# block 1

Fig. 1: block 1, cell density map
11 x 11 tiles, from black (low) to pale yellow (high), 0 to 100% covered.
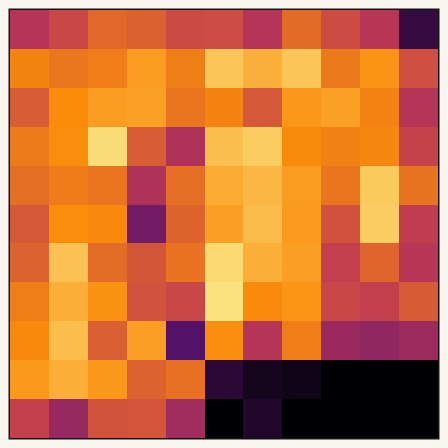

===== config.mk =====
export PLATFORM = sky130hd
export DESIGN_NAME = io_bus_initiator
export DESIGN_NICKNAME = d
export VERILOG_FILES = /design/src/rtl/io_bus_initiator.sv
export SDC_FILE = /design/constraint.sdc
export NUM_CORES = 1
export LEC_CHECK = 0
export CORE_MARGIN = 1.5
export CORE_UTILIZATION = 38
export DETAILED_ROUTE_END_ITERATION = 16
export GPL_TIMING_DRIVEN = 0
export PLACE_DENSITY_LB_ADDON = 0.3
export SLEW_MARGIN = 40
export SYNTH_ARGS = -nofsm -noshare
export SYNTH_HDL_FRONTEND = slang
export SYNTH_SLANG_ARGS = --single-unit

===== constraint.sdc =====
create_clock -name i_clk -period 1.8 [get_ports i_clk]
set_input_delay 0.36 -clock i_clk [delete_from_list [all_inputs] [get_ports i_clk]]
set_output_delay 0.36 -clock i_clk [all_outputs]
set_load 0.02 [all_outputs]

===== src/rtl/io_bus_initiator.sv =====
// rtl/io_bus_initiator.sv - CPU-side initiator turning one in/out request into one device bus transaction
//
// Ports:
//   i_clk, i_rst          clock, asynchronous active-low reset
//   i_req_*, o_req_ready  pipeline request (write flag, device id, write data)
//   o_resp_*, i_resp_ready pipeline response (read data, timeout flag)
//   o_busy                transaction in progress (state != IDLE)
//   o_dev_id              device id to bus, held from the cycle after accept
//   o_wr_valid/o_wr_bits/i_wr_ready  write channel into the bus
//   i_rd_valid/i_rd_bits/o_rd_ready  read channel from the bus
module io_bus_initiator #(
  parameter int unsigned TimeoutCycles = 65535
) (
  input  logic        i_clk,
  input  logic        i_rst,
  input  logic        i_req_valid,
  output logic        o_req_ready,
  input  logic        i_req_write,
  input  logic [31:0] i_req_dev_id,
  input  logic [31:0] i_req_wdata,
  output logic        o_resp_valid,
  input  logic        i_resp_ready,
  output logic [31:0] o_resp_rdata,
  output logic        o_resp_timeout,
  output logic        o_busy,
  output logic [31:0] o_dev_id,
  output logic        o_wr_valid,
  output logic [31:0] o_wr_bits,
  input  logic        i_wr_ready,
  input  logic        i_rd_valid,
  input  logic [31:0] i_rd_bits,
  output logic        o_rd_ready
);

  // A disabled timeout still needs a legal (1-bit) timer vector.
  localparam int TW = (TimeoutCycles > 0) ? $clog2(TimeoutCycles + 1) : 1;
  localparam logic [TW-1:0] TIMER_LAST = TW'(TimeoutCycles - 1);
  localparam logic [TW-1:0] TIMER_ONE  = TW'(1);

  typedef enum logic [1:0] {
    IDLE  = 2'd0,
    WRITE = 2'd1,
    READ  = 2'd2,
    RESP  = 2'd3
  } state_t;

  state_t        state_q, state_d;
  logic [TW-1:0] timer_q;
  logic          timeout_hit;

  // Last permitted bus cycle; a handshake in this same cycle still wins.
  assign timeout_hit = (TimeoutCycles != 0) && (timer_q == TIMER_LAST);

  always_ff @(posedge i_clk or negedge i_rst) begin
    if (!i_rst) begin
      state_q <= IDLE;
    end else begin
      state_q <= state_d;
    end
  end

  always_comb begin
    state_d      = state_q;
    o_req_ready  = 1'b0;
    o_wr_valid   = 1'b0;
    o_rd_ready   = 1'b0;
    o_resp_valid = 1'b0;
    case (state_q)
      IDLE: begin
        o_req_ready = 1'b1;
        if (i_req_valid) begin
          state_d = i_req_write ? WRITE : READ;
        end
      end
      WRITE: begin
        o_wr_valid = 1'b1;
        if (i_wr_ready || timeout_hit) begin
          state_d = RESP;
        end
      end
      READ: begin
        o_rd_ready = 1'b1;
        if (i_rd_valid || timeout_hit) begin
          state_d = RESP;
        end
      end
      RESP: begin
        o_resp_valid = 1'b1;
        if (i_resp_ready) begin
          state_d = IDLE;
        end
      end
      default: state_d = IDLE;
    endcase
  end

  assign o_busy = (state_q != IDLE);

  // Datapath: latched request, timer and response registers.
  always_ff @(posedge i_clk or negedge i_rst) begin
    if (!i_rst) begin
      o_dev_id       <= 32'd0;
      o_wr_bits      <= 32'd0;
      o_resp_rdata   <= 32'd0;
      o_resp_timeout <= 1'b0;
      timer_q        <= '0;
    end else begin
      case (state_q)
        IDLE: begin
          if (i_req_valid) begin
            o_dev_id  <= i_req_dev_id;
            o_wr_bits <= i_req_wdata;
            timer_q   <= '0;
          end
        end
        WRITE: begin
          if (i_wr_ready) begin
            o_resp_rdata   <= 32'd0;
            o_resp_timeout <= 1'b0;
          end else if (timeout_hit) begin
            o_resp_rdata   <= 32'd0;
            o_resp_timeout <= 1'b1;
          end else if (TimeoutCycles != 0) begin
            timer_q <= timer_q + TIMER_ONE;
          end
        end
        READ: begin
          if (i_rd_valid) begin
            o_resp_rdata   <= i_rd_bits;
            o_resp_timeout <= 1'b0;
          end else if (timeout_hit) begin
            o_resp_rdata   <= 32'd0;
            o_resp_timeout <= 1'b1;
          end else if (TimeoutCycles != 0) begin
            timer_q <= timer_q + TIMER_ONE;
          end
        end
        default: ;
      endcase
    end
  end

endmodule

# block 2

==> src/rtl/updown_counter_arbiter.sv <==
// Round-robin arbiter that lends one up/down counter to two requesters for a run of N steps,
// keeping a shadow of the counter value and pulsing done when a run completes.
//
// state | meaning
// IDLE  | no owner; arbitrate pending requests
// SETUP | owner granted, mode latched, counter idle for one cycle
// RUN   | cnt_en high, one step per cycle until remaining is exhausted
// DONE  | done pulse to owner, pointer passes to the other requester
module updown_counter_arbiter #(
    parameter int WIDTH = 3,
    parameter int STEPW = 3
) (
    input  logic             clk,
    input  logic             clear,
    input  logic             req0,
    input  logic             req1,
    input  logic             dir0,
    input  logic             dir1,
    input  logic [STEPW-1:0] steps0,
    input  logic [STEPW-1:0] steps1,
    output logic             grant0,
    output logic             grant1,
    output logic             done0,
    output logic             done1,
    output logic             cnt_mode,
    output logic             cnt_en,
    output logic             busy,
    output logic [WIDTH-1:0] pos
);

    typedef enum logic [1:0] {IDLE, SETUP, RUN, DONE} state_t;

    state_t           state, state_n;
    logic             ptr, ptr_n;
    logic             owner, owner_n;
    logic [STEPW-1:0] rem, rem_n;
    logic             grant0_n, grant1_n, done0_n, done1_n;
    logic             cnt_mode_n, cnt_en_n, busy_n;
    logic [WIDTH-1:0] pos_n;
    logic             pick;
    logic             own_req;

    // Contention goes to the pointer; a lone request wins outright.
    assign pick    = (req0 && req1) ? ptr : req1;
    assign own_req = owner ? req1 : req0;

    always_ff @(posedge clk or negedge clear) begin
        if (!clear) begin
            state    <= IDLE;
            ptr      <= 1'b0;
            owner    <= 1'b0;
            rem      <= '0;
            grant0   <= 1'b0;
            grant1   <= 1'b0;
            done0    <= 1'b0;
            done1    <= 1'b0;
            cnt_mode <= 1'b0;
            cnt_en   <= 1'b0;
            busy     <= 1'b0;
            pos      <= '0;
        end else begin
            state    <= state_n;
            ptr      <= ptr_n;
            owner    <= owner_n;
            rem      <= rem_n;
            grant0   <= grant0_n;
            grant1   <= grant1_n;
            done0    <= done0_n;
            done1    <= done1_n;
            cnt_mode <= cnt_mode_n;
            cnt_en   <= cnt_en_n;
            busy     <= busy_n;
            pos      <= pos_n;
        end
    end

    always_comb begin
        state_n    = state;
        ptr_n      = ptr;
        owner_n    = owner;
        rem_n      = rem;
        grant0_n   = grant0;
        grant1_n   = grant1;
        done0_n    = 1'b0;
        done1_n    = 1'b0;
        cnt_mode_n = cnt_mode;
        cnt_en_n   = 1'b0;
        pos_n      = pos;

        // Shadow follows the counter: it moves on every edge that sees cnt_en high.
        if (cnt_en) begin
            pos_n = cnt_mode ? (pos - WIDTH'(1)) : (pos + WIDTH'(1));
        end

        case (state)
            IDLE: begin
                if (req0 || req1) begin
                    owner_n    = pick;
                    grant0_n   = !pick;
                    grant1_n   = pick;
                    cnt_mode_n = pick ? dir1 : dir0;
                    rem_n      = pick ? steps1 : steps0;
                    state_n    = SETUP;
                end
            end
            SETUP: begin
                if (!own_req) begin
                    state_n  = IDLE;
                    grant0_n = 1'b0;
                    grant1_n = 1'b0;
                    ptr_n    = !owner;
                end else if (rem == '0) begin
                    state_n = DONE;
                    done0_n = !owner;
                    done1_n = owner;
                end else begin
                    state_n  = RUN;
                    cnt_en_n = 1'b1;
                end
            end
            RUN: begin
                if (!own_req) begin
                    state_n  = IDLE;
                    grant0_n = 1'b0;
                    grant1_n = 1'b0;
                    ptr_n    = !owner;
                end else if (rem == STEPW'(1)) begin
                    state_n = DONE;
                    rem_n   = '0;
                    done0_n = !owner;
                    done1_n = owner;
                end else begin
                    rem_n    = rem - STEPW'(1);
                    cnt_en_n = 1'b1;
                end
            end
            DONE: begin
                state_n  = IDLE;
                grant0_n = 1'b0;
                grant1_n = 1'b0;
                ptr_n    = !owner;
            end
            default: begin
                state_n  = IDLE;
                grant0_n = 1'b0;
                grant1_n = 1'b0;
            end
        endcase

        busy_n = (state_n != IDLE);
    end

endmodule

==> config.mk <==
export PLATFORM = sky130hd
export DESIGN_NAME = updown_counter_arbiter
export DESIGN_NICKNAME = d
export VERILOG_FILES = /design/src/rtl/updown_counter_arbiter.sv
export SDC_FILE = /design/constraint.sdc
export NUM_CORES = 1
export LEC_CHECK = 0
export CORE_MARGIN = 10
export CORE_UTILIZATION = 50
export DETAILED_ROUTE_END_ITERATION = 10
export HOLD_SLACK_MARGIN = 0.03
export PLACE_DENSITY = 0.81
export SYNTH_ARGS = -nofsm -noshare
export SYNTH_HDL_FRONTEND = slang
export SYNTH_SLANG_ARGS = --single-unit
==> constraint.sdc <==
create_clock -name clk -period 1.6 [get_ports clk]
set_input_delay 0.16 -clock clk [delete_from_list [all_inputs] [get_ports clk]]
set_output_delay 0.16 -clock clk [all_outputs]
set_load 0.005 [all_outputs]
# block 3

### config.mk
export PLATFORM = sky130hd
export DESIGN_NAME = bit_sync_filt
export DESIGN_NICKNAME = d
export VERILOG_FILES = /design/src/rtl/bit_sync_filt.sv
export SDC_FILE = /design/constraint.sdc
export NUM_CORES = 1
export LEC_CHECK = 0
export ABC_CLOCK_PERIOD_IN_PS = 1340
export CAP_MARGIN = 15
export CORE_MARGIN = 2
export CORE_UTILIZATION = 35
export DETAILED_ROUTE_END_ITERATION = 16
export RECOVER_POWER = 100
export REMOVE_ABC_BUFFERS = 1
export SETUP_SLACK_MARGIN = 0.3
export SYNTH_ARGS = -nofsm -noshare
export SYNTH_HDL_FRONTEND = slang
export SYNTH_SLANG_ARGS = --single-unit
### constraint.sdc
create_clock -name CLK -period 1.34 [get_ports CLK]
set_clock_uncertainty 0.1 [all_clocks]
set_input_delay 0.201 -clock CLK [delete_from_list [all_inputs] [get_ports CLK]]
set_output_delay 0.201 -clock CLK [all_outputs]
set_load 0.03 [all_outputs]
### src/rtl/bit_sync_filt.sv
// Multi-channel bit synchronizer with per-channel stability filter and registered edge pulses.
// Define BIT_SYNC_STICKY_EN to add CLR_STICKY/STICKY per-channel sticky change flags.
module bit_sync_filt #(
  parameter int                   BUS_WIDTH   = 4,
  parameter int                   NUM_STAGES  = 2,
  parameter int                   FILT_CYCLES = 1,
  parameter logic [BUS_WIDTH-1:0] RST_VAL     = {BUS_WIDTH{1'b0}}
) (
  input  logic                 CLK,
  input  logic                 RST,
  input  logic [BUS_WIDTH-1:0] ASYNC,
`ifdef BIT_SYNC_STICKY_EN
  input  logic [BUS_WIDTH-1:0] CLR_STICKY,
  output logic [BUS_WIDTH-1:0] STICKY,
`endif
  output logic [BUS_WIDTH-1:0] SYNC,
  output logic [BUS_WIDTH-1:0] RISE,
  output logic [BUS_WIDTH-1:0] FALL,
  output logic [BUS_WIDTH-1:0] CHG
);

  localparam int               CNT_W   = (FILT_CYCLES > 1) ? $clog2(FILT_CYCLES) : 1;
  localparam logic [CNT_W-1:0] CNT_MAX = CNT_W'(FILT_CYCLES - 1);

  logic [BUS_WIDTH-1:0] stage_q [NUM_STAGES];
  logic [BUS_WIDTH-1:0] s;
  logic [CNT_W-1:0]     cnt_q   [BUS_WIDTH];
  logic [CNT_W-1:0]     cnt_d   [BUS_WIDTH];
  logic [BUS_WIDTH-1:0] sync_q, sync_d;
  logic [BUS_WIDTH-1:0] rise_q, fall_q, chg_q;

  always_ff @(posedge CLK or negedge RST) begin
    if (!RST) begin
      for (int k = 0; k < NUM_STAGES; k++) stage_q[k] <= RST_VAL;
    end else begin
      stage_q[0] <= ASYNC;
      for (int k = 1; k < NUM_STAGES; k++) stage_q[k] <= stage_q[k-1];
    end
  end

  assign s = stage_q[NUM_STAGES-1];

  // Counter tracks consecutive samples disagreeing with SYNC; any agreeing sample restarts it.
  always_comb begin
    sync_d = sync_q;
    for (int i = 0; i < BUS_WIDTH; i++) begin
      cnt_d[i] = '0;
      if (s[i] != sync_q[i]) begin
        if (cnt_q[i] == CNT_MAX) sync_d[i] = s[i];
        else                     cnt_d[i] = cnt_q[i] + 1'b1;
      end
    end
  end

  always_ff @(posedge CLK or negedge RST) begin
    if (!RST) begin
      sync_q <= RST_VAL;
      cnt_q  <= '{default: '0};
      rise_q <= '0;
      fall_q <= '0;
      chg_q  <= '0;
    end else begin
      sync_q <= sync_d;
      cnt_q  <= cnt_d;
      rise_q <= sync_d & ~sync_q;
      fall_q <= ~sync_d & sync_q;
      chg_q  <= sync_d ^ sync_q;
    end
  end

  assign SYNC = sync_q;
  assign RISE = rise_q;
  assign FALL = fall_q;
  assign CHG  = chg_q;

`ifdef BIT_SYNC_STICKY_EN
  logic [BUS_WIDTH-1:0] sticky_q, sticky_d;

  // A change event overrides a clear arriving in the same cycle.
  assign sticky_d = chg_q | (sticky_q & ~CLR_STICKY);

  always_ff @(posedge CLK or negedge RST) begin
    if (!RST) sticky_q <= '0;
    else      sticky_q <= sticky_d;
  end

  assign STICKY = sticky_q;
`endif

endmodule

# block 4

`config.mk`:
```
export PLATFORM = sky130hd
export DESIGN_NAME = control_fsm_flat
export DESIGN_NICKNAME = d
export VERILOG_FILES = /design/src/rtl/control_fsm_if.sv /design/src/rtl/control_fsm.sv /design/src/flat_wrapper.sv
export SDC_FILE = /design/constraint.sdc
export NUM_CORES = 1
export LEC_CHECK = 0
export CAP_MARGIN = 15
export CORE_ASPECT_RATIO = 1.5
export CORE_MARGIN = 4
export CORE_UTILIZATION = 49
export DETAILED_ROUTE_END_ITERATION = 7
export GPL_TIMING_DRIVEN = 0
export PLACE_DENSITY = 0.83
export SYNTH_ARGS = -nofsm -noshare
export SYNTH_HDL_FRONTEND = slang
export SYNTH_SLANG_ARGS = --single-unit
export TNS_END_PERCENT = 50
```
`constraint.sdc`:
```
create_clock -name clk -period 3.5 [get_ports clk]
set_clock_uncertainty 0.1 [all_clocks]
set_input_delay 0.7 -clock clk [delete_from_list [all_inputs] [get_ports clk]]
set_output_delay 0.7 -clock clk [all_outputs]
set_load 0.01 [all_outputs]
```
`src/rtl/control_fsm_if.sv`:
```
// Memory request/response bus between the sequencer and instruction/data memory.
// A request (rd or wr) is held stable until the posedge where ready is 1.
interface control_fsm_if;
    logic [15:0] mem_addr;
    logic        mem_rd;
    logic        mem_wr;
    logic [15:0] mem_wdata;
    logic [15:0] mem_rdata;
    logic        mem_ready;

    modport master (
        output mem_addr, mem_rd, mem_wr, mem_wdata,
        input  mem_rdata, mem_ready
    );

    modport slave (
        input  mem_addr, mem_rd, mem_wr, mem_wdata,
        output mem_rdata, mem_ready
    );
endinterface

```
`src/rtl/control_fsm.sv`:
```
// Multi-cycle fetch/execute sequencer: owns PC, IR and flags, drives the register
// file selects and write port, and issues fetch/LOAD/STOR requests on the memory bus.
module control_fsm (
    input  logic               clk,
    input  logic               rst_n,
    control_fsm_if.master      mem,
    output logic [4:0]         register1,
    output logic [4:0]         register2,
    output logic [15:0]        data_in,
    output logic               write,
    input  logic [15:0]        r1_data_out,
    input  logic [15:0]        r2_data_out,
    output logic [15:0]        pc_out
);

    typedef enum logic [1:0] {
        IDLE  = 2'd0,
        FETCH = 2'd1,
        EXEC  = 2'd2,
        MEM   = 2'd3
    } state_t;

    state_t      state;
    state_t      next_state;
    logic [15:0] pc;
    logic [15:0] ir;
    logic        flag_z;
    logic        flag_c;
    logic        flag_n;

    logic [3:0]  op;
    logic [3:0]  rd;
    logic [3:0]  ext;
    logic [3:0]  rs;
    logic [15:0] disp;
    logic [15:0] result;
    logic        writes_reg;
    logic        is_cmp;
    logic        is_load;
    logic        is_stor;
    logic        is_jump;
    logic        is_branch;
    logic        take_branch;

    assign op     = ir[15:12];
    assign rd     = ir[11:8];
    assign ext    = ir[7:4];
    assign rs     = ir[3:0];
    assign disp   = {{8{ir[7]}}, ir[7:0]};
    assign pc_out = pc;

    assign is_cmp    = (op == 4'h0) && (ext == 4'hB);
    assign is_load   = (op == 4'h4) && (ext == 4'h0);
    assign is_stor   = (op == 4'h4) && (ext == 4'h4);
    assign is_jump   = (op == 4'h4) && (ext == 4'hC);
    assign is_branch = (op == 4'hC);

    always_comb begin
        result     = 16'h0000;
        writes_reg = 1'b0;
        if (op == 4'h5) begin
            result     = r1_data_out + disp;
            writes_reg = 1'b1;
        end else if (op == 4'hD) begin
            result     = {8'h00, ir[7:0]};
            writes_reg = 1'b1;
        end else if (op == 4'h0) begin
            writes_reg = 1'b1;
            case (ext)
                4'h1:    result = r1_data_out & r2_data_out;
                4'h2:    result = r1_data_out | r2_data_out;
                4'h3:    result = r1_data_out ^ r2_data_out;
                4'h5:    result = r1_data_out + r2_data_out;
                4'h9:    result = r1_data_out - r2_data_out;
                4'hD:    result = r2_data_out;
                default: writes_reg = 1'b0;
            endcase
        end
    end

    // The rd field doubles as the branch condition code.
    always_comb begin
        case (rd)
            4'h0:    take_branch = flag_z;
            4'h1:    take_branch = !flag_z;
            4'h2:    take_branch = flag_c;
            4'h3:    take_branch = !flag_c;
            4'h4:    take_branch = flag_n;
            4'h5:    take_branch = !flag_n;
            4'hE:    take_branch = 1'b1;
            default: take_branch = 1'b0;
        endcase
    end

    always_ff @(posedge clk or negedge rst_n) begin
        if (!rst_n) begin
            state <= IDLE;
        end else begin
            state <= next_state;
        end
    end

    always_comb begin
        next_state = state;
        case (state)
            IDLE:    next_state = FETCH;
            FETCH:   if (mem.mem_ready) next_state = EXEC;
            EXEC:    next_state = (is_load || is_stor) ? MEM : FETCH;
            MEM:     if (mem.mem_ready) next_state = FETCH;
            default: next_state = IDLE;
        endcase
    end

    // Branch displacement is applied to the PC already incremented during FETCH.
    always_ff @(posedge clk or negedge rst_n) begin
        if (!rst_n) begin
            pc     <= 16'h0000;
            ir     <= 16'h0000;
            flag_z <= 1'b0;
            flag_c <= 1'b0;
            flag_n <= 1'b0;
        end else begin
            case (state)
                FETCH: begin
                    if (mem.mem_ready) begin
                        ir <= mem.mem_rdata;
                        pc <= pc + 16'd1;
                    end
                end
                EXEC: begin
                    if (is_cmp) begin
                        flag_z <= (r1_data_out == r2_data_out);
                        flag_c <= (r1_data_out < r2_data_out);
                        flag_n <= ($signed(r1_data_out) < $signed(r2_data_out));
                    end
                    if (is_jump) begin
                        pc <= r2_data_out;
                    end else if (is_branch && take_branch) begin
                        pc <= pc + disp;
                    end
                end
                default: ;
            endcase
        end
    end

    always_comb begin
        mem.mem_addr  = 16'h0000;
        mem.mem_rd    = 1'b0;
        mem.mem_wr    = 1'b0;
        mem.mem_wdata = 16'h0000;
        register1     = 5'd0;
        register2     = 5'd0;
        data_in       = 16'h0000;
        write         = 1'b0;
        case (state)
            FETCH: begin
                mem.mem_rd   = 1'b1;
                mem.mem_addr = pc;
            end
            EXEC: begin
                register1 = {1'b0, rd};
                register2 = {1'b0, rs};
                data_in   = result;
                write     = writes_reg && (rd != 4'h0);
            end
            MEM: begin
                register1    = {1'b0, rd};
                register2    = {1'b0, rs};
                mem.mem_addr = r2_data_out;
                if (is_load) begin
                    mem.mem_rd = 1'b1;
                    data_in    = mem.mem_rdata;
                    write      = mem.mem_ready && (rd != 4'h0);
                end else begin
                    mem.mem_wr    = 1'b1;
                    mem.mem_wdata = r1_data_out;
                end
            end
            default: ;
        endcase
    end

endmodule

```
`src/flat_wrapper.sv`:
```
// flat-port wrapper written by rule: the top's interface ports become plain ports
module control_fsm_flat 
  (clk, rst_n, register1, register2, data_in, write, r1_data_out, r2_data_out, pc_out, mem_mem_addr, mem_mem_rd, mem_mem_wr, mem_mem_wdata, mem_mem_rdata, mem_mem_ready);
  control_fsm_if mem_i ();
  input  logic clk;
  input  logic rst_n;
  output logic [4:0] register1;
  output logic [4:0] register2;
  output logic [15:0] data_in;
  output logic write;
  input  logic [15:0] r1_data_out;
  input  logic [15:0] r2_data_out;
  output logic [15:0] pc_out;
  output wire logic [$bits(mem_i.mem_addr)-1:0] mem_mem_addr;
  output wire logic [$bits(mem_i.mem_rd)-1:0] mem_mem_rd;
  output wire logic [$bits(mem_i.mem_wr)-1:0] mem_mem_wr;
  output wire logic [$bits(mem_i.mem_wdata)-1:0] mem_mem_wdata;
  input wire logic [$bits(mem_i.mem_rdata)-1:0] mem_mem_rdata;
  input wire logic [$bits(mem_i.mem_ready)-1:0] mem_mem_ready;
  assign mem_mem_addr = mem_i.mem_addr;
  assign mem_mem_rd = mem_i.mem_rd;
  assign mem_mem_wr = mem_i.mem_wr;
  assign mem_mem_wdata = mem_i.mem_wdata;
  assign mem_i.mem_rdata = mem_mem_rdata;
  assign mem_i.mem_ready = mem_mem_ready;
  control_fsm u_core (.clk(clk), .rst_n(rst_n), .mem(mem_i), .register1(register1), .register2(register2), .data_in(data_in), .write(write), .r1_data_out(r1_data_out), .r2_data_out(r2_data_out), .pc_out(pc_out));
endmodule
```
# block 5

`src/rtl/vga_pkg.sv`:
```
// vga_pkg: shared XGA (1024x768 @ 60 Hz, 65 MHz pixel clock) timing constants,
// colour constants and the vga_bus record passed between draw stages.
//
// Contents:
//   CNT_W                      counter width (11 bits)
//   H_* / V_*                  raster geometry in pixels / lines
//   H_LAST, V_LAST, *_FIRST    counter-width decode points derived from the geometry
//   RGB_*                      12-bit colour constants (4 bits per channel)
//   vga_bus_t                  hcount, vcount, hsync, hblnk, vsync, vblnk, rgb
package vga_pkg;

  localparam int unsigned CNT_W = 11;

  localparam int unsigned H_ACTIVE = 1024;
  localparam int unsigned H_FP     = 24;
  localparam int unsigned H_SYNC   = 136;
  localparam int unsigned H_TOTAL  = 1344;

  localparam int unsigned V_ACTIVE = 768;
  localparam int unsigned V_FP     = 3;
  localparam int unsigned V_SYNC   = 6;
  localparam int unsigned V_TOTAL  = 806;

  // Decode points at counter width; blanking ends at the wrap, so only its start is needed.
  localparam logic [CNT_W-1:0] H_LAST      = CNT_W'(H_TOTAL - 1);
  localparam logic [CNT_W-1:0] HBLNK_FIRST = CNT_W'(H_ACTIVE);
  localparam logic [CNT_W-1:0] HSYNC_FIRST = CNT_W'(H_ACTIVE + H_FP);
  localparam logic [CNT_W-1:0] HSYNC_LAST  = CNT_W'(H_ACTIVE + H_FP + H_SYNC - 1);

  localparam logic [CNT_W-1:0] V_LAST      = CNT_W'(V_TOTAL - 1);
  localparam logic [CNT_W-1:0] VBLNK_FIRST = CNT_W'(V_ACTIVE);
  localparam logic [CNT_W-1:0] VSYNC_FIRST = CNT_W'(V_ACTIVE + V_FP);
  localparam logic [CNT_W-1:0] VSYNC_LAST  = CNT_W'(V_ACTIVE + V_FP + V_SYNC - 1);

  localparam logic [11:0] RGB_WHITE   = 12'hFFF;
  localparam logic [11:0] RGB_YELLOW  = 12'hFF0;
  localparam logic [11:0] RGB_CYAN    = 12'h0FF;
  localparam logic [11:0] RGB_GREEN   = 12'h0F0;
  localparam logic [11:0] RGB_MAGENTA = 12'hF0F;
  localparam logic [11:0] RGB_RED     = 12'hF00;
  localparam logic [11:0] RGB_BLUE    = 12'h00F;
  localparam logic [11:0] RGB_BLACK   = 12'h000;

  typedef struct packed {
    logic [CNT_W-1:0] hcount;
    logic [CNT_W-1:0] vcount;
    logic             hsync;
    logic             hblnk;
    logic             vsync;
    logic             vblnk;
    logic [11:0]      rgb;
  } vga_bus_t;

endpackage

```
`src/rtl/vga_test_pattern.sv`:
```
// vga_test_pattern: combinational colour-bar generator. Eight vertical bars,
// 128 pixels wide, left to right: white, yellow, cyan, green, magenta, red,
// blue, black. Output is black whenever either blanking flag is set.
//
// Ports:
//   bar_sel_i [2:0]  hcount[9:7] of the pixel being coloured
//   hblnk_i          horizontal blanking flag of that pixel
//   vblnk_i          vertical blanking flag of that pixel
//   rgb_o [11:0]     bar colour
module vga_test_pattern
  import vga_pkg::*;
(
  input  logic [2:0]  bar_sel_i,
  input  logic        hblnk_i,
  input  logic        vblnk_i,
  output logic [11:0] rgb_o
);

  always_comb begin
    rgb_o = RGB_BLACK;
    if (!(hblnk_i || vblnk_i)) begin
      case (bar_sel_i)
        3'd0:    rgb_o = RGB_WHITE;
        3'd1:    rgb_o = RGB_YELLOW;
        3'd2:    rgb_o = RGB_CYAN;
        3'd3:    rgb_o = RGB_GREEN;
        3'd4:    rgb_o = RGB_MAGENTA;
        3'd5:    rgb_o = RGB_RED;
        3'd6:    rgb_o = RGB_BLUE;
        default: rgb_o = RGB_BLACK;
      endcase
    end
  end

endmodule

```
`src/rtl/vga_timing_gen.sv`:
```
// vga_timing_gen: head of the vga_bus pipeline. Generates the XGA raster
// counters, active-high sync/blanking flags and a one-cycle frame-start strobe.
// Every bus field is decoded from the next count and registered alongside it,
// so all fields in a cycle describe the same pixel.
//
// Ports:
//   clk          65 MHz pixel clock
//   rst_n        asynchronous active-low reset (clears all outputs)
//   en           count enable; low freezes the raster and all bus fields
//   bus_out      vga_bus_t: hcount, vcount, hsync, hblnk, vsync, vblnk, rgb
//   frame_start  one-cycle pulse in the cycle bus_out first shows (0,0) after a wrap
//
// Build option: define VGA_TIMING_TEST_PATTERN_EN to drive colour bars on rgb;
// otherwise rgb is constant 0.
module vga_timing_gen
  import vga_pkg::*;
(
  input  logic     clk,
  input  logic     rst_n,
  input  logic     en,
  output vga_bus_t bus_out,
  output logic     frame_start
);

  vga_bus_t         bus_q, bus_d;
  logic             frame_start_q, frame_start_d;
  logic [CNT_W-1:0] h_nxt, v_nxt;
  logic             h_last, v_last;
  logic             hblnk_nxt, vblnk_nxt;
  logic [11:0]      rgb_nxt;

  always_comb begin
    h_last = (bus_q.hcount == H_LAST);
    v_last = (bus_q.vcount == V_LAST);

    h_nxt = bus_q.hcount;
    v_nxt = bus_q.vcount;
    if (en) begin
      if (h_last) begin
        h_nxt = '0;
        v_nxt = v_last ? '0 : bus_q.vcount + 1'b1;
      end else begin
        h_nxt = bus_q.hcount + 1'b1;
      end
    end

    hblnk_nxt = (h_nxt >= HBLNK_FIRST);
    vblnk_nxt = (v_nxt >= VBLNK_FIRST);
  end

`ifdef VGA_TIMING_TEST_PATTERN_EN
  vga_test_pattern u_test_pattern (
    .bar_sel_i (h_nxt[9:7]),
    .hblnk_i   (hblnk_nxt),
    .vblnk_i   (vblnk_nxt),
    .rgb_o     (rgb_nxt)
  );
`else
  always_comb begin
    rgb_nxt = RGB_BLACK;
  end
`endif

  // With en low the next count equals the current one, so re-decoding it
  // reproduces the held flags and colour without a separate hold path.
  always_comb begin
    bus_d        = '0;
    bus_d.hcount = h_nxt;
    bus_d.vcount = v_nxt;
    bus_d.hblnk  = hblnk_nxt;
    bus_d.vblnk  = vblnk_nxt;
    bus_d.hsync  = (h_nxt >= HSYNC_FIRST) && (h_nxt <= HSYNC_LAST);
    bus_d.vsync  = (v_nxt >= VSYNC_FIRST) && (v_nxt <= VSYNC_LAST);
    bus_d.rgb    = rgb_nxt;

    // Pulse only on an actual frame wrap, so (0,0) after reset or a frozen
    // (0,0) never raises it.
    frame_start_d = en && h_last && v_last;
  end

  always_ff @(posedge clk or negedge rst_n) begin
    if (!rst_n) begin
      bus_q         <= '0;
      frame_start_q <= 1'b0;
    end else begin
      bus_q         <= bus_d;
      frame_start_q <= frame_start_d;
    end
  end

  assign bus_out     = bus_q;
  assign frame_start = frame_start_q;

endmodule

```
`config.mk`:
```
export PLATFORM = sky130hd
export DESIGN_NAME = vga_timing_gen
export DESIGN_NICKNAME = d
export VERILOG_FILES = /design/src/rtl/vga_pkg.sv /design/src/rtl/vga_test_pattern.sv /design/src/rtl/vga_timing_gen.sv
export SDC_FILE = /design/constraint.sdc
export NUM_CORES = 1
export LEC_CHECK = 0
export ABC_AREA = 1
export ABC_CLOCK_PERIOD_IN_PS = 3800
export CELL_PAD_IN_SITES_DETAIL_PLACEMENT = 0
export CELL_PAD_IN_SITES_GLOBAL_PLACEMENT = 1
export CORE_MARGIN = 2
export CORE_UTILIZATION = 37
export DETAILED_ROUTE_END_ITERATION = 7
export PLACE_DENSITY = 0.86
export SYNTH_ARGS = -nofsm -noshare
export SYNTH_HDL_FRONTEND = slang
export SYNTH_SLANG_ARGS = --single-unit
export TNS_END_PERCENT = 30
```
`constraint.sdc`:
```
create_clock -name clk -period 3.8 [get_ports clk]
set_input_delay 0.38 -clock clk [delete_from_list [all_inputs] [get_ports clk]]
set_output_delay 0.38 -clock clk [all_outputs]
set_load 0.05 [all_outputs]
```

==> notes/layouts.md <==
Pictures saved along the way, in no particular order.

Selected gate families.
Bar = 20 um.
shot_01.png
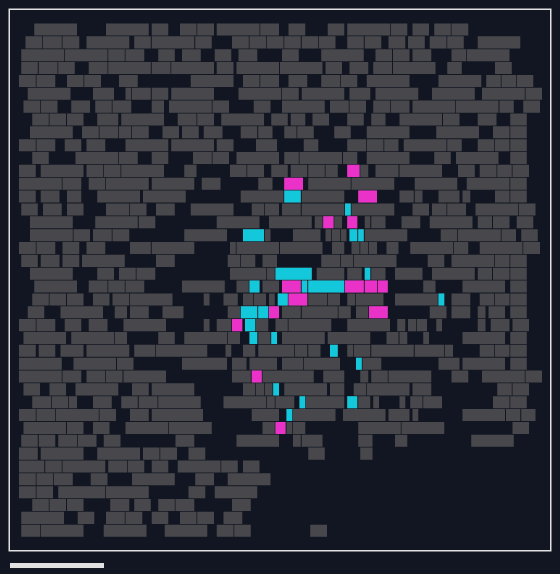
shot_02.png
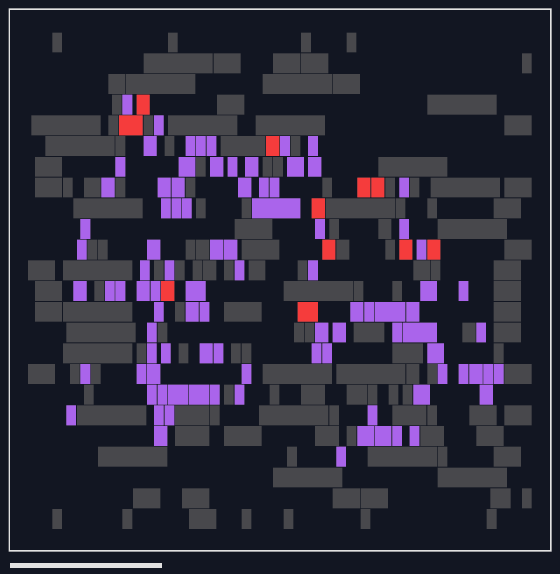
shot_03.png
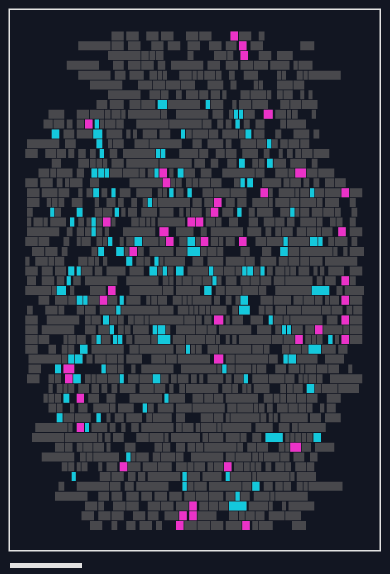
shot_04.png
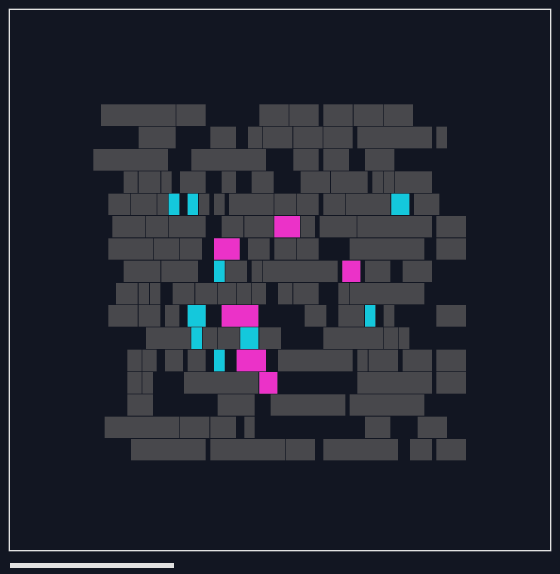
shot_05.png
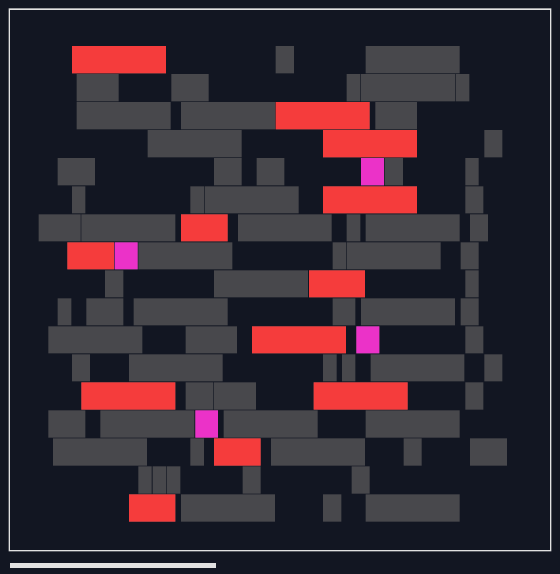
- smallest die: shot_05.png
shot_05.png: block 3
shot_02.png: block 5
shot_01.png: block 1
shot_04.png: block 2
shot_03.png: block 4

Fig. 2: block 1, the metal 3 layer
Bar = 20 um.
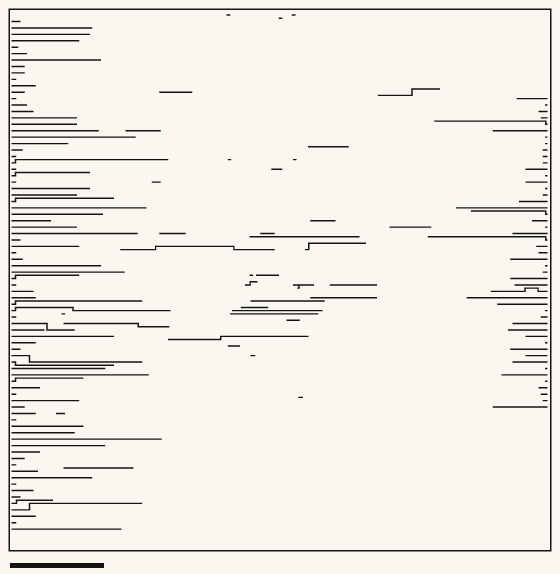
nets with wire on the layer = 146
wire length on this layer = 1,470 um
met3 global-route usage: 10.8%
total number of vias: 3,835

About Fig. 1:
tiles over 75% full = 30%
emptiest ninth of the die = lower right
mean over tiles = 60%
nearly empty tiles = 6.6%
fullest tile = 94%
Initial Util: 39.0%
total core area: 12,100 sq um
Layout Utilization: 67.1%

==> flow_summary.rst, block 1 <==
Implementation results
======================

.. list-table::
   :header-rows: 1

   * - Metric
     - Value
   * - Setup slack after layout
     - -152 ps
   * - Setup repair after global routing missed its margin
     - yes
   * - Maximum fanout along the worst path
     - 6
   * - Number of cell instances after yosys synthesis
     - roughly 330
   * - Worst IR drop on VDD
     - between 1 and 1.5 mV
   * - Synthesized area
     - ~4700 sq um
   * - Violations in the final reports
     - setup timing
   * - MI comb cells
     - between 150 and 200
   * - Total internal power
     - 0.00980 W
   * - Worst slack after detailed placement
     - -560 ps
   * - Power of the clock network
     - between 0.003 and 0.004 W
   * - Crit-path cells
     - inv_2, ha_4, mux2i_4, nor3_4, nand4_4, or3_4, a21oi_2
   * - Number of signal-net inverters in the final layout
     - 8
   * - Most frequent cells in the layout
     - clkdlybuf4s50_1 (188), dfrtp_1 (114), mux2_2 (64)
   * - Non-clock buffers
     - between 200 and 250
   * - Share of post-route cells with drive strength above 1
     - between 30% and 40%
   * - Clock-pin slew reported for the worst setup and hold paths after clock tree synthesis
     - about 60 ps
   * - Final setup violation count
     - 10
   * - Number of design rule violations left after detail routing
     - 0
   * - Status
     - complete, but fails checks
   * - Max-capacitance violation count
     - 0
   * - Final cell area excluding filler cells
     - ~8100 sq um
   * - Start point of the critical path
     - state_q[1]$_DFFE_PN0P_
   * - Startpoint type of the worst setup path
     - register
   * - Post-layout total power
     - 0.0151 W
   * - Post-CTS Repair Setup Buffers
     - 12
   * - Post-synthesis cell type with the largest instance count
     - dfrtp_1
block 1: registers in the layout, indices dropped and copies added, names as in the netlist:
signal	cells
state_q	2
o_resp_rdata	32
o_resp_timeout	1
timer_q	16
o_dev_id	32
o_wr_bits	32
block 1: logic make-up after synthesis:
family          Yosys count
compound gates           63
fa+ha+maj                 7
xor+xnor                  6
flops                   115
buf+inv                  24
simple gates             52
mux                      67
block 1: per-layer routing:
layer / share of wire [%] / vias up
met3: 11 / 28
met4: 2.3 / 0
met1: 38 / 1899
li1: - / 1723
met5: 0 / -
met2: 49 / 185
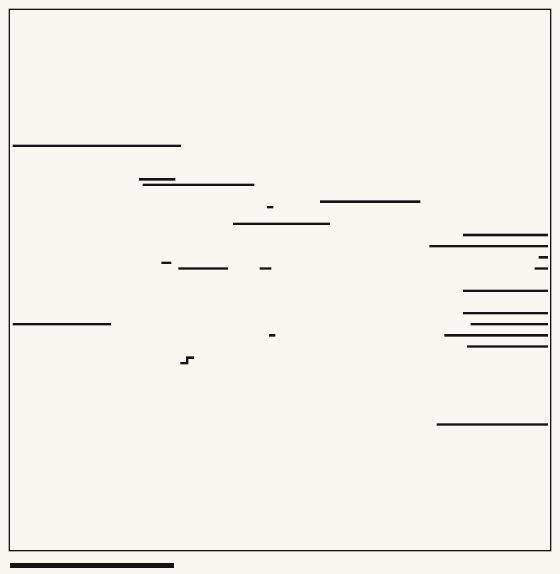
Fig. 3. The metal 3 layer (block 2).
Bar = 20 um.
main direction = horizontal
share of all routed wire = 7.0%
total number of vias: 896
total wire length: 2.50 mm
met3 global-route usage: 2.71%

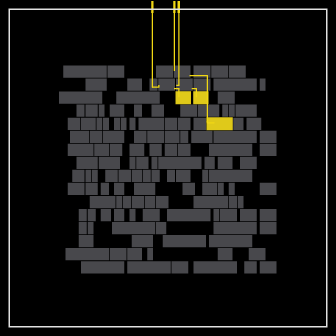
Fig. 4. Wires at chosen ports, followed through buffers (block 2).
yellow -> steps1  # bits 3, direction input, end cells 3, buffers 3, wire 66.0 um

==> flow_summary.rst, block 2 <==
Implementation results
======================

.. list-table::
   :header-rows: 1

   * - Metric
     - Value
   * - Maximum fanout along the worst path
     - 7
   * - Aggregate negative setup slack
     - 0 ps
   * - Number of buffers and inverters on the critical path
     - 1
   * - Status
     - finished clean
   * - Yosys warns
     - 0
   * - Top-level I/O count
     - 22
   * - Power of the clock network
     - 0.000233 W
   * - Capture point of the worst path
     - rem[0]$_DFFE_PN0P_
   * - Number of antenna cells inserted
     - 0
   * - Fraction of standard cell area that is sequential
     - a little under a third
   * - DP HPWL
     - between 1.5 and 2 mm
   * - Cell Type Count
     - ~40
   * - Number of instances in the synthesized netlist
     - about 100
   * - Signal arrival time at the worst endpoint
     - around 1700 ps
   * - Proportion of final cell area spent on non-clock buffers
     - approximately 22%
   * - Average wire per standard cell
     - between 15 and 20 um
   * - Top routing layer in use
     - met4
   * - CTS HTree Levels
     - 1
   * - Hold Violations, Final
     - 0
   * - Clock period minus worst slack
     - 1560 ps
   * - Non-clock buffers
     - 34
   * - Initial Util
     - a little over half
   * - Root buffer cell
     - clkbuf_4
   * - Crit-path cells
     - inv_1, ha_2, and3b_1, a221oi_1, mux2i_1
   * - Gates resized, CTS repair
     - 0
   * - Share of post-route cells with drive strength above 1
     - around a fifth
   * - GP Congestion
     - ~0.9
   * - Synthesized area
     - around 1100 sq um
   * - Switching pwr
     - about 0.00095 W
[block 2: kinds of logic after synthesis]
family          share of synthesized area [%]
simple gates                             14.9
mux                                      5.23
fa+ha+maj                                10.2
flops                                    40.4
buf+inv                                  5.95
xor+xnor                                 2.50
compound gates                           20.8
[block 2: stage by stage]
step | power (W) | std cells | hold WS [ps] | instance area [sq um]
final | 0.00242 | 164 | 186 | 1410
after global routing | 0.00263 | 164 | 196 | 1410
after CTS | 0.00240 | 163 | 191 | 1390
after detailed placement | 0.00216 | 159 | 467 | 1360
after global placement | 0.00210 | 159 | 463 | 1360
after floorplan | 0.00164 | 103 | -136 | 1050
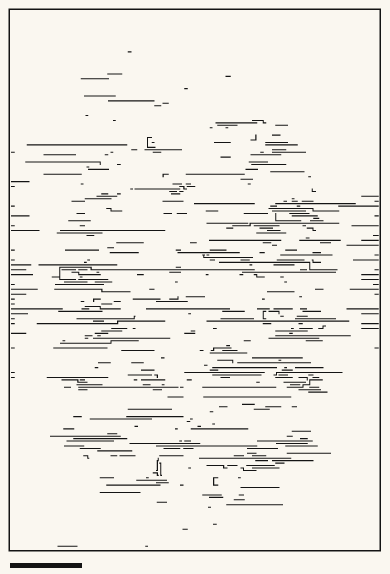
Fig. 5. The metal 3 layer (block 4).
Bar = 20 um.
main direction = horizontal
wire length on this layer = 2,280 um
share of all routed wire = 8.0%
nets with wire on the layer = 237
total wire length: 28.4 mm
met3 global-route usage: 4.71%
total number of vias: 8,376

==> flow_summary.rst, block 4 <==
Implementation results
======================

.. list-table::
   :header-rows: 1

   * - Metric
     - Value
   * - Status
     - complete, but fails checks
   * - Violations in the final reports
     - setup timing
   * - Worst reg-to-reg path cell count
     - 9
   * - Aggregate global-route resource usage
     - a little over a third
   * - Hold Violations, Final
     - 0
   * - Ys async rst share
     - 100%
   * - Delay contributed by the slowest stage of the critical path
     - 340 ps
   * - Hold_ws
     - about 390 ps
   * - Power dissipated in sequential cells
     - a little over 0.001 W
   * - Number of instances in the synthesized netlist
     - between 800 and 900
   * - Flop Count
     - 37
   * - Die extent in x
     - slightly above 100 um
   * - Tap cell count
     - 159
   * - Worst-margin pin slew
     - ~940 ps
   * - Final setup violation count
     - 13
   * - Yosys warns
     - 0
   * - Top routing layer in use
     - met4
   * - Hold Path Class
     - reg2reg
   * - Met2 Wirelength
     - about 14 mm
   * - Flop and latch count out of synthesis
     - 37
   * - Startpoint of the worst hold path
     - u_core.flag_z$_DFFE_PN0P_
   * - Post-place instance area
     - 8050 sq um
   * - Setup slack after layout
     - -373 ps
## block 4: kinds of logic (layout without fill, tap and decap cells)
| group | after synthesis | after routing | share of synthesized area (%) |
|---|---|---|---|
| flip-flops | 37 | 37 | 14.1 |
| AND/OR/NAND/NOR | 267 | 267 | 20.3 |
| adder cells (fa/ha/maj) | 88 | 88 | 17.2 |
| AND-OR/OR-AND | 332 | 332 | 33.7 |
| XOR/XNOR | 30 | 30 | 3.99 |
| other | 1 | 2 | 0.0569 |
| buffers and inverters | 113 | 290 | 6.74 |
| multiplexers | 24 | 24 | 4.01 |
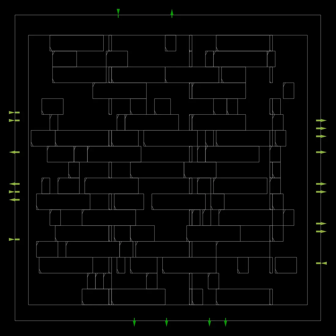
Fig. 6. Placement view (block 3).
floorplan row count: 17
fraction of standard cell area that is sequential: 51.1%
Flop Count: 24

==> flow_summary.rst, block 3 <==
Implementation results
======================

.. list-table::
   :header-rows: 1

   * - Metric
     - Value
   * - Met3 global-route usage
     - 2.57%
   * - Capture point of the worst path
     - SYNC[0]$_DFF_PN0_
   * - Total Die Area
     - between 2000 and 3000 sq um
   * - Status
     - finished clean
   * - Post-place instance area
     - 1060 sq um
   * - Clock network area share
     - under 10%
   * - Yosys simple share
     - under 10%
   * - Sequential share of the synthesized area
     - about 73%
   * - Power dissipated in sequential cells
     - 0.000840 W
   * - Detailed-routing iteration count for the pre-antenna-repair pass
     - 2
   * - Max-capacitance violation count
     - 0
   * - Endpoint type of the worst setup path
     - register
   * - Launch instance of the worst register-to-register path
     - SYNC[0]$_DFF_PN0_
   * - Final setup violation count
     - 0
   * - Switching fraction of total power
     - a little under a third
   * - Vias in the first global route
     - approximately 430
   * - Tool Warnings
     - 35
   * - GP Congestion
     - 0.695
   * - Met2 Wirelength
     - around 600 um
   * - Antenna violations before repair
     - 0
   * - Post-Syn Area per Cell
     - around 16 sq um
   * - Number of instances in the synthesized netlist
     - 52
   * - Switching pwr
     - slightly below 0.0005 W
   * - Routed via count divided by cell count
     - approximately 4
   * - Vertical die dimension
     - roughly 52 um
   * - Chip area from the yosys synthesis statistics
     - 821 sq um
   * - Critical Setup Path Class
     - reg2reg
   * - Leakage power total
     - roughly 0.59 nW
   * - Aggregate global-route resource usage
     - approximately a tenth
   * - Final cell area excluding filler cells
     - ~1200 sq um
   * - First-pass GRT wire length
     - 1.85 mm
   * - Top routing layer in use
     - met4
   * - Share of post-route cells with drive strength above 1
     - 40.0%
   * - Non-clock buffers
     - 29
   * - Max-slew headroom at the worst pin
     - 62.0%
   * - Layout Utilization
     - between 50% and 60%
   * - Dominant class by area
     - sequential cells
   * - Total internal power
     - between 0.001 and 0.0015 W
-- block 3: what timing repair did --
item,CTS,global route
hold buffers,0,0
pin swaps,2,2
endpoints found under the setup margin,20,24
buffers inserted,7,0
resized,101,16
-- block 3: cell usage after synthesis (all sizes together) --
master	n	area share, %
inv	12	5.5
dfrtp	24	73
ha	12	18
or2	4	3.0
-- block 3: state kept, by name, indices dropped and copies added, names as in the netlist --
signal   count
FALL         4
CHG          4
stage_q      4
SYNC         4
s            4
RISE         4
-- block 3: critical path, cell delays in order (launching register included) --
cell and delay (ps):
dfrtp_1 370, clkbuf_1 260, inv_4 40, ha_2 180
or2_1 200
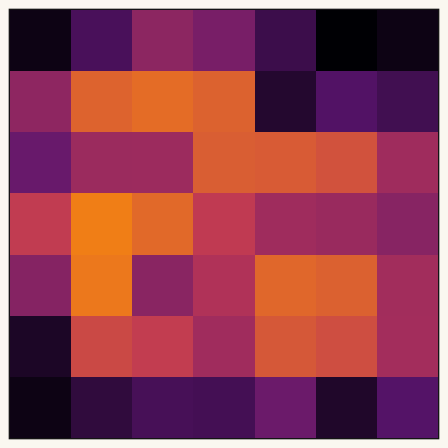
Fig. 7. Cell density map (block 5).
7 x 7 tiles, from black (low) to pale yellow (high), 0 to 100% covered.
nearly empty tiles = 2.0%
mean over tiles = 38%
emptiest ninth of the die = upper right

==> flow_summary.rst, block 5 <==
Implementation results
======================

.. list-table::
   :header-rows: 1

   * - Metric
     - Value
   * - Antenna violations before repair
     - 0
   * - Deepest clock path buffer count
     - 2
   * - Multiplexer share
     - 0%
   * - Flip-flop count of the largest register after layout
     - 25
   * - Number of hold buffers added after cts
     - 0
   * - Flop Count
     - 26
   * - Post-Synth AOI/OAI Area
     - 3.70%
   * - Final setup violation count
     - 0
   * - Combinational cell fraction of total power
     - 43.3%
   * - Initial Util
     - between 30% and 40%
   * - Yosys warns
     - 0
   * - Clock-pin slew reported for the worst setup and hold paths after clock tree synthesis
     - roughly 90 ps
   * - Capture point of the worst path
     - bus_out[13]$_DFF_PN0_
   * - TritonCTS clock tree
     - yes
   * - Dominant class by area
     - logic gates
   * - Number of signal-net inverters in the final layout
     - 35
   * - Aggregate negative setup slack
     - 0 ps
   * - CTS HTree Levels
     - 1
   * - Comb pwr
     - between 0.0004 and 0.0005 W
   * - Status
     - finished clean
   * - Clock network area share
     - about 2.8%
   * - Predominant post-synthesis flop cell
     - dfrtp_1
   * - Critical Setup Path Class
     - in2reg
   * - Area fraction of the dominant cell type after synthesis
     - 39.3%
   * - Area share of xor/xnor cells in the synthesized design
     - 1.59%
   * - Worst reg-to-reg setup slack
     - about 1600 ps
   * - Met3 global-route usage
     - 2.14%
   * - Start point of the critical path
     - en
   * - Tool Warnings
     - 27
   * - Flop and latch count out of synthesis
     - 26
   * - Power dissipated in sequential cells
     - ~0.00038 W
   * - Residual overflow from global routing
     - 0
   * - Most congested layer reported by global routing
     - met2
   * - Largest clock skew in the final design
     - between 6 and 7 ps
   * - Power share of the sequential group
     - between 30% and 40%
   * - Post-Syn Area per Cell
     - between 7 and 8 sq um
   * - Crit-path cells
     - clkdlybuf4s50_1, nand2_2, nor2_4, nand2_4, nor2_4, nand3_1, nand3_1, nand3_1, nor2_1, nand2_1, nor2_2
   * - Number of antenna cells inserted
     - 0
   * - Count of antenna-violating nets left after detailed routing
     - 0
   * - Clock Sinks
     - 26
   * - Vertical die dimension
     - roughly 71 um
   * - Fraction of the cycle the final worst path needs
     - around 60%
   * - Chip area from the yosys synthesis statistics
     - roughly 1700 sq um
   * - Post-place instance area
     - between 1500 and 2000 sq um
   * - Worst reg-to-reg path cell count
     - 11
==> block 5: per-stage QoR <==
step / utilization (%) / total power (W) / cells / setup slack (ps) / hold WS, ps
2_1_floorplan: - / 0.000691 / 235 / 1760 / 84.4
3_3_place_gp: 44.8 / 0.000809 / 301 / 1280 / 564
3_5_place_dp: 44.8 / 0.000811 / 301 / 1170 / 559
4_1_cts: 46.0 / 0.000991 / 305 / 1460 / 501
5_1_grt: 46.0 / 0.00104 / 305 / 1180 / 510
6_report: 46.0 / 0.000978 / 305 / 1480 / 490

# block 6

Fig. 8: block 6, wires at chosen ports, followed through buffers
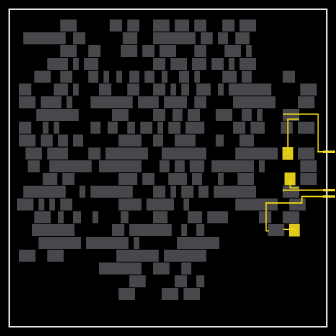

## config.mk

```make
export PLATFORM = sky130hd
export DESIGN_NAME = board_port_arbiter
export DESIGN_NICKNAME = d
export VERILOG_FILES = /design/src/rtl/board_pkg.sv /design/src/rtl/position_to_address.sv /design/src/rtl/board_port_arbiter.sv
export SDC_FILE = /design/constraint.sdc
export NUM_CORES = 1
export LEC_CHECK = 0
export CELL_PAD_IN_SITES_DETAIL_PLACEMENT = 1
export CELL_PAD_IN_SITES_GLOBAL_PLACEMENT = 1
export CORE_UTILIZATION = 32
export CTS_CLUSTER_DIAMETER = 30
export CTS_CLUSTER_SIZE = 25
export DETAILED_ROUTE_END_ITERATION = 10
export GPL_TIMING_DRIVEN = 0
export PLACE_DENSITY = 0.84
export SYNTH_ARGS = -nofsm -noshare
export SYNTH_HDL_FRONTEND = slang
export SYNTH_HIERARCHICAL = 1
export SYNTH_SLANG_ARGS = --single-unit
export TNS_END_PERCENT = 100
```

## constraint.sdc

```tcl
create_clock -name clock -period 2 [get_ports clock]
set_clock_uncertainty 0.15 [all_clocks]
set_input_delay 0.2 -clock clock [delete_from_list [all_inputs] [get_ports clock]]
set_output_delay 0.2 -clock clock [all_outputs]
set_load 0.02 [all_outputs]
```

## src/rtl/board_pkg.sv

```systemverilog
`default_nettype none
// ============================================================================
//  Module      : board_pkg
//  Description : Shared board constants for the board port arbiter: cell
//                colours, board geometry, address width and the arbiter
//                state encoding. Also the {Y,X} cell-to-address helper.
//  Revision    : 1.0 - initial release
// ============================================================================
package board_pkg;

   // Board geometry: 16x16 cells, 4-bit coordinates, 8-bit row-major address
   localparam int unsigned c_board_dim = 16;
   localparam int unsigned c_pos_w     = 4;
   localparam int unsigned c_addr_w    = 8;
   localparam int unsigned c_color_w   = 3;

   // Cell colours as stored in the board BRAM
   localparam logic [c_color_w-1:0] c_empty = 3'b000;
   localparam logic [c_color_w-1:0] c_red   = 3'b100;
   localparam logic [c_color_w-1:0] c_blue  = 3'b001;
   localparam logic [c_color_w-1:0] c_clash = 3'b110;

   // Arbiter grant states; every grant state lasts exactly one cycle
   typedef enum logic [2:0] {
      ST_IDLE     = 3'd0,
      ST_WR_RED   = 3'd1,
      ST_WR_BLUE  = 3'd2,
      ST_WR_MERGE = 3'd3,
      ST_RD_DRAW  = 3'd4
   } arb_state_e;

   // Row-major cell address: Y selects the row (upper nibble), X the column
   function automatic logic [c_addr_w-1:0] cell_addr(
      input logic [c_pos_w-1:0] x,
      input logic [c_pos_w-1:0] y
   );
      return {y, x};
   endfunction

endpackage
`default_nettype wire

```

## src/rtl/position_to_address.sv

```systemverilog
`default_nettype none
// ============================================================================
//  Module      : position_to_address
//  Description : Combinational conversion of a board cell position (X,Y)
//                into its row-major BRAM address {Y,X}.
//  Ports       : i_x    - column, 0..15
//                i_y    - row, 0..15
//                o_addr - 8-bit cell address
//  Revision    : 1.0 - initial release
// ============================================================================
module position_to_address
   import board_pkg::*;
(
   input  logic [c_pos_w-1:0]  i_x,
   input  logic [c_pos_w-1:0]  i_y,
   output logic [c_addr_w-1:0] o_addr
);

   assign o_addr = cell_addr(i_x, i_y);

endmodule
`default_nettype wire

```

## src/rtl/board_port_arbiter.sv

```systemverilog
`default_nettype none
// ============================================================================
//  Module      : board_port_arbiter
//  Description : Shares the single port of the board BRAM between two player
//                cell-write requesters (red, blue) and a renderer cell-read
//                requester (draw). Requests sampled in cycle N produce the
//                registered BRAM command and the one-cycle ack in cycle N+1.
//                Same-cell red/blue writes merge into one CLASH write with a
//                collision pulse. A starvation counter forces a draw grant
//                after STARVE_LIMIT consecutive write grants.
//  Build macro : BOARD_ARB_ROUND_ROBIN_EN - alternate red/blue on
//                different-cell contention (default: fixed red-first).
//  Parameters  : STARVE_LIMIT - max consecutive write grants while draw waits
//                RD_LAT       - BRAM read latency, mem_rden to mem_q (>= 1)
//  Ports       : clock, reset (async, active low)
//                red_req/red_X/red_Y/red_ack      - red write request
//                blue_req/blue_X/blue_Y/blue_ack  - blue write request
//                draw_req/draw_addr/draw_ack      - renderer read request
//                draw_valid/draw_q                - read return
//                mem_address/mem_data/mem_wren/mem_rden/mem_q - BRAM port
//                collision                        - merged same-cell write
//  Revision    : 1.0 - initial release
// ============================================================================
module board_port_arbiter
   import board_pkg::*;
#(
   parameter int unsigned STARVE_LIMIT = 4,
   parameter int unsigned RD_LAT       = 1
) (
   input  logic                  clock,
   input  logic                  reset,
   input  logic                  red_req,
   input  logic [c_pos_w-1:0]    red_X,
   input  logic [c_pos_w-1:0]    red_Y,
   output logic                  red_ack,
   input  logic                  blue_req,
   input  logic [c_pos_w-1:0]    blue_X,
   input  logic [c_pos_w-1:0]    blue_Y,
   output logic                  blue_ack,
   input  logic                  draw_req,
   input  logic [c_addr_w-1:0]   draw_addr,
   output logic                  draw_ack,
   output logic                  draw_valid,
   output logic [c_color_w-1:0]  draw_q,
   output logic [c_addr_w-1:0]   mem_address,
   output logic [c_color_w-1:0]  mem_data,
   output logic                  mem_wren,
   output logic                  mem_rden,
   input  logic [c_color_w-1:0]  mem_q,
   output logic                  collision
);

   localparam int unsigned c_cnt_w = (STARVE_LIMIT < 1) ? 1 : $clog2(STARVE_LIMIT + 1);
   localparam logic [c_cnt_w-1:0] c_starve_max = c_cnt_w'(STARVE_LIMIT);

   // ------------------------------------------------------------------------
   // Cell address conversion
   // ------------------------------------------------------------------------
   logic [c_addr_w-1:0] w_red_addr;
   logic [c_addr_w-1:0] w_blue_addr;

   position_to_address u_red_pos (
      .i_x    (red_X),
      .i_y    (red_Y),
      .o_addr (w_red_addr)
   );

   position_to_address u_blue_pos (
      .i_x    (blue_X),
      .i_y    (blue_Y),
      .o_addr (w_blue_addr)
   );

   // ------------------------------------------------------------------------
   // State and registered outputs
   // ------------------------------------------------------------------------
   arb_state_e            state_q, state_d;
   logic                  red_ack_q, red_ack_d;
   logic                  blue_ack_q, blue_ack_d;
   logic                  draw_ack_q, draw_ack_d;
   logic                  collision_q, collision_d;
   logic                  mem_wren_q, mem_wren_d;
   logic                  mem_rden_q, mem_rden_d;
   logic [c_addr_w-1:0]   mem_address_q, mem_address_d;
   logic [c_color_w-1:0]  mem_data_q, mem_data_d;
   logic [c_cnt_w-1:0]    starve_cnt_q, starve_cnt_d;
   logic [RD_LAT-1:0]     rd_pipe_q, rd_pipe_d;
   logic [RD_LAT-1:0]     w_rd_pipe_next;

   // A requester keeps its req high through its ack cycle (it only sees the
   // ack at the following edge), so a requester being acked right now is
   // not eligible again; otherwise it would be granted twice.
   logic w_red_ok;
   logic w_blue_ok;
   logic w_draw_ok;
   logic w_same_cell;
   logic w_starved;
   logic w_blue_first;

   assign w_red_ok    = red_req  && !((state_q == ST_WR_RED)  || (state_q == ST_WR_MERGE));
   assign w_blue_ok   = blue_req && !((state_q == ST_WR_BLUE) || (state_q == ST_WR_MERGE));
   assign w_draw_ok   = draw_req && (state_q != ST_RD_DRAW);
   assign w_same_cell = (w_red_addr == w_blue_addr);
   assign w_starved   = w_draw_ok && (starve_cnt_q >= c_starve_max);

   // ------------------------------------------------------------------------
   // Red/blue contention priority
   // ------------------------------------------------------------------------
`ifdef BOARD_ARB_ROUND_ROBIN_EN
   // Pointer moves only when a different-cell contention is resolved, so two
   // back-to-back contentions are won by opposite players.
   logic rr_blue_q, rr_blue_d;
   logic w_contend;

   assign w_contend    = w_red_ok && w_blue_ok && !w_same_cell;
   assign w_blue_first = rr_blue_q;

   always_comb begin
      rr_blue_d = rr_blue_q;
      if (w_contend && (state_d == ST_WR_RED)) begin
         rr_blue_d = 1'b1;
      end else if (w_contend && (state_d == ST_WR_BLUE)) begin
         rr_blue_d = 1'b0;
      end
   end

   always_ff @(posedge clock or negedge reset) begin
      if (!reset) begin
         rr_blue_q <= 1'b0;
      end else begin
         rr_blue_q <= rr_blue_d;
      end
   end
`else
   assign w_blue_first = 1'b0;
`endif

   // ------------------------------------------------------------------------
   // Read-return pipeline: one bit per in-flight read
   // ------------------------------------------------------------------------
   generate
      if (RD_LAT == 1) begin : g_rd_pipe_single
         assign w_rd_pipe_next = mem_rden_q;
      end else begin : g_rd_pipe_multi
         assign w_rd_pipe_next = {rd_pipe_q[RD_LAT-2:0], mem_rden_q};
      end
   endgenerate

   // ------------------------------------------------------------------------
   // Grant decision
   // ------------------------------------------------------------------------
   always_comb begin
      state_d = ST_IDLE;
      if (w_starved) begin
         state_d = ST_RD_DRAW;
      end else if (w_red_ok && w_blue_ok) begin
         if (w_same_cell) begin
            state_d = ST_WR_MERGE;
         end else if (w_blue_first) begin
            state_d = ST_WR_BLUE;
         end else begin
            state_d = ST_WR_RED;
         end
      end else if (w_red_ok) begin
         state_d = ST_WR_RED;
      end else if (w_blue_ok) begin
         state_d = ST_WR_BLUE;
      end else if (w_draw_ok) begin
         state_d = ST_RD_DRAW;
      end
   end

   // ------------------------------------------------------------------------
   // Next values of the registered outputs and the starvation counter
   // ------------------------------------------------------------------------
   always_comb begin
      red_ack_d     = (state_d == ST_WR_RED)  || (state_d == ST_WR_MERGE);
      blue_ack_d    = (state_d == ST_WR_BLUE) || (state_d == ST_WR_MERGE);
      collision_d   = (state_d == ST_WR_MERGE);
      draw_ack_d    = (state_d == ST_RD_DRAW);
      mem_wren_d    = red_ack_d || blue_ack_d;
      mem_rden_d    = draw_ack_d;
      mem_address_d = mem_address_q;
      mem_data_d    = mem_data_q;

      case (state_d)
         ST_WR_RED: begin
            mem_address_d = w_red_addr;
            mem_data_d    = c_red;
         end
         ST_WR_BLUE: begin
            mem_address_d = w_blue_addr;
            mem_data_d    = c_blue;
         end
         ST_WR_MERGE: begin
            mem_address_d = w_red_addr;
            mem_data_d    = c_clash;
         end
         ST_RD_DRAW: begin
            mem_address_d = draw_addr;
         end
         default: begin
         end
      endcase

      // Counts write grants made while a draw is waiting; saturates at the
      // limit, which keeps the draw forced until it is granted.
      starve_cnt_d = starve_cnt_q;
      if (!draw_req || draw_ack_d) begin
         starve_cnt_d = '0;
      end else if (mem_wren_d && w_draw_ok && (starve_cnt_q < c_starve_max)) begin
         starve_cnt_d = starve_cnt_q + c_cnt_w'(1);
      end

      rd_pipe_d = w_rd_pipe_next;
   end

   // ------------------------------------------------------------------------
   // State machine and output registers
   // ------------------------------------------------------------------------
   always_ff @(posedge clock or negedge reset) begin
      if (!reset) begin
         state_q       <= ST_IDLE;
         red_ack_q     <= 1'b0;
         blue_ack_q    <= 1'b0;
         draw_ack_q    <= 1'b0;
         collision_q   <= 1'b0;
         mem_wren_q    <= 1'b0;
         mem_rden_q    <= 1'b0;
         mem_address_q <= '0;
         mem_data_q    <= c_empty;
         starve_cnt_q  <= '0;
         rd_pipe_q     <= '0;
      end else begin
         state_q       <= state_d;
         red_ack_q     <= red_ack_d;
         blue_ack_q    <= blue_ack_d;
         draw_ack_q    <= draw_ack_d;
         collision_q   <= collision_d;
         mem_wren_q    <= mem_wren_d;
         mem_rden_q    <= mem_rden_d;
         mem_address_q <= mem_address_d;
         mem_data_q    <= mem_data_d;
         starve_cnt_q  <= starve_cnt_d;
         rd_pipe_q     <= rd_pipe_d;
      end
   end

   assign red_ack     = red_ack_q;
   assign blue_ack    = blue_ack_q;
   assign draw_ack    = draw_ack_q;
   assign collision   = collision_q;
   assign mem_wren    = mem_wren_q;
   assign mem_rden    = mem_rden_q;
   assign mem_address = mem_address_q;
   assign mem_data    = mem_data_q;

   // mem_q is only valid in the return cycle, so it is passed straight
   // through; a register here would add a cycle of read latency.
   assign draw_valid  = rd_pipe_q[RD_LAT-1];
   assign draw_q      = draw_valid ? mem_q : c_empty;

endmodule
`default_nettype wire

```

# block 7

[src/rtl/tree_deserializer.sv]
// -----------------------------------------------------------------------------
// tree_deserializer
//
// Serial-to-parallel receive stage for the tree_serializer bit stream. Hunts
// for SYNC_PATTERN to establish word alignment, then reassembles consecutive
// INPUTS_NUM-bit words (LSB first) and presents each with a one-cycle strobe.
// A wrapping count of delivered words since the last lock is maintained.
//
// Ports:
//   CLK        in   bit-rate clock, one serial bit sampled per rising edge
//   RESET      in   asynchronous active-low reset
//   SERIAL_IN  in   serial data, LSB of each word first
//   REALIGN    in   synchronous request to drop lock and re-hunt
//   PAR_OUT    out  last completed data word (held until the next one)
//   PAR_VALID  out  one-cycle strobe marking a new PAR_OUT
//   LOCKED     out  high while word-aligned
//   FRAME_CNT  out  words delivered since lock, wrapping
// -----------------------------------------------------------------------------
module tree_deserializer #(
  parameter int unsigned           INPUTS_NUM   = 8,
  parameter logic [INPUTS_NUM-1:0] SYNC_PATTERN = INPUTS_NUM'(8'hA5),
  parameter int unsigned           CNT_W        = 16
) (
  input  logic                  CLK,
  input  logic                  RESET,
  input  logic                  SERIAL_IN,
  input  logic                  REALIGN,
  output logic [INPUTS_NUM-1:0] PAR_OUT,
  output logic                  PAR_VALID,
  output logic                  LOCKED,
  output logic [CNT_W-1:0]      FRAME_CNT
);

  localparam int unsigned BW = $clog2(INPUTS_NUM);

  typedef enum logic {
    ST_HUNT,
    ST_LOCKED
  } state_t;

  state_t                  state, state_next;
  logic [INPUTS_NUM-1:0]   sr, sr_next;
  logic [BW-1:0]           bcnt, bcnt_next;
  logic [INPUTS_NUM-1:0]   par_out_next;
  logic                    par_valid_next;
  logic [CNT_W-1:0]        frame_cnt_next;

  // The shift register runs in every state so a re-hunt after REALIGN can
  // match on the very next edge.
  assign sr_next = {SERIAL_IN, sr[INPUTS_NUM-1:1]};

  // NOTE: every signal assigned here gets a default first; a path that leaves
  // one unassigned would infer a latch.
  always_comb begin
    state_next     = state;
    bcnt_next      = bcnt;
    par_out_next   = PAR_OUT;
    par_valid_next = 1'b0;
    frame_cnt_next = FRAME_CNT;

    if (REALIGN) begin
      // Realign wins over both a sync match and a word completion; the
      // partial word is dropped and PAR_OUT / FRAME_CNT hold.
      state_next = ST_HUNT;
      bcnt_next  = '0;
    end else begin
      unique case (state)
        ST_HUNT: begin
          if (sr_next == SYNC_PATTERN) begin
            state_next     = ST_LOCKED;
            bcnt_next      = '0;
            frame_cnt_next = '0;
          end
        end
        ST_LOCKED: begin
          // bcnt wraps naturally because INPUTS_NUM is a power of two.
          bcnt_next = bcnt + BW'(1);
          if (bcnt == BW'(INPUTS_NUM - 1)) begin
            par_out_next   = sr_next;
            par_valid_next = 1'b1;
            frame_cnt_next = FRAME_CNT + CNT_W'(1);
          end
        end
        default: state_next = ST_HUNT;
      endcase
    end
  end

  // NOTE: sequential state uses non-blocking assignments so every register
  // samples the pre-edge values regardless of statement order.
  always_ff @(posedge CLK or negedge RESET) begin
    if (!RESET) begin
      state     <= ST_HUNT;
      sr        <= '0;
      bcnt      <= '0;
      PAR_OUT   <= '0;
      PAR_VALID <= 1'b0;
      FRAME_CNT <= '0;
    end else begin
      state     <= state_next;
      sr        <= sr_next;
      bcnt      <= bcnt_next;
      PAR_OUT   <= par_out_next;
      PAR_VALID <= par_valid_next;
      FRAME_CNT <= frame_cnt_next;
    end
  end

  // Decoded straight from the state flop, so it is glitch-free and registered.
  assign LOCKED = (state == ST_LOCKED);

endmodule

[config.mk]
export PLATFORM = sky130hd
export DESIGN_NAME = tree_deserializer
export DESIGN_NICKNAME = d
export VERILOG_FILES = /design/src/rtl/tree_deserializer.sv
export SDC_FILE = /design/constraint.sdc
export NUM_CORES = 1
export LEC_CHECK = 0
export CORE_UTILIZATION = 55
export CTS_CLUSTER_DIAMETER = 200
export DETAILED_ROUTE_END_ITERATION = 7
export MAX_ROUTING_LAYER = met4
export PLACE_DENSITY = 0.85
export SYNTH_ARGS = -nofsm -noshare
export SYNTH_HDL_FRONTEND = slang
export SYNTH_SLANG_ARGS = --single-unit
[constraint.sdc]
create_clock -name CLK -period 2.95 [get_ports CLK]
set_input_delay 0.885 -clock CLK [delete_from_list [all_inputs] [get_ports CLK]]
set_output_delay 0.885 -clock CLK [all_outputs]
set_load 0.03 [all_outputs]
# block 8

`config.mk`:
```
export PLATFORM = sky130hd
export DESIGN_NAME = rmw_tbl_scheduler
export DESIGN_NICKNAME = d
export VERILOG_FILES = /design/src/rtl/rmw_long_latency_pkg.sv /design/src/rtl/rmw_tag_pool.sv /design/src/rtl/rmw_tbl_scheduler.sv
export SDC_FILE = /design/constraint.sdc
export NUM_CORES = 1
export LEC_CHECK = 0
export CAP_MARGIN = 5
export CORE_MARGIN = 1.5
export CORE_UTILIZATION = 61
export DETAILED_ROUTE_END_ITERATION = 8
export PLACE_DENSITY_LB_ADDON = 0.08
export SETUP_SLACK_MARGIN = 0.5
export SYNTH_ARGS = -nofsm -noshare
export SYNTH_HDL_FRONTEND = slang
export SYNTH_SLANG_ARGS = --single-unit
```
`constraint.sdc`:
```
create_clock -name clk -period 8.08 [get_ports clk]
set_input_delay 1.616 -clock clk [delete_from_list [all_inputs] [get_ports clk]]
set_output_delay 1.616 -clock clk [all_outputs]
set_load 0.1 [all_outputs]
```
`src/rtl/rmw_long_latency_pkg.sv`:
```
// Shared types for the long-latency read-modify-write table front end:
// command/entry layouts, tag sizing and the small arithmetic helpers.
package rmw_long_latency_pkg;

    localparam int IN_FLIGHT_N = 16;
    localparam int TAG_W       = 4;
    localparam int CNT_W       = 5;

    typedef logic [15:0]            id_t;
    typedef logic [31:0]            word_t;
    typedef logic [TAG_W-1:0]       tag_t;
    typedef logic [IN_FLIGHT_N-1:0] vld_vec_t;
    typedef logic [CNT_W-1:0]       cnt_t;

    typedef enum logic [1:0] {
        OP_NOP  = 2'd0,
        OP_MOVI = 2'd1,
        OP_ADDI = 2'd2,
        OP_SUBI = 2'd3
    } op_t;

    typedef struct packed {
        id_t   id;
        word_t imm;
        op_t   op;
    } issue_t;

    typedef struct packed {
        id_t  id;
        tag_t tag;
    } lk_t;

    typedef struct packed {
        tag_t  tag;
        word_t dat;
    } rsp_t;

    typedef struct packed {
        id_t   id;
        word_t dat;
    } wr_t;

    typedef struct packed {
        id_t   id;
        word_t imm;
        op_t   op;
    } tbl_entry_t;

    // Index of the lowest clear bit; only meaningful when one exists.
    function automatic tag_t clz_tag(input vld_vec_t vld);
        tag_t t;
        t = '0;
        for (int i = IN_FLIGHT_N - 1; i >= 0; i--) begin
            if (!vld[i]) begin
                t = tag_t'(i);
            end
        end
        return t;
    endfunction

    function automatic cnt_t popcount(input vld_vec_t v);
        cnt_t c;
        c = '0;
        for (int i = 0; i < IN_FLIGHT_N; i++) begin
            c = c + cnt_t'(v[i]);
        end
        return c;
    endfunction

    function automatic word_t compute(input op_t op, input word_t rd, input word_t imm);
        word_t r;
        case (op)
            OP_ADDI: r = rd + imm;
            OP_SUBI: r = rd - imm;
            OP_MOVI: r = imm;
            default: r = rd;
        endcase
        return r;
    endfunction

endpackage

```
`src/rtl/rmw_tag_pool.sv`:
```
// In-flight tag bookkeeping: valid vector, lowest-free allocation,
// release on response and a registered occupancy count.
module rmw_tag_pool
    import rmw_long_latency_pkg::*;
(
    input  logic     clk,
    input  logic     rst,
    input  logic     alloc_en,
    input  logic     free_en,
    input  tag_t     free_tag,
    output vld_vec_t vld,
    output logic     alloc_ok,
    output tag_t     alloc_tag,
    output cnt_t     cnt
);

    vld_vec_t vld_q;
    vld_vec_t vld_d;
    cnt_t     cnt_q;
    cnt_t     cnt_d;
    logic     full;

    // Allocation looks only at the registered vector, so a tag released
    // this cycle becomes allocatable from the next cycle on.
    assign full      = &vld_q;
    assign alloc_ok  = !full;
    assign alloc_tag = clz_tag(vld_q);

    always_comb begin
        vld_d = vld_q;
        if (free_en) begin
            vld_d[free_tag] = 1'b0;
        end
        if (alloc_en && alloc_ok) begin
            vld_d[alloc_tag] = 1'b1;
        end
        cnt_d = popcount(vld_d);
    end

    always_ff @(posedge clk or posedge rst) begin
        if (rst) begin
            vld_q <= '0;
            cnt_q <= '0;
        end else begin
            vld_q <= vld_d;
            cnt_q <= cnt_d;
        end
    end

    assign vld = vld_q;
    assign cnt = cnt_q;

endmodule

```
`src/rtl/rmw_tbl_scheduler.sv`:
```
// Front-end scheduler for the long-latency RMW table: tags lookups, keeps
// same-id operations serialized and turns responses into write-backs.
module rmw_tbl_scheduler
    import rmw_long_latency_pkg::*;
(
    input  logic                      clk,
    input  logic                      rst,
    input  logic                      in_vld,
    input  logic [$bits(issue_t)-1:0] in,
    output logic                      in_accept,
    output logic                      lk_vld,
    output logic [15:0]               lk_id,
    output logic [TAG_W-1:0]          lk_tag,
    input  logic                      lk_accept,
    input  logic                      rsp_vld,
    input  logic [TAG_W-1:0]          rsp_tag,
    input  logic [31:0]               rsp_dat,
    output logic                      wr_vld,
    output logic [15:0]               wr_id,
    output logic [31:0]               wr_dat,
    output logic [CNT_W-1:0]          in_flight_cnt
);

    issue_t     cmd;
    rsp_t       rsp;
    vld_vec_t   tag_vld;
    logic       alloc_ok;
    tag_t       alloc_tag;
    cnt_t       pool_cnt;
    logic       hz;
    logic       acc;
    logic       rmw_acc;
    logic       movi_acc;
    tbl_entry_t rsp_ent;

    tbl_entry_t ent_q [IN_FLIGHT_N];
    tbl_entry_t ent_d [IN_FLIGHT_N];

    lk_t  lk_q;
    lk_t  lk_d;
    logic lk_vld_q;
    logic lk_vld_d;
    wr_t  wr_q;
    wr_t  wr_d;
    logic wr_vld_q;
    logic wr_vld_d;

    assign cmd = issue_t'(in);
    assign rsp = '{tag: rsp_tag, dat: rsp_dat};

    rmw_tag_pool u_pool (
        .clk       (clk),
        .rst       (rst),
        .alloc_en  (rmw_acc),
        .free_en   (rsp_vld),
        .free_tag  (rsp.tag),
        .vld       (tag_vld),
        .alloc_ok  (alloc_ok),
        .alloc_tag (alloc_tag),
        .cnt       (pool_cnt)
    );

    // Hazard uses the pre-free vector: a same-id command waits one extra
    // cycle after the response, keeping write-backs in acceptance order.
    always_comb begin
        hz = 1'b0;
        for (int i = 0; i < IN_FLIGHT_N; i++) begin
            if (tag_vld[i] && (ent_q[i].id == cmd.id)) begin
                hz = 1'b1;
            end
        end
        hz = hz && in_vld;
    end

    always_comb begin
        in_accept = 1'b0;
        if (!rst) begin
            case (cmd.op)
                OP_NOP:  in_accept = 1'b1;
                OP_MOVI: in_accept = !hz && !rsp_vld;
                default: in_accept = !hz && alloc_ok && (!lk_vld_q || lk_accept);
            endcase
        end
    end

    assign acc      = in_vld && in_accept;
    assign rmw_acc  = acc && ((cmd.op == OP_ADDI) || (cmd.op == OP_SUBI));
    assign movi_acc = acc && (cmd.op == OP_MOVI);
    assign rsp_ent  = ent_q[rsp.tag];

    always_comb begin
        ent_d = ent_q;
        if (rmw_acc) begin
            ent_d[alloc_tag] = '{id: cmd.id, imm: cmd.imm, op: cmd.op};
        end
    end

    // Entry payload is only read behind a valid bit, so it carries no reset.
    always_ff @(posedge clk) begin
        ent_q <= ent_d;
    end

    always_comb begin
        lk_vld_d = lk_vld_q;
        lk_d     = lk_q;
        if (rmw_acc) begin
            lk_vld_d = 1'b1;
            lk_d     = '{id: cmd.id, tag: alloc_tag};
        end else if (lk_accept) begin
            lk_vld_d = 1'b0;
        end
    end

    // A response always owns the write-back port; MOVI is held off when
    // rsp_vld is high, so the two never collide here.
    always_comb begin
        wr_vld_d = 1'b0;
        wr_d     = wr_q;
        if (rsp_vld) begin
            wr_vld_d = 1'b1;
            wr_d     = '{id: rsp_ent.id, dat: compute(rsp_ent.op, rsp.dat, rsp_ent.imm)};
        end else if (movi_acc) begin
            wr_vld_d = 1'b1;
            wr_d     = '{id: cmd.id, dat: cmd.imm};
        end
    end

    always_ff @(posedge clk or posedge rst) begin
        if (rst) begin
            lk_vld_q <= 1'b0;
            lk_q     <= '0;
            wr_vld_q <= 1'b0;
            wr_q     <= '0;
        end else begin
            lk_vld_q <= lk_vld_d;
            lk_q     <= lk_d;
            wr_vld_q <= wr_vld_d;
            wr_q     <= wr_d;
        end
    end

    assign lk_vld        = lk_vld_q;
    assign lk_id         = lk_q.id;
    assign lk_tag        = lk_q.tag;
    assign wr_vld        = wr_vld_q;
    assign wr_id         = wr_q.id;
    assign wr_dat        = wr_q.dat;
    assign in_flight_cnt = pool_cnt;

    a_rsp_tag_valid : assert property (@(posedge clk) disable iff (rst)
        rsp_vld |-> tag_vld[rsp.tag]);

    a_rsp_after_lookup : assert property (@(posedge clk) disable iff (rst)
        (rsp_vld && lk_vld_q) |-> (rsp.tag != lk_q.tag));

    a_cnt_range : assert property (@(posedge clk) disable iff (rst)
        in_flight_cnt <= 5'd16);

    a_no_x_out : assert property (@(posedge clk) disable iff (rst)
        !$isunknown({in_accept, lk_vld, lk_id, lk_tag, wr_vld, wr_id, wr_dat, in_flight_cnt}));

endmodule
```

==> gallery <==
Cell density map.
image #1
7 x 7 tiles, from black (low) to pale yellow (high), 0 to 100% covered.
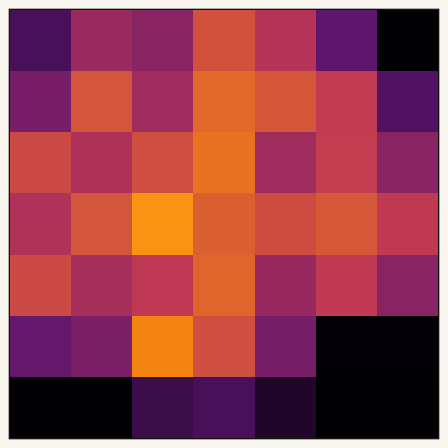
image #2
26 x 26 tiles, from black (low) to pale yellow (high), 0 to 100% covered.
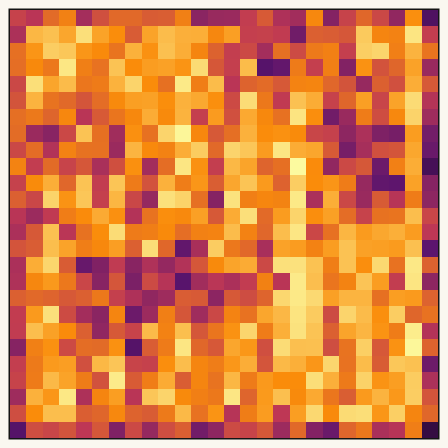
image #3
11 x 11 tiles, from black (low) to pale yellow (high), 0 to 100% covered.
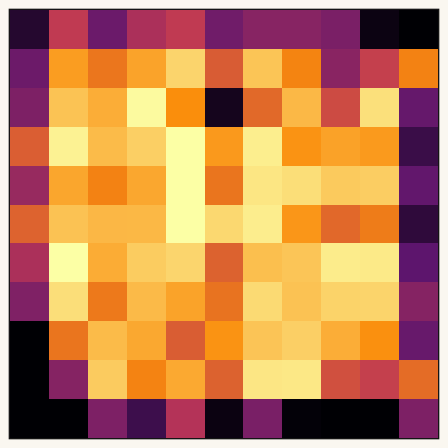
The one with the lowest utilization is image #1.
block 8: image #2
block 7: image #3
block 6: image #1

Key to image #3:
fullest tile = 100%
tiles over 75% full = 49%
densest ninth of the die = centre
nearly empty tiles = 6.6%
mean over tiles = 63%

Fig. 9: block 6, the metal 3 layer
Bar = 20 um.
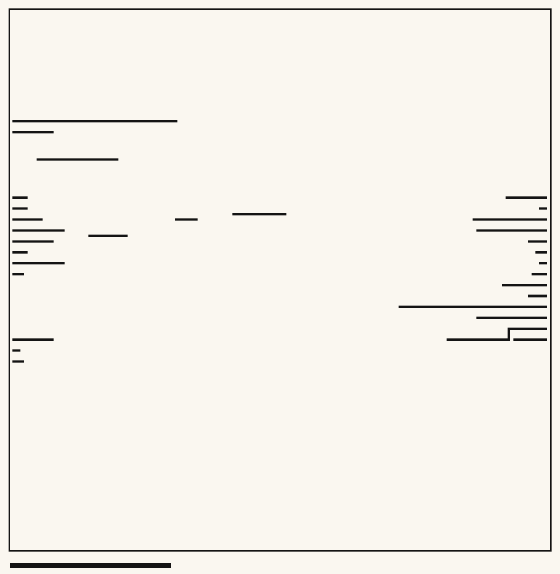
share of all routed wire = 4.5%
wire length on this layer = 162 um
nets with wire on the layer = 29
total number of vias: 1,150
met3 global-route usage: 2.70%

About Fig. 8:
yellow -> mem_q  # bits 3, direction input, end cells 3, buffers 3, wire 61.1 um

==> flow_summary.rst, block 6 <==
Implementation results
======================

.. list-table::
   :header-rows: 1

   * - Metric
     - Value
   * - Flop and latch count out of synthesis
     - 23
   * - Comb pwr
     - 0.000501 W
   * - Tap cell count
     - 50
   * - Setup repair after global routing missed its margin
     - no
   * - Area fraction of the dominant cell type after synthesis
     - between 40 and 50%
   * - Proportion of final cell area spent on non-clock buffers
     - between 20% and 30%
   * - Maximum fanout along the worst path
     - 8
   * - Flip-flop count of the largest register after layout
     - 8
   * - Met1 global-route usage
     - between 10% and 20%
   * - Cell Type Count
     - 39
   * - GP Congestion
     - approximately 0.81
   * - Share of post-route cells with drive strength above 1
     - between 20% and 30%
   * - Placed insts
     - 223
   * - Endpoint required time on the critical path
     - just over 2000 ps
   * - Largest area contributor in the synthesized netlist
     - dfrtp_1
   * - Post-Syn Area per Cell
     - ~9.9 sq um
   * - Total core area
     - 4030 sq um
   * - Floorplan row count
     - 23
   * - Antenna violations before repair
     - 0
   * - Final non-filler cell total
     - roughly 230
   * - Chip area from the yosys synthesis statistics
     - about 1400 sq um
   * - Crit-path cells
     - clkdlybuf4s50_1, and2_1, o21ai_4, and3_1, or3_4, a41oi_1
   * - Fraction of the cycle the final worst path needs
     - 95.3%
   * - Number of nets in the synthesized netlist
     - roughly 170
   * - Multiplexer share
     - 0%
   * - Count of antenna-violating nets left after detailed routing
     - 0
   * - Switching pwr
     - roughly 0.00045 W
   * - Number of antenna cells inserted
     - 0
   * - Signal arrival time at the worst endpoint
     - 1940 ps
   * - Routed length on met3
     - 161 um
   * - Worst-case hold path end point
     - mem_address[6]$_DFFE_PN0P_
   * - Status
     - finished clean
   * - Yosys simple share
     - 22.6%
   * - Max-slew headroom at the worst pin
     - 30.7%
   * - Vias in the first global route
     - around 1,300
   * - Predominant post-synthesis flop cell
     - dfrtp_1
   * - Detailed-routing iteration count for the pre-antenna-repair pass
     - 2
   * - Area taken by flip-flops and latches
     - 576 sq um
   * - Multi-input combinational area share
     - roughly a third
   * - CTS HTree Levels
     - 1
   * - DP HPWL
     - 2.88 mm
   * - Post-synthesis cell type with the largest instance count
     - dfrtp_1
   * - TritonCTS clock tree
     - yes
   * - Dominant class by area
     - logic gates
-- block 6: per-stage QoR --
| step | utilization (%) | setup WS [ps] | TNS (ps) | area (sq um) |
|---|---|---|---|---|
| 2_1_floorplan | - | 280 | 0 | 1360 |
| 3_5_place_dp | 44.3 | -296 | -1970 | 1780 |
| 4_1_cts | 45.5 | 79.6 | 0 | 1830 |
| 5_1_grt | 45.9 | 2.13 | 0 | 1850 |
| 3_3_place_gp | 44.3 | -182 | -1130 | 1780 |
| 6_report | 45.9 | 94.9 | 0 | 1850 |
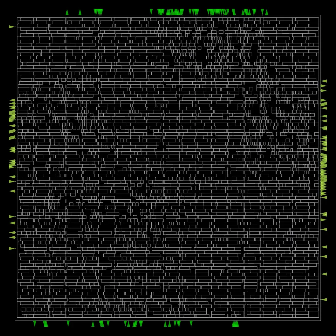
Fig. 10. Placement view (block 8).
Layout Utilization: 71.4%
total core area: 65,700 sq um
Fillers: 4,135
final non-filler cell total: 3,575
floorplan row count: 94

==> flow_summary.rst, block 8 <==
Implementation results
======================

.. list-table::
   :header-rows: 1

   * - Metric
     - Value
   * - Most used cell, CP
     - fa_1
   * - Chip area from the yosys synthesis statistics
     - ~40,000 sq um
   * - Tool Warnings
     - 27
   * - Status
     - finished clean
   * - Clock network area share
     - under 10%
   * - Launch instance of the worst register-to-register path
     - ent_q[649]$_DFFE_PP_
   * - Max-slew headroom at the worst pin
     - 13.8%
   * - Flop and latch count out of synthesis
     - slightly below 900
   * - Worst reg-to-reg setup slack
     - 1950 ps
   * - CLK BUF
     - approximately 120
   * - Fraction of standard cell area that is sequential
     - 56.0%
   * - Number of signal-net inverters in the final layout
     - approximately 40
   * - Max-capacitance violation count
     - 0
   * - GP Congestion
     - approximately 0.98
   * - Total internal power
     - 0.00848 W
   * - Number of nets in the synthesized netlist
     - between 2,000 and 3,000
   * - Synth-to-layout area growth
     - 15.9%
   * - Most frequent cells in the layout
     - edfxtp_1 (800), xnor2_1 (288), mux4_2 (220)
   * - MI comb cells
     - around 1,300
   * - Post-CTS Repair Setup Buffers
     - 0
==> block 8: kinds of logic (layout without fill, tap and decap cells) <==
logic type,after synthesis,in the layout,share of synthesized area (%)
buffers and inverters,174,475,2.00
XOR/XNOR,311,311,6.73
AND/OR/NAND/NOR,357,357,4.51
multiplexers,321,321,15.3
AND-OR/OR-AND,308,308,4.80
adder cells (fa/ha/maj),48,48,1.69
flip-flops,891,891,64.9
==> block 8: layer usage <==
layer	vias to the layer above	GRT usage (%)	wire [um]
met5	-	0	12
met4	2	12.8	4530
met3	249	5.75	9650
met2	1329	56.4	56300
met1	12306	47.6	44500
li1	9987	-	-
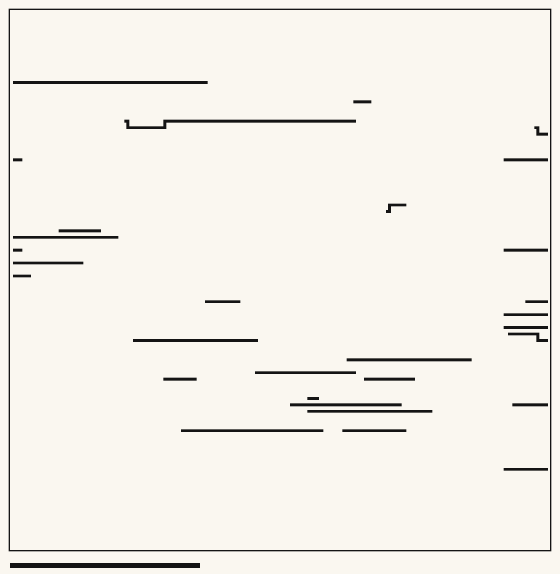
Fig. 11. The metal 3 layer (block 7).
Bar = 20 um.
longest straight run = 20.2 um
wire length on this layer = 203 um
share of all routed wire = 5.9%

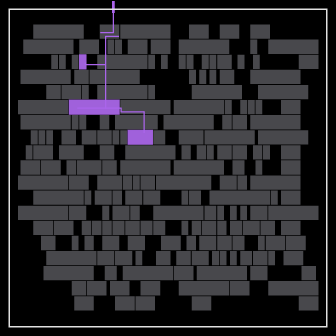
Fig. 12. Wires at chosen ports, followed through buffers (block 7).
purple -> SERIAL_IN  # bits 1, direction input, end cells 3, buffers 1, wire 41.8 um
top-level I/O count: 30
number of port buffers: 29

==> flow_summary.rst, block 7 <==
Implementation results
======================

.. list-table::
   :header-rows: 1

   * - Metric
     - Value
   * - Status
     - complete, but fails checks
   * - Violations in the final reports
     - DRC
   * - Average wire per standard cell
     - 15.3 um
   * - Number of design rule violations left after detail routing
     - 5
   * - Critical Setup Path Class
     - reg2out
   * - CTS HTree Levels
     - 2
   * - Endpoint type of the worst setup path
     - output pin
   * - Largest clock skew in the final design
     - 7.14 ps
   * - Met2 Wirelength
     - ~1.7 mm
   * - Flop and latch count out of synthesis
     - 36
   * - Capture point of the worst path
     - FRAME_CNT[5]
   * - Fillers
     - between 200 and 250
   * - Met2 usage
     - a little under two fifths
   * - Number of instances on the worst hold path
     - 0
   * - CLK BUF
     - 6
   * - Crit path depth
     - 1
-- block 7: registers in the layout, indices dropped and copies added, names as in the netlist --
| name | count |
|---|---|
| LOCKED | 1 |
| PAR_VALID | 1 |
| sr | 7 |
| PAR_OUT | 8 |
| bcnt | 3 |
| FRAME_CNT | 16 |
-- block 7: where the power goes --
part,internal [W],switching (W)
Clock,0.000177,0.000166
Combinational,0.0000178,0.0000282
Sequential,0.000503,0.0000124

# block 9

### src/rtl/mem_arbiter_rr.sv
// N-channel SDRAM command-port arbiter with fixed-priority or round-robin selection,
// a per-grant ack budget (burst lock) and registered read-return routing by source tag.
module mem_arbiter_rr #(
    parameter int N    = 4,
    parameter int AN   = 24,
    parameter int DN   = 16,
    parameter int IDN  = 2,
    parameter int SN   = $clog2(N),
    parameter int MODE = 1,
    parameter int LOCK = 8
) (
    input  logic             clkSYS,
    input  logic             n_reset,
    input  logic [N-1:0]     req,
    input  logic [N-1:0]     wr,
    input  logic [N*AN-1:0]  addr,
    input  logic [N*DN-1:0]  data,
    input  logic [N*IDN-1:0] id,
    output logic [N-1:0]     ack,
    output logic [N-1:0]     valid,
    output logic [DN-1:0]    rdata,
    output logic             mem_req,
    output logic             mem_wr,
    output logic [AN-1:0]    mem_addr,
    output logic [DN-1:0]    mem_data,
    output logic [IDN-1:0]   mem_id,
    output logic [SN-1:0]    mem_src,
    input  logic             mem_ack,
    input  logic             mem_valid,
    input  logic [DN-1:0]    mem_rdata,
    input  logic [SN-1:0]    mem_rsrc
);

    typedef enum logic [0:0] {
        IDLE = 1'b0,
        BUSY = 1'b1
    } state_t;

    state_t          state_q, state_d;
    logic [SN-1:0]   grant_q, grant_d;
    logic [SN-1:0]   ptr_q, ptr_d;
    logic [7:0]      cnt_q, cnt_d;
    logic [N-1:0]    valid_q, valid_d;
    logic [DN-1:0]   rdata_q, rdata_d;

    logic [SN-1:0]   pick_s;
    logic [SN-1:0]   sel_s;
    logic [SN-1:0]   next_ptr_s;
    logic [SN:0]     idx_s;
    logic            found_s;
    logic            cur_req_s;
    logic            ack_hit_s;

    // Candidate search: from channel 0 (fixed) or from the rr pointer with wrap (round robin).
    always_comb begin
        pick_s  = '0;
        found_s = 1'b0;
        idx_s   = '0;
        for (int j = 0; j < N; j++) begin
            if (MODE == 0) begin
                idx_s = (SN+1)'(j);
            end else begin
                idx_s = {1'b0, ptr_q} + (SN+1)'(j);
                idx_s = (idx_s >= (SN+1)'(N)) ? (idx_s - (SN+1)'(N)) : idx_s;
            end
            if (!found_s && req[idx_s[SN-1:0]]) begin
                found_s = 1'b1;
                pick_s  = idx_s[SN-1:0];
            end else begin
                found_s = found_s;
            end
        end
    end

    // Command-path mux: the granted channel while BUSY, channel 0 while IDLE.
    always_comb begin
        sel_s    = (state_q == BUSY) ? grant_q : '0;
        mem_wr   = wr[0];
        mem_addr = addr[AN-1:0];
        mem_data = data[DN-1:0];
        mem_id   = id[IDN-1:0];
        for (int i = 1; i < N; i++) begin
            mem_wr   = (sel_s == SN'(i)) ? wr[i]              : mem_wr;
            mem_addr = (sel_s == SN'(i)) ? addr[i*AN +: AN]   : mem_addr;
            mem_data = (sel_s == SN'(i)) ? data[i*DN +: DN]   : mem_data;
            mem_id   = (sel_s == SN'(i)) ? id[i*IDN +: IDN]   : mem_id;
        end
        mem_src = sel_s;
    end

    // Grant-side strobes; all zero whenever no grant is held, including under reset.
    always_comb begin
        cur_req_s  = req[grant_q];
        ack_hit_s  = (state_q == BUSY) & mem_ack & cur_req_s;
        mem_req    = (state_q == BUSY) & cur_req_s;
        ack        = ack_hit_s ? (N'(1) << grant_q) : '0;
        next_ptr_s = (grant_q == SN'(N - 1)) ? '0 : (grant_q + SN'(1));
    end

    // Grant FSM next state: acquire on any request, release on request drop or exhausted lock budget.
    always_comb begin
        state_d = state_q;
        grant_d = grant_q;
        ptr_d   = ptr_q;
        cnt_d   = cnt_q;
        case (state_q)
            IDLE: begin
                if (found_s) begin
                    state_d = BUSY;
                    grant_d = pick_s;
                    cnt_d   = 8'd0;
                end else begin
                    state_d = IDLE;
                end
            end
            BUSY: begin
                if (!cur_req_s) begin
                    state_d = IDLE;
                    ptr_d   = next_ptr_s;
                end else if (ack_hit_s) begin
                    if (cnt_q == 8'(LOCK - 1)) begin
                        state_d = IDLE;
                        ptr_d   = next_ptr_s;
                    end else begin
                        cnt_d = cnt_q + 8'd1;
                    end
                end else begin
                    state_d = BUSY;
                end
            end
            default: begin
                state_d = IDLE;
            end
        endcase
    end

    // Grant FSM state register.
    always_ff @(posedge clkSYS or negedge n_reset) begin
        if (!n_reset) begin
            state_q <= IDLE;
            grant_q <= '0;
            ptr_q   <= '0;
            cnt_q   <= 8'd0;
        end else begin
            state_q <= state_d;
            grant_q <= grant_d;
            ptr_q   <= ptr_d;
            cnt_q   <= cnt_d;
        end
    end

    // Read-return decode; tags at or above N match no channel and are dropped.
    always_comb begin
        valid_d = '0;
        for (int i = 0; i < N; i++) begin
            valid_d[i] = mem_valid & (mem_rsrc == SN'(i));
        end
        rdata_d = mem_valid ? mem_rdata : rdata_q;
    end

    // Read-return register, independent of the grant state.
    always_ff @(posedge clkSYS or negedge n_reset) begin
        if (!n_reset) begin
            valid_q <= '0;
            rdata_q <= '0;
        end else begin
            valid_q <= valid_d;
            rdata_q <= rdata_d;
        end
    end

    assign valid = valid_q;
    assign rdata = rdata_q;

endmodule

### config.mk
export PLATFORM = sky130hd
export DESIGN_NAME = mem_arbiter_rr
export DESIGN_NICKNAME = d
export VERILOG_FILES = /design/src/rtl/mem_arbiter_rr.sv
export SDC_FILE = /design/constraint.sdc
export NUM_CORES = 1
export LEC_CHECK = 0
export CORE_MARGIN = 3
export CORE_UTILIZATION = 29
export CTS_BUF_LIST = sky130_fd_sc_hd__clkbuf_2 sky130_fd_sc_hd__clkbuf_4 sky130_fd_sc_hd__clkbuf_8
export CTS_CLUSTER_DIAMETER = 150
export DETAILED_ROUTE_END_ITERATION = 16
export PLACE_DENSITY = 0.8
export SLEW_MARGIN = 20
export SYNTH_ARGS = -nofsm -noshare
export SYNTH_HDL_FRONTEND = slang
export SYNTH_SLANG_ARGS = --single-unit
### constraint.sdc
create_clock -name clkSYS -period 1.9 [get_ports clkSYS]
set_input_delay 0.285 -clock clkSYS [delete_from_list [all_inputs] [get_ports clkSYS]]
set_output_delay 0.285 -clock clkSYS [all_outputs]
set_load 0.03 [all_outputs]
# block 10

File: src/rtl/mini_xception_pkg.sv
// Shared constants and FSM encoding for the mini-Xception frame controller.
package mini_xception_pkg;
    localparam int NUM_CLASSES   = 7;
    localparam int CLASS_ID_W    = 3;
    localparam int TIMEOUT_CLASS = 7;

    typedef enum logic [2:0] {
        ST_IDLE,
        ST_FEED,
        ST_WAIT,
        ST_ARGMAX,
        ST_DONE
    } state_t;
endpackage

File: src/rtl/class_argmax.sv
// Sequential signed argmax over the seven class scores, one index per cycle.
module class_argmax
    import mini_xception_pkg::*;
#(
    parameter int DATA_WIDHT = 32
) (
    input  logic                              clk,
    input  logic                              rst,
    input  logic                              start,
    input  logic [DATA_WIDHT*NUM_CLASSES-1:0] scores,
    output logic                              done,
    output logic [CLASS_ID_W-1:0]             index,
    output logic [DATA_WIDHT-1:0]             score
);
    logic                         active_q, active_d;
    logic [CLASS_ID_W-1:0]        idx_q, idx_d;
    logic [CLASS_ID_W-1:0]        best_idx_q, best_idx_d;
    logic signed [DATA_WIDHT-1:0] best_q, best_d;
    logic signed [DATA_WIDHT-1:0] cand;
    logic                         last;

    always_comb begin
        cand = '0;
        for (int i = 0; i < NUM_CLASSES; i++) begin
            if (idx_q == CLASS_ID_W'(i)) cand = scores[i*DATA_WIDHT +: DATA_WIDHT];
        end
        last       = active_q && (idx_q == CLASS_ID_W'(NUM_CLASSES - 1));
        active_d   = active_q;
        idx_d      = idx_q;
        best_d     = best_q;
        best_idx_d = best_idx_q;
        if (start) begin
            active_d = 1'b1;
            idx_d    = '0;
        end else if (active_q) begin
            // Strictly-greater keeps the lowest index on ties.
            if (idx_q == '0 || cand > best_q) begin
                best_d     = cand;
                best_idx_d = idx_q;
            end
            idx_d = idx_q + 1'b1;
            if (last) active_d = 1'b0;
        end
    end

    always_ff @(posedge clk or negedge rst) begin
        if (!rst) begin
            active_q   <= 1'b0;
            idx_q      <= '0;
            best_idx_q <= '0;
            best_q     <= '0;
        end else begin
            active_q   <= active_d;
            idx_q      <= idx_d;
            best_idx_q <= best_idx_d;
            best_q     <= best_d;
        end
    end

    // Result includes the final index compared in the last scan cycle.
    assign done  = last;
    assign index = best_idx_d;
    assign score = best_d;
endmodule

File: src/rtl/mini_xception_ctrl.sv
// Frame controller: streams a frame to the network, waits for scores with a
// timeout, and reports the winning class via a sequential argmax.
module mini_xception_ctrl
    import mini_xception_pkg::*;
#(
    parameter int DATA_WIDHT     = 32,
    parameter int IMG_WIDHT      = 48,
    parameter int IMG_HEIGHT     = 48,
    parameter int TIMEOUT_CYCLES = 65535
) (
    input  logic                                   clk,
    input  logic                                   rst,
    input  logic                                   start,
    output logic                                   busy,
    output logic [$clog2(IMG_WIDHT*IMG_HEIGHT)-1:0] mem_addr,
    output logic                                   mem_rd_en,
    input  logic [DATA_WIDHT-1:0]                  mem_rd_data,
    output logic [DATA_WIDHT-1:0]                  net_Data_In,
    output logic                                   net_Valid_In,
    input  logic [DATA_WIDHT*7-1:0]                net_Data_Out,
    input  logic                                   net_Valid_Out,
    output logic [2:0]                             class_id,
    output logic [DATA_WIDHT-1:0]                  class_score,
    output logic                                   done,
    output logic                                   timeout
);
    localparam int N  = IMG_WIDHT * IMG_HEIGHT;
    localparam int AW = $clog2(N);
    localparam int CW = $clog2(N + 1);
    localparam int TW = (TIMEOUT_CYCLES > 1) ? $clog2(TIMEOUT_CYCLES) : 1;

    state_t                            state_q, state_d;
    logic [CW-1:0]                     feed_cnt_q, feed_cnt_d;
    logic [TW-1:0]                     wait_cnt_q, wait_cnt_d;
    logic [DATA_WIDHT*NUM_CLASSES-1:0] scores_q, scores_d;
    logic [CLASS_ID_W-1:0]             class_id_q, class_id_d;
    logic [DATA_WIDHT-1:0]             class_score_q, class_score_d;
    logic                              timeout_q, timeout_d;
    logic                              valid_in_q;
    logic                              am_start, am_done;
    logic [CLASS_ID_W-1:0]             am_index;
    logic [DATA_WIDHT-1:0]             am_score;

    assign busy         = (state_q != ST_IDLE);
    assign mem_rd_en    = (state_q == ST_FEED) && (feed_cnt_q < CW'(N));
    assign mem_addr     = mem_rd_en ? feed_cnt_q[AW-1:0] : '0;
    assign net_Data_In  = mem_rd_data;
    assign net_Valid_In = valid_in_q;
    assign class_id     = class_id_q;
    assign class_score  = class_score_q;
    assign timeout      = timeout_q;
    assign done         = (state_q == ST_DONE);

    always_comb begin
        state_d       = state_q;
        feed_cnt_d    = feed_cnt_q;
        wait_cnt_d    = wait_cnt_q;
        scores_d      = scores_q;
        class_id_d    = class_id_q;
        class_score_d = class_score_q;
        timeout_d     = timeout_q;
        am_start      = 1'b0;
        case (state_q)
            ST_IDLE: begin
                if (start) begin
                    state_d       = ST_FEED;
                    feed_cnt_d    = '0;
                    class_id_d    = '0;
                    class_score_d = '0;
                    timeout_d     = 1'b0;
                end
            end
            ST_FEED: begin
                // Extra cycle at count N lets the last registered valid drain.
                if (feed_cnt_q == CW'(N)) begin
                    state_d    = ST_WAIT;
                    wait_cnt_d = '0;
                end else begin
                    feed_cnt_d = feed_cnt_q + 1'b1;
                end
            end
            ST_WAIT: begin
                if (net_Valid_Out) begin
                    scores_d = net_Data_Out;
                    am_start = 1'b1;
                    state_d  = ST_ARGMAX;
                end else if (wait_cnt_q == TW'(TIMEOUT_CYCLES - 1)) begin
                    state_d       = ST_DONE;
                    class_id_d    = CLASS_ID_W'(TIMEOUT_CLASS);
                    class_score_d = '0;
                    timeout_d     = 1'b1;
                end else begin
                    wait_cnt_d = wait_cnt_q + 1'b1;
                end
            end
            ST_ARGMAX: begin
                if (am_done) begin
                    state_d       = ST_DONE;
                    class_id_d    = am_index;
                    class_score_d = am_score;
                end
            end
            ST_DONE: state_d = ST_IDLE;
            default: state_d = ST_IDLE;
        endcase
    end

    always_ff @(posedge clk or negedge rst) begin
        if (!rst) begin
            state_q       <= ST_IDLE;
            feed_cnt_q    <= '0;
            wait_cnt_q    <= '0;
            scores_q      <= '0;
            class_id_q    <= '0;
            class_score_q <= '0;
            timeout_q     <= 1'b0;
            valid_in_q    <= 1'b0;
        end else begin
            state_q       <= state_d;
            feed_cnt_q    <= feed_cnt_d;
            wait_cnt_q    <= wait_cnt_d;
            scores_q      <= scores_d;
            class_id_q    <= class_id_d;
            class_score_q <= class_score_d;
            timeout_q     <= timeout_d;
            valid_in_q    <= mem_rd_en;
        end
    end

    class_argmax #(
        .DATA_WIDHT(DATA_WIDHT)
    ) u_argmax (
        .clk   (clk),
        .rst   (rst),
        .start (am_start),
        .scores(scores_q),
        .done  (am_done),
        .index (am_index),
        .score (am_score)
    );
endmodule
File: config.mk
export PLATFORM = sky130hd
export DESIGN_NAME = mini_xception_ctrl
export DESIGN_NICKNAME = d
export VERILOG_FILES = /design/src/rtl/mini_xception_pkg.sv /design/src/rtl/class_argmax.sv /design/src/rtl/mini_xception_ctrl.sv
export SDC_FILE = /design/constraint.sdc
export NUM_CORES = 1
export LEC_CHECK = 0
export CAP_MARGIN = 0
export CORE_MARGIN = 4
export CORE_UTILIZATION = 50
export DETAILED_ROUTE_END_ITERATION = 7
export MAX_ROUTING_LAYER = met4
export PLACE_DENSITY_LB_ADDON = 0.25
export SLEW_MARGIN = 10
export SYNTH_ARGS = -nofsm -noshare
export SYNTH_HDL_FRONTEND = slang
export SYNTH_HIERARCHICAL = 1
export SYNTH_SLANG_ARGS = --single-unit
File: constraint.sdc
create_clock -name clk -period 5 [get_ports clk]
set_clock_uncertainty 0.2 [all_clocks]
set_input_delay 1 -clock clk [delete_from_list [all_inputs] [get_ports clk]]
set_output_delay 1 -clock clk [all_outputs]
set_load 0.03 [all_outputs]
# block 11

**config.mk**
```make
export PLATFORM = sky130hd
export DESIGN_NAME = exu_seq
export DESIGN_NICKNAME = d
export VERILOG_FILES = /design/src/rtl/exu_seq.sv
export SDC_FILE = /design/constraint.sdc
export NUM_CORES = 1
export LEC_CHECK = 0
export ABC_AREA = 1
export CAP_MARGIN = 20
export CORE_MARGIN = 2
export CORE_UTILIZATION = 47
export CTS_BUF_LIST = sky130_fd_sc_hd__clkbuf_16
export CTS_CLUSTER_SIZE = 14
export DETAILED_ROUTE_END_ITERATION = 8
export PLACE_DENSITY = 0.78
export SETUP_SLACK_MARGIN = 0.15
export SLEW_MARGIN = 30
export SYNTH_ARGS = -nofsm -noshare
export SYNTH_HDL_FRONTEND = slang
export SYNTH_SLANG_ARGS = --single-unit
export TNS_END_PERCENT = 10
```
**constraint.sdc**
```tcl
create_clock -name clk -period 1.79 [get_ports clk]
set_input_delay 0.358 -clock clk [delete_from_list [all_inputs] [get_ports clk]]
set_output_delay 0.358 -clock clk [all_outputs]
set_load 0.03 [all_outputs]
```
**src/rtl/exu_seq.sv**
```systemverilog
// Multi-cycle instruction sequencer: owns the PC, fetches over a valid/ready port,
// hands each instruction to the decoder, gates EXU writeback and tracks halts.
module exu_seq #(
  parameter int                  DATA_LEN = 32,
  parameter logic [DATA_LEN-1:0] RESET_PC = 32'h80000000,
  parameter int                  TIMEOUT  = 255
) (
  input  logic                clk,
  input  logic                rst,
  output logic                imem_req_valid,
  input  logic                imem_req_ready,
  output logic [DATA_LEN-1:0] imem_addr,
  input  logic                imem_rsp_valid,
  input  logic [31:0]         imem_rsp_data,
  output logic [31:0]         inst,
  output logic                idu_valid,
  output logic [DATA_LEN-1:0] pc,
  input  logic                ebreak,
  input  logic                exu_dest_wen,
  input  logic                exu_jump_flag,
  input  logic [DATA_LEN-1:0] exu_jump_pc,
  output logic                rf_wen,
  output logic [31:0]         instret,
  output logic                halted,
  output logic [1:0]          halt_code
);

  typedef enum logic [2:0] {
    IDLE,
    FETCH_REQ,
    FETCH_WAIT,
    DECODE,
    EXEC,
    HALT
  } state_t;

  localparam logic [7:0] TIMEOUT_CNT = 8'(TIMEOUT);

  state_t     state;
  logic [7:0] cnt;
  logic       misaligned;

  assign misaligned = exu_jump_flag && (exu_jump_pc[1:0] != 2'b00);

  // Strobes decode the registered state; gating with rst keeps them low during reset.
  assign imem_req_valid = !rst && (state == FETCH_REQ);
  assign imem_addr      = pc;
  assign idu_valid      = !rst && (state == DECODE);
  assign rf_wen         = !rst && (state == EXEC) && !ebreak && !misaligned && exu_dest_wen;

  always_ff @(posedge clk) begin
    if (rst) begin
      state     <= IDLE;
      pc        <= RESET_PC;
      inst      <= '0;
      instret   <= '0;
      halted    <= 1'b0;
      halt_code <= 2'd0;
      cnt       <= '0;
    end else begin
      case (state)
        IDLE: state <= FETCH_REQ;

        FETCH_REQ: begin
          if (imem_req_ready) begin
            cnt   <= '0;
            state <= FETCH_WAIT;
          end
        end

        // A response arriving on the last allowed cycle still beats the timeout.
        FETCH_WAIT: begin
          if (imem_rsp_valid) begin
            inst  <= imem_rsp_data;
            state <= DECODE;
          end else if (cnt == TIMEOUT_CNT) begin
            halted    <= 1'b1;
            halt_code <= 2'd2;
            state     <= HALT;
          end else begin
            cnt <= cnt + 8'd1;
          end
        end

        DECODE: state <= EXEC;

        EXEC: begin
          if (ebreak) begin
            instret   <= instret + 32'd1;
            halted    <= 1'b1;
            halt_code <= 2'd1;
            state     <= HALT;
          end else if (misaligned) begin
            halted    <= 1'b1;
            halt_code <= 2'd3;
            state     <= HALT;
          end else begin
            instret <= instret + 32'd1;
            pc      <= exu_jump_flag ? exu_jump_pc : pc + DATA_LEN'(4);
            state   <= FETCH_REQ;
          end
        end

        HALT: state <= HALT;

        default: state <= IDLE;
      endcase
    end
  end

endmodule

```
Fig. 13: block 9, placement view
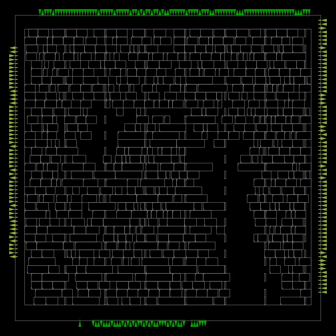
floorplan row count: 35
total core area: 9420 sq um
final non-filler cell total: 794

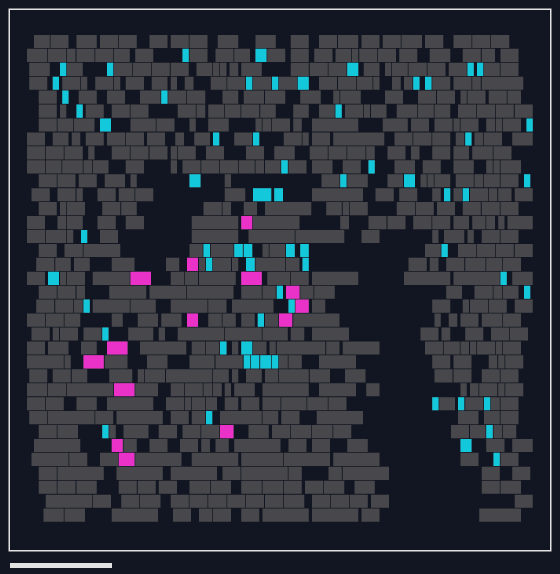
Fig. 14. Selected gate families (block 9).
Bar = 20 um.
magenta -> AND and OR gates  # cells 14
cyan -> NAND gates  # cells 64, where all over the die
multi-input combinational area share: 34.1%
most common logic cell in the routed design: clkdlybuf4s50_1

==> flow_summary.rst, block 9 <==
Implementation results
======================

.. list-table::
   :header-rows: 1

   * - Metric
     - Value
   * - Post-Synth AOI/OAI Area
     - about 20%
   * - Worst reg-to-reg setup slack
     - about 30 ps
   * - Status
     - complete, but fails checks
   * - Setup repair after global routing missed its margin
     - yes
   * - GP Congestion
     - 0.859
   * - Aggregate global-route resource usage
     - 24.1%
   * - Final setup violation count
     - roughly 47
   * - Vias in the first global route
     - around 4,000
   * - Setup slack after layout
     - -116 ps
   * - Violations in the final reports
     - setup timing
   * - Cell Type Count
     - 34
   * - Share of post-route cells with drive strength above 1
     - 30.4%
   * - Placed insts
     - a little under 800
   * - Comb pwr
     - 0.00766 W
   * - Terminus of the critical flop-to-flop path
     - cnt_q[5]$_DFFE_PN0P_
   * - Area fraction of the dominant cell type after synthesis
     - between 20% and 30%
block 9: registers in the layout, indices dropped and copies added, names as in the netlist:
signal / flops
cnt_q: 8
grant_q: 2
ptr_q: 2
rdata: 16
state_q: 1
valid: 4
block 9: critical path, stage by stage (launching register included):
cell and delay (ps):
dfrtp_2 430, buf_6 140, o21ai_4 250, buf_6 170, buf_16 140, nand2_1 90, o21ai_2 80, buf_6 150
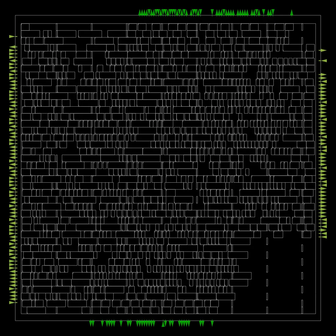
Fig. 15. Placement view (block 11).
Layout Utilization: 67.5%
total core area: 13,200 sq um
floorplan row count: 42
fraction of standard cell area that is sequential: 24.9%

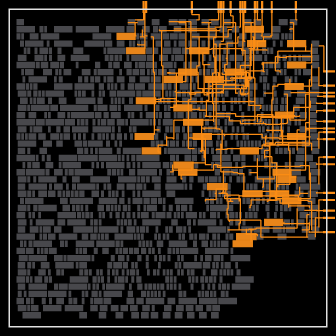
Fig. 16. Wires at chosen ports, followed through buffers (block 11).
orange -> imem_addr  # bits 32, direction output, end cells 32, buffers 34, wire 2,190 um
number of port buffers: 204
top-level I/O count: 205

==> flow_summary.rst, block 11 <==
Implementation results
======================

.. list-table::
   :header-rows: 1

   * - Metric
     - Value
   * - Number of hold buffers added after cts
     - 0
   * - Met1 global-route usage
     - 33.1%
   * - Clock Sinks
     - between 100 and 150
   * - Largest family of logic cells by area
     - simple AND/OR/NAND/NOR gates
   * - Startpoint type of the worst setup path
     - input port
   * - Flop and latch count out of synthesis
     - ~110
   * - Chip area from the yosys synthesis statistics
     - approximately 6300 sq um
   * - Power of the clock network
     - a little over 0.002 W
   * - Proportion of final cell area spent on non-clock buffers
     - 26.5%
   * - Number of cell instances after yosys synthesis
     - 1,011
   * - Clock period minus worst slack
     - roughly 1600 ps
   * - Maximum number of pins on one net before global-route repair
     - slightly below 60
   * - Critical Setup Path Class
     - in2out
   * - Dominant class by area
     - logic gates
   * - Tool Warnings
     - 29
   * - Average wire per standard cell
     - around 14 um
   * - Setup slack after layout
     - between 100 and 150 ps
   * - DP HPWL
     - around 14 mm
   * - Status
     - finished clean
   * - Total Die Area
     - between 10,000 and 15,000 sq um
   * - Worst slack after detailed placement
     - -191 ps
   * - Routed via count divided by cell count
     - between 5 and 6
   * - Maximum fanout along the worst path
     - 2
   * - Aggregate global-route resource usage
     - between 20 and 30%
   * - Most common logic cell in the routed design
     - nand2_1
-- block 11: cell usage after synthesis, drive strengths merged --
cell and number:
nand4 13, o31ai 1, nand3 61, nand3b 8, or2 2, a21oi 58, o21bai 1, o21a 2
xor2 11, nor2 244, ha 3, dfxtp 110, nor3 16, nor3b 2, clkbuf 19, buf 45
o21ai 60, inv 82, a31oi 7, nand2 265, a211oi 1
-- block 11: state kept, by name, indices dropped and copies added (netlist names) --
register,count
inst,32
state,3
halted,1
instret,32
cnt,8
halt_code,2
imem_addr,32
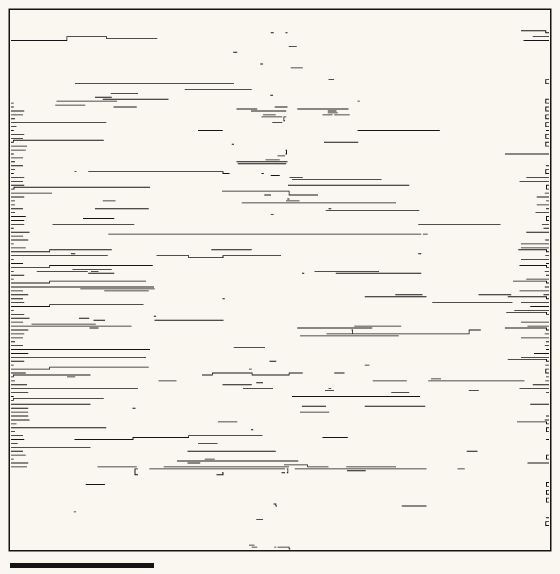
Fig. 17. The metal 3 layer (block 10).
Bar = 50 um.
longest straight run = 109 um
nets with wire on the layer = 262

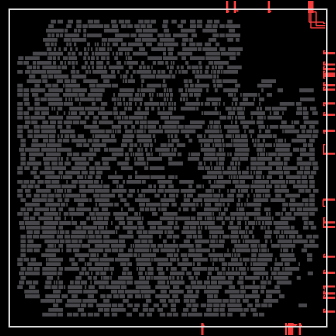
Fig. 18. Wires at chosen ports, followed through buffers (block 10).
red -> mem_rd_data  # bits 32, direction input, end cells 0, buffers 0, wire 146 um

==> flow_summary.rst, block 10 <==
Implementation results
======================

.. list-table::
   :header-rows: 1

   * - Metric
     - Value
   * - Initial Util
     - about half
   * - Hold Violations, Final
     - 0
   * - Fraction of the cycle the final worst path needs
     - a little over nine tenths
   * - Total core area
     - 31,700 sq um
   * - Number of nets in the synthesized netlist
     - 1,682
   * - Area fraction of the dominant cell type after synthesis
     - between 50% and 60%
   * - Final setup violation count
     - 0
   * - Status
     - finished clean
   * - Tap cell count
     - approximately 400
   * - Yosys warns
     - 6
   * - Synth-to-layout area growth
     - 29.2%
   * - Power of the clock network
     - ~0.0027 W
   * - Number of instances in the synthesized netlist
     - roughly 1,400
   * - Largest area contributor in the synthesized netlist
     - dfrtp_1
   * - Synthesized area
     - about 16,000 sq um
   * - Deepest clock path buffer count
     - 3
   * - Met2 Wirelength
     - approximately 20 mm
   * - Sequential share of the synthesized area
     - approximately half
   * - Antenna violations before repair
     - 11
   * - Floorplan row count
     - ~65
   * - Final non-filler cell total
     - approximately 2,100
==> block 10: final timing paths <==
| path | slack, ps | cells past startpoint | endpoint |
|---|---|---|---|
| max | 90 | 22 | class_id[1]$_DFFE_PN0P_ |
| min | 270 | 1 | scores_q[204]$_DFFE_PN0P_ |
| max reg2reg | 90 | 22 | class_id[1]$_DFFE_PN0P_ |
| min reg2reg | 300 | 1 | scores_q[157]$_DFFE_PN0P_ |
| max in group asynchronous | 3160 | 2 | u_argmax/idx_q[0]$_DFFE_PN0P_ |
| min in group clk | 300 | 1 | scores_q[157]$_DFFE_PN0P_ |


==> screenshots <==
Selected gate families.
(a)
Bar = 20 um.
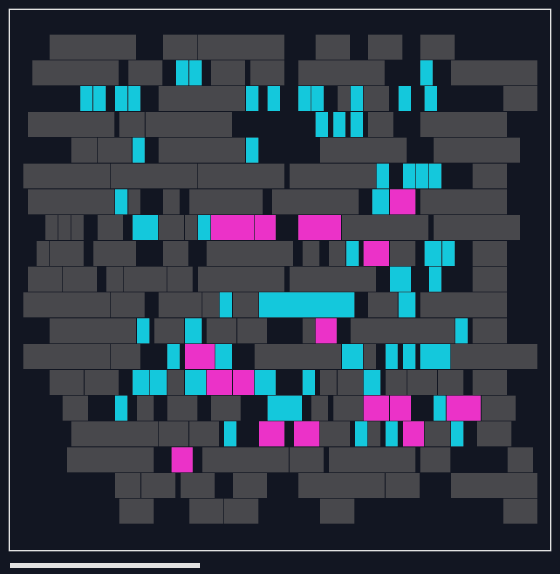
(b)
Bar = 50 um.
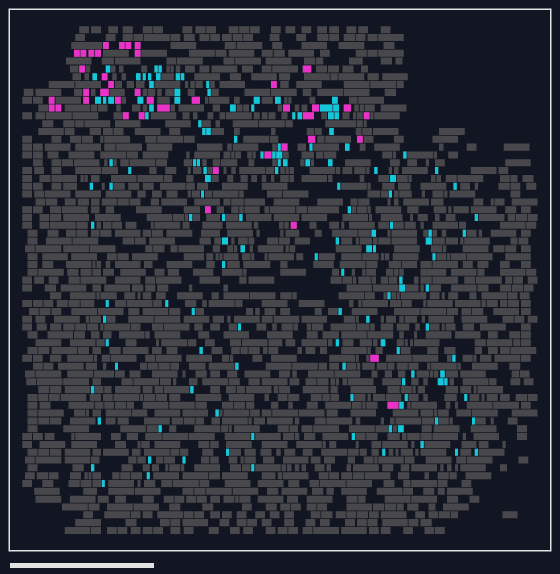
(c)
Bar = 100 um.
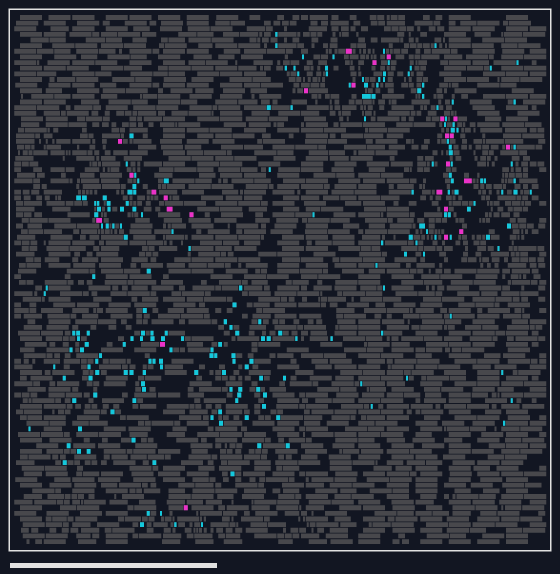
(d)
Bar = 20 um.
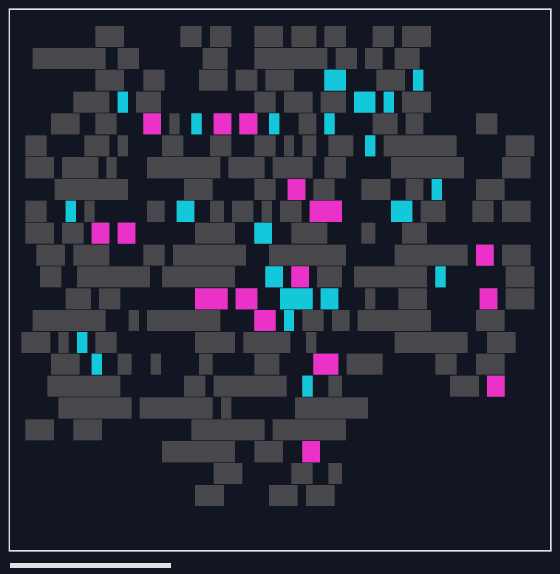
(e)
Bar = 20 um.
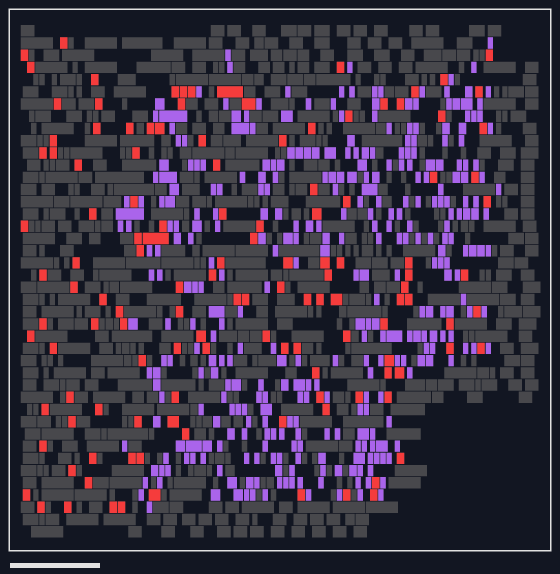
The one with the smallest die is (a).
The one with the most cells is (c).
| picture | from |
|---|---|
| (e) | block 11 |
| (d) | block 6 |
| (c) | block 8 |
| (b) | block 10 |
| (a) | block 7 |


==> layout pictures side by side <==
The metal 3 layer.
panel A
Bar = 20 um.
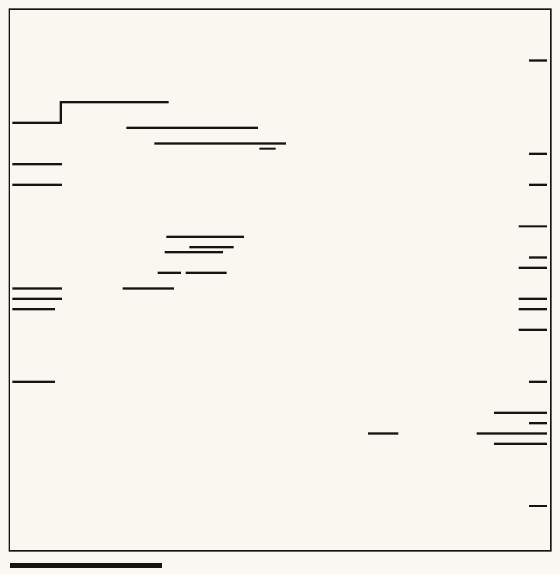
panel B
Bar = 100 um.
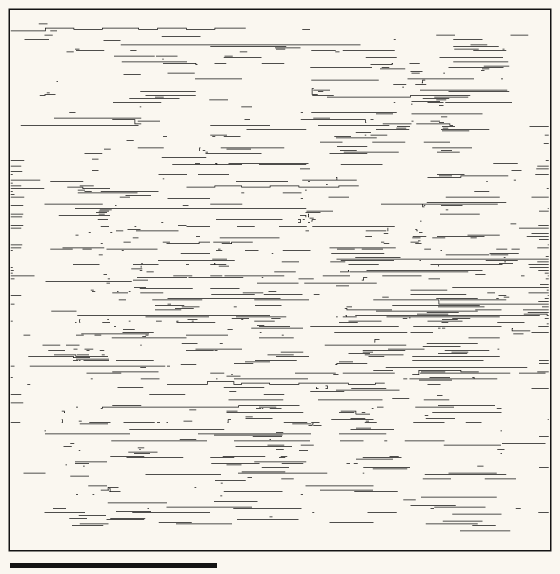
panel C
Bar = 20 um.
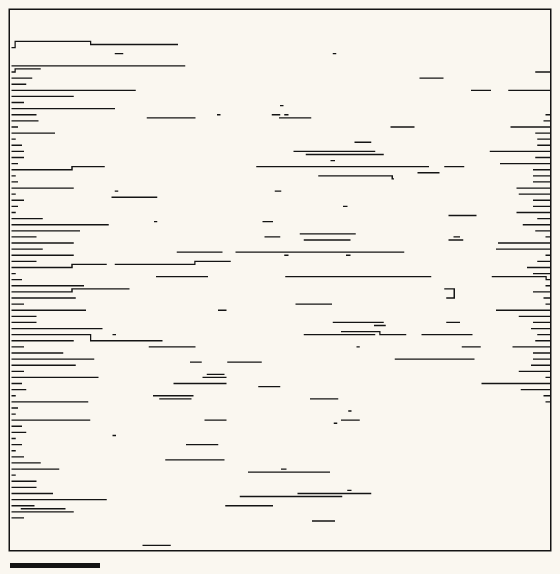
panel D
Bar = 20 um.
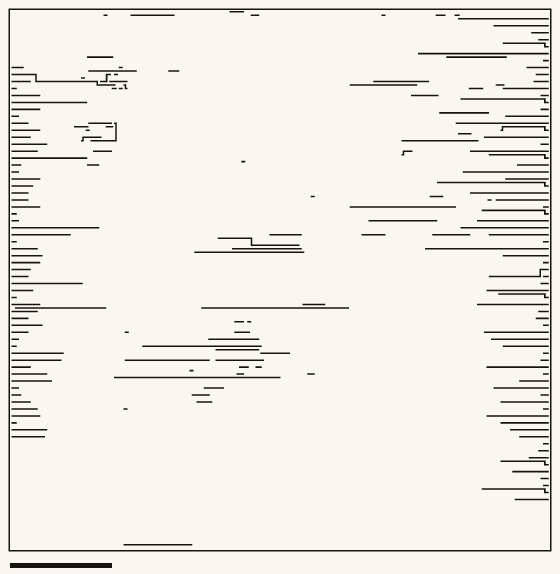
panel E
Bar = 20 um.
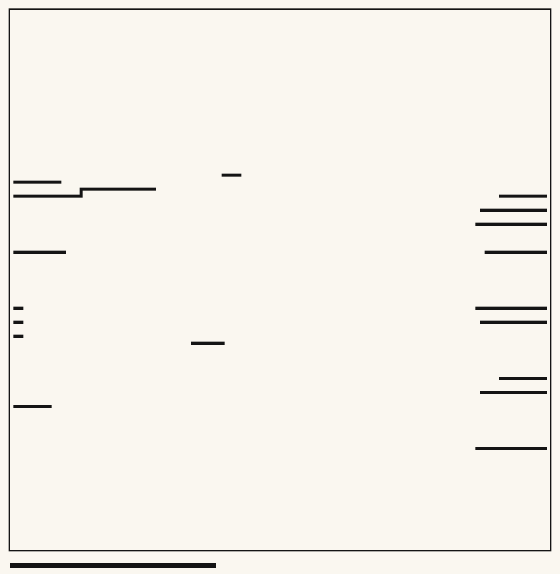
- panel C = block 11
- panel D = block 9
- panel B = block 8
- panel A = block 5
- panel E = block 3
- largest die: panel B

No activity file was given, so power comes from the tool's default toggle rates.
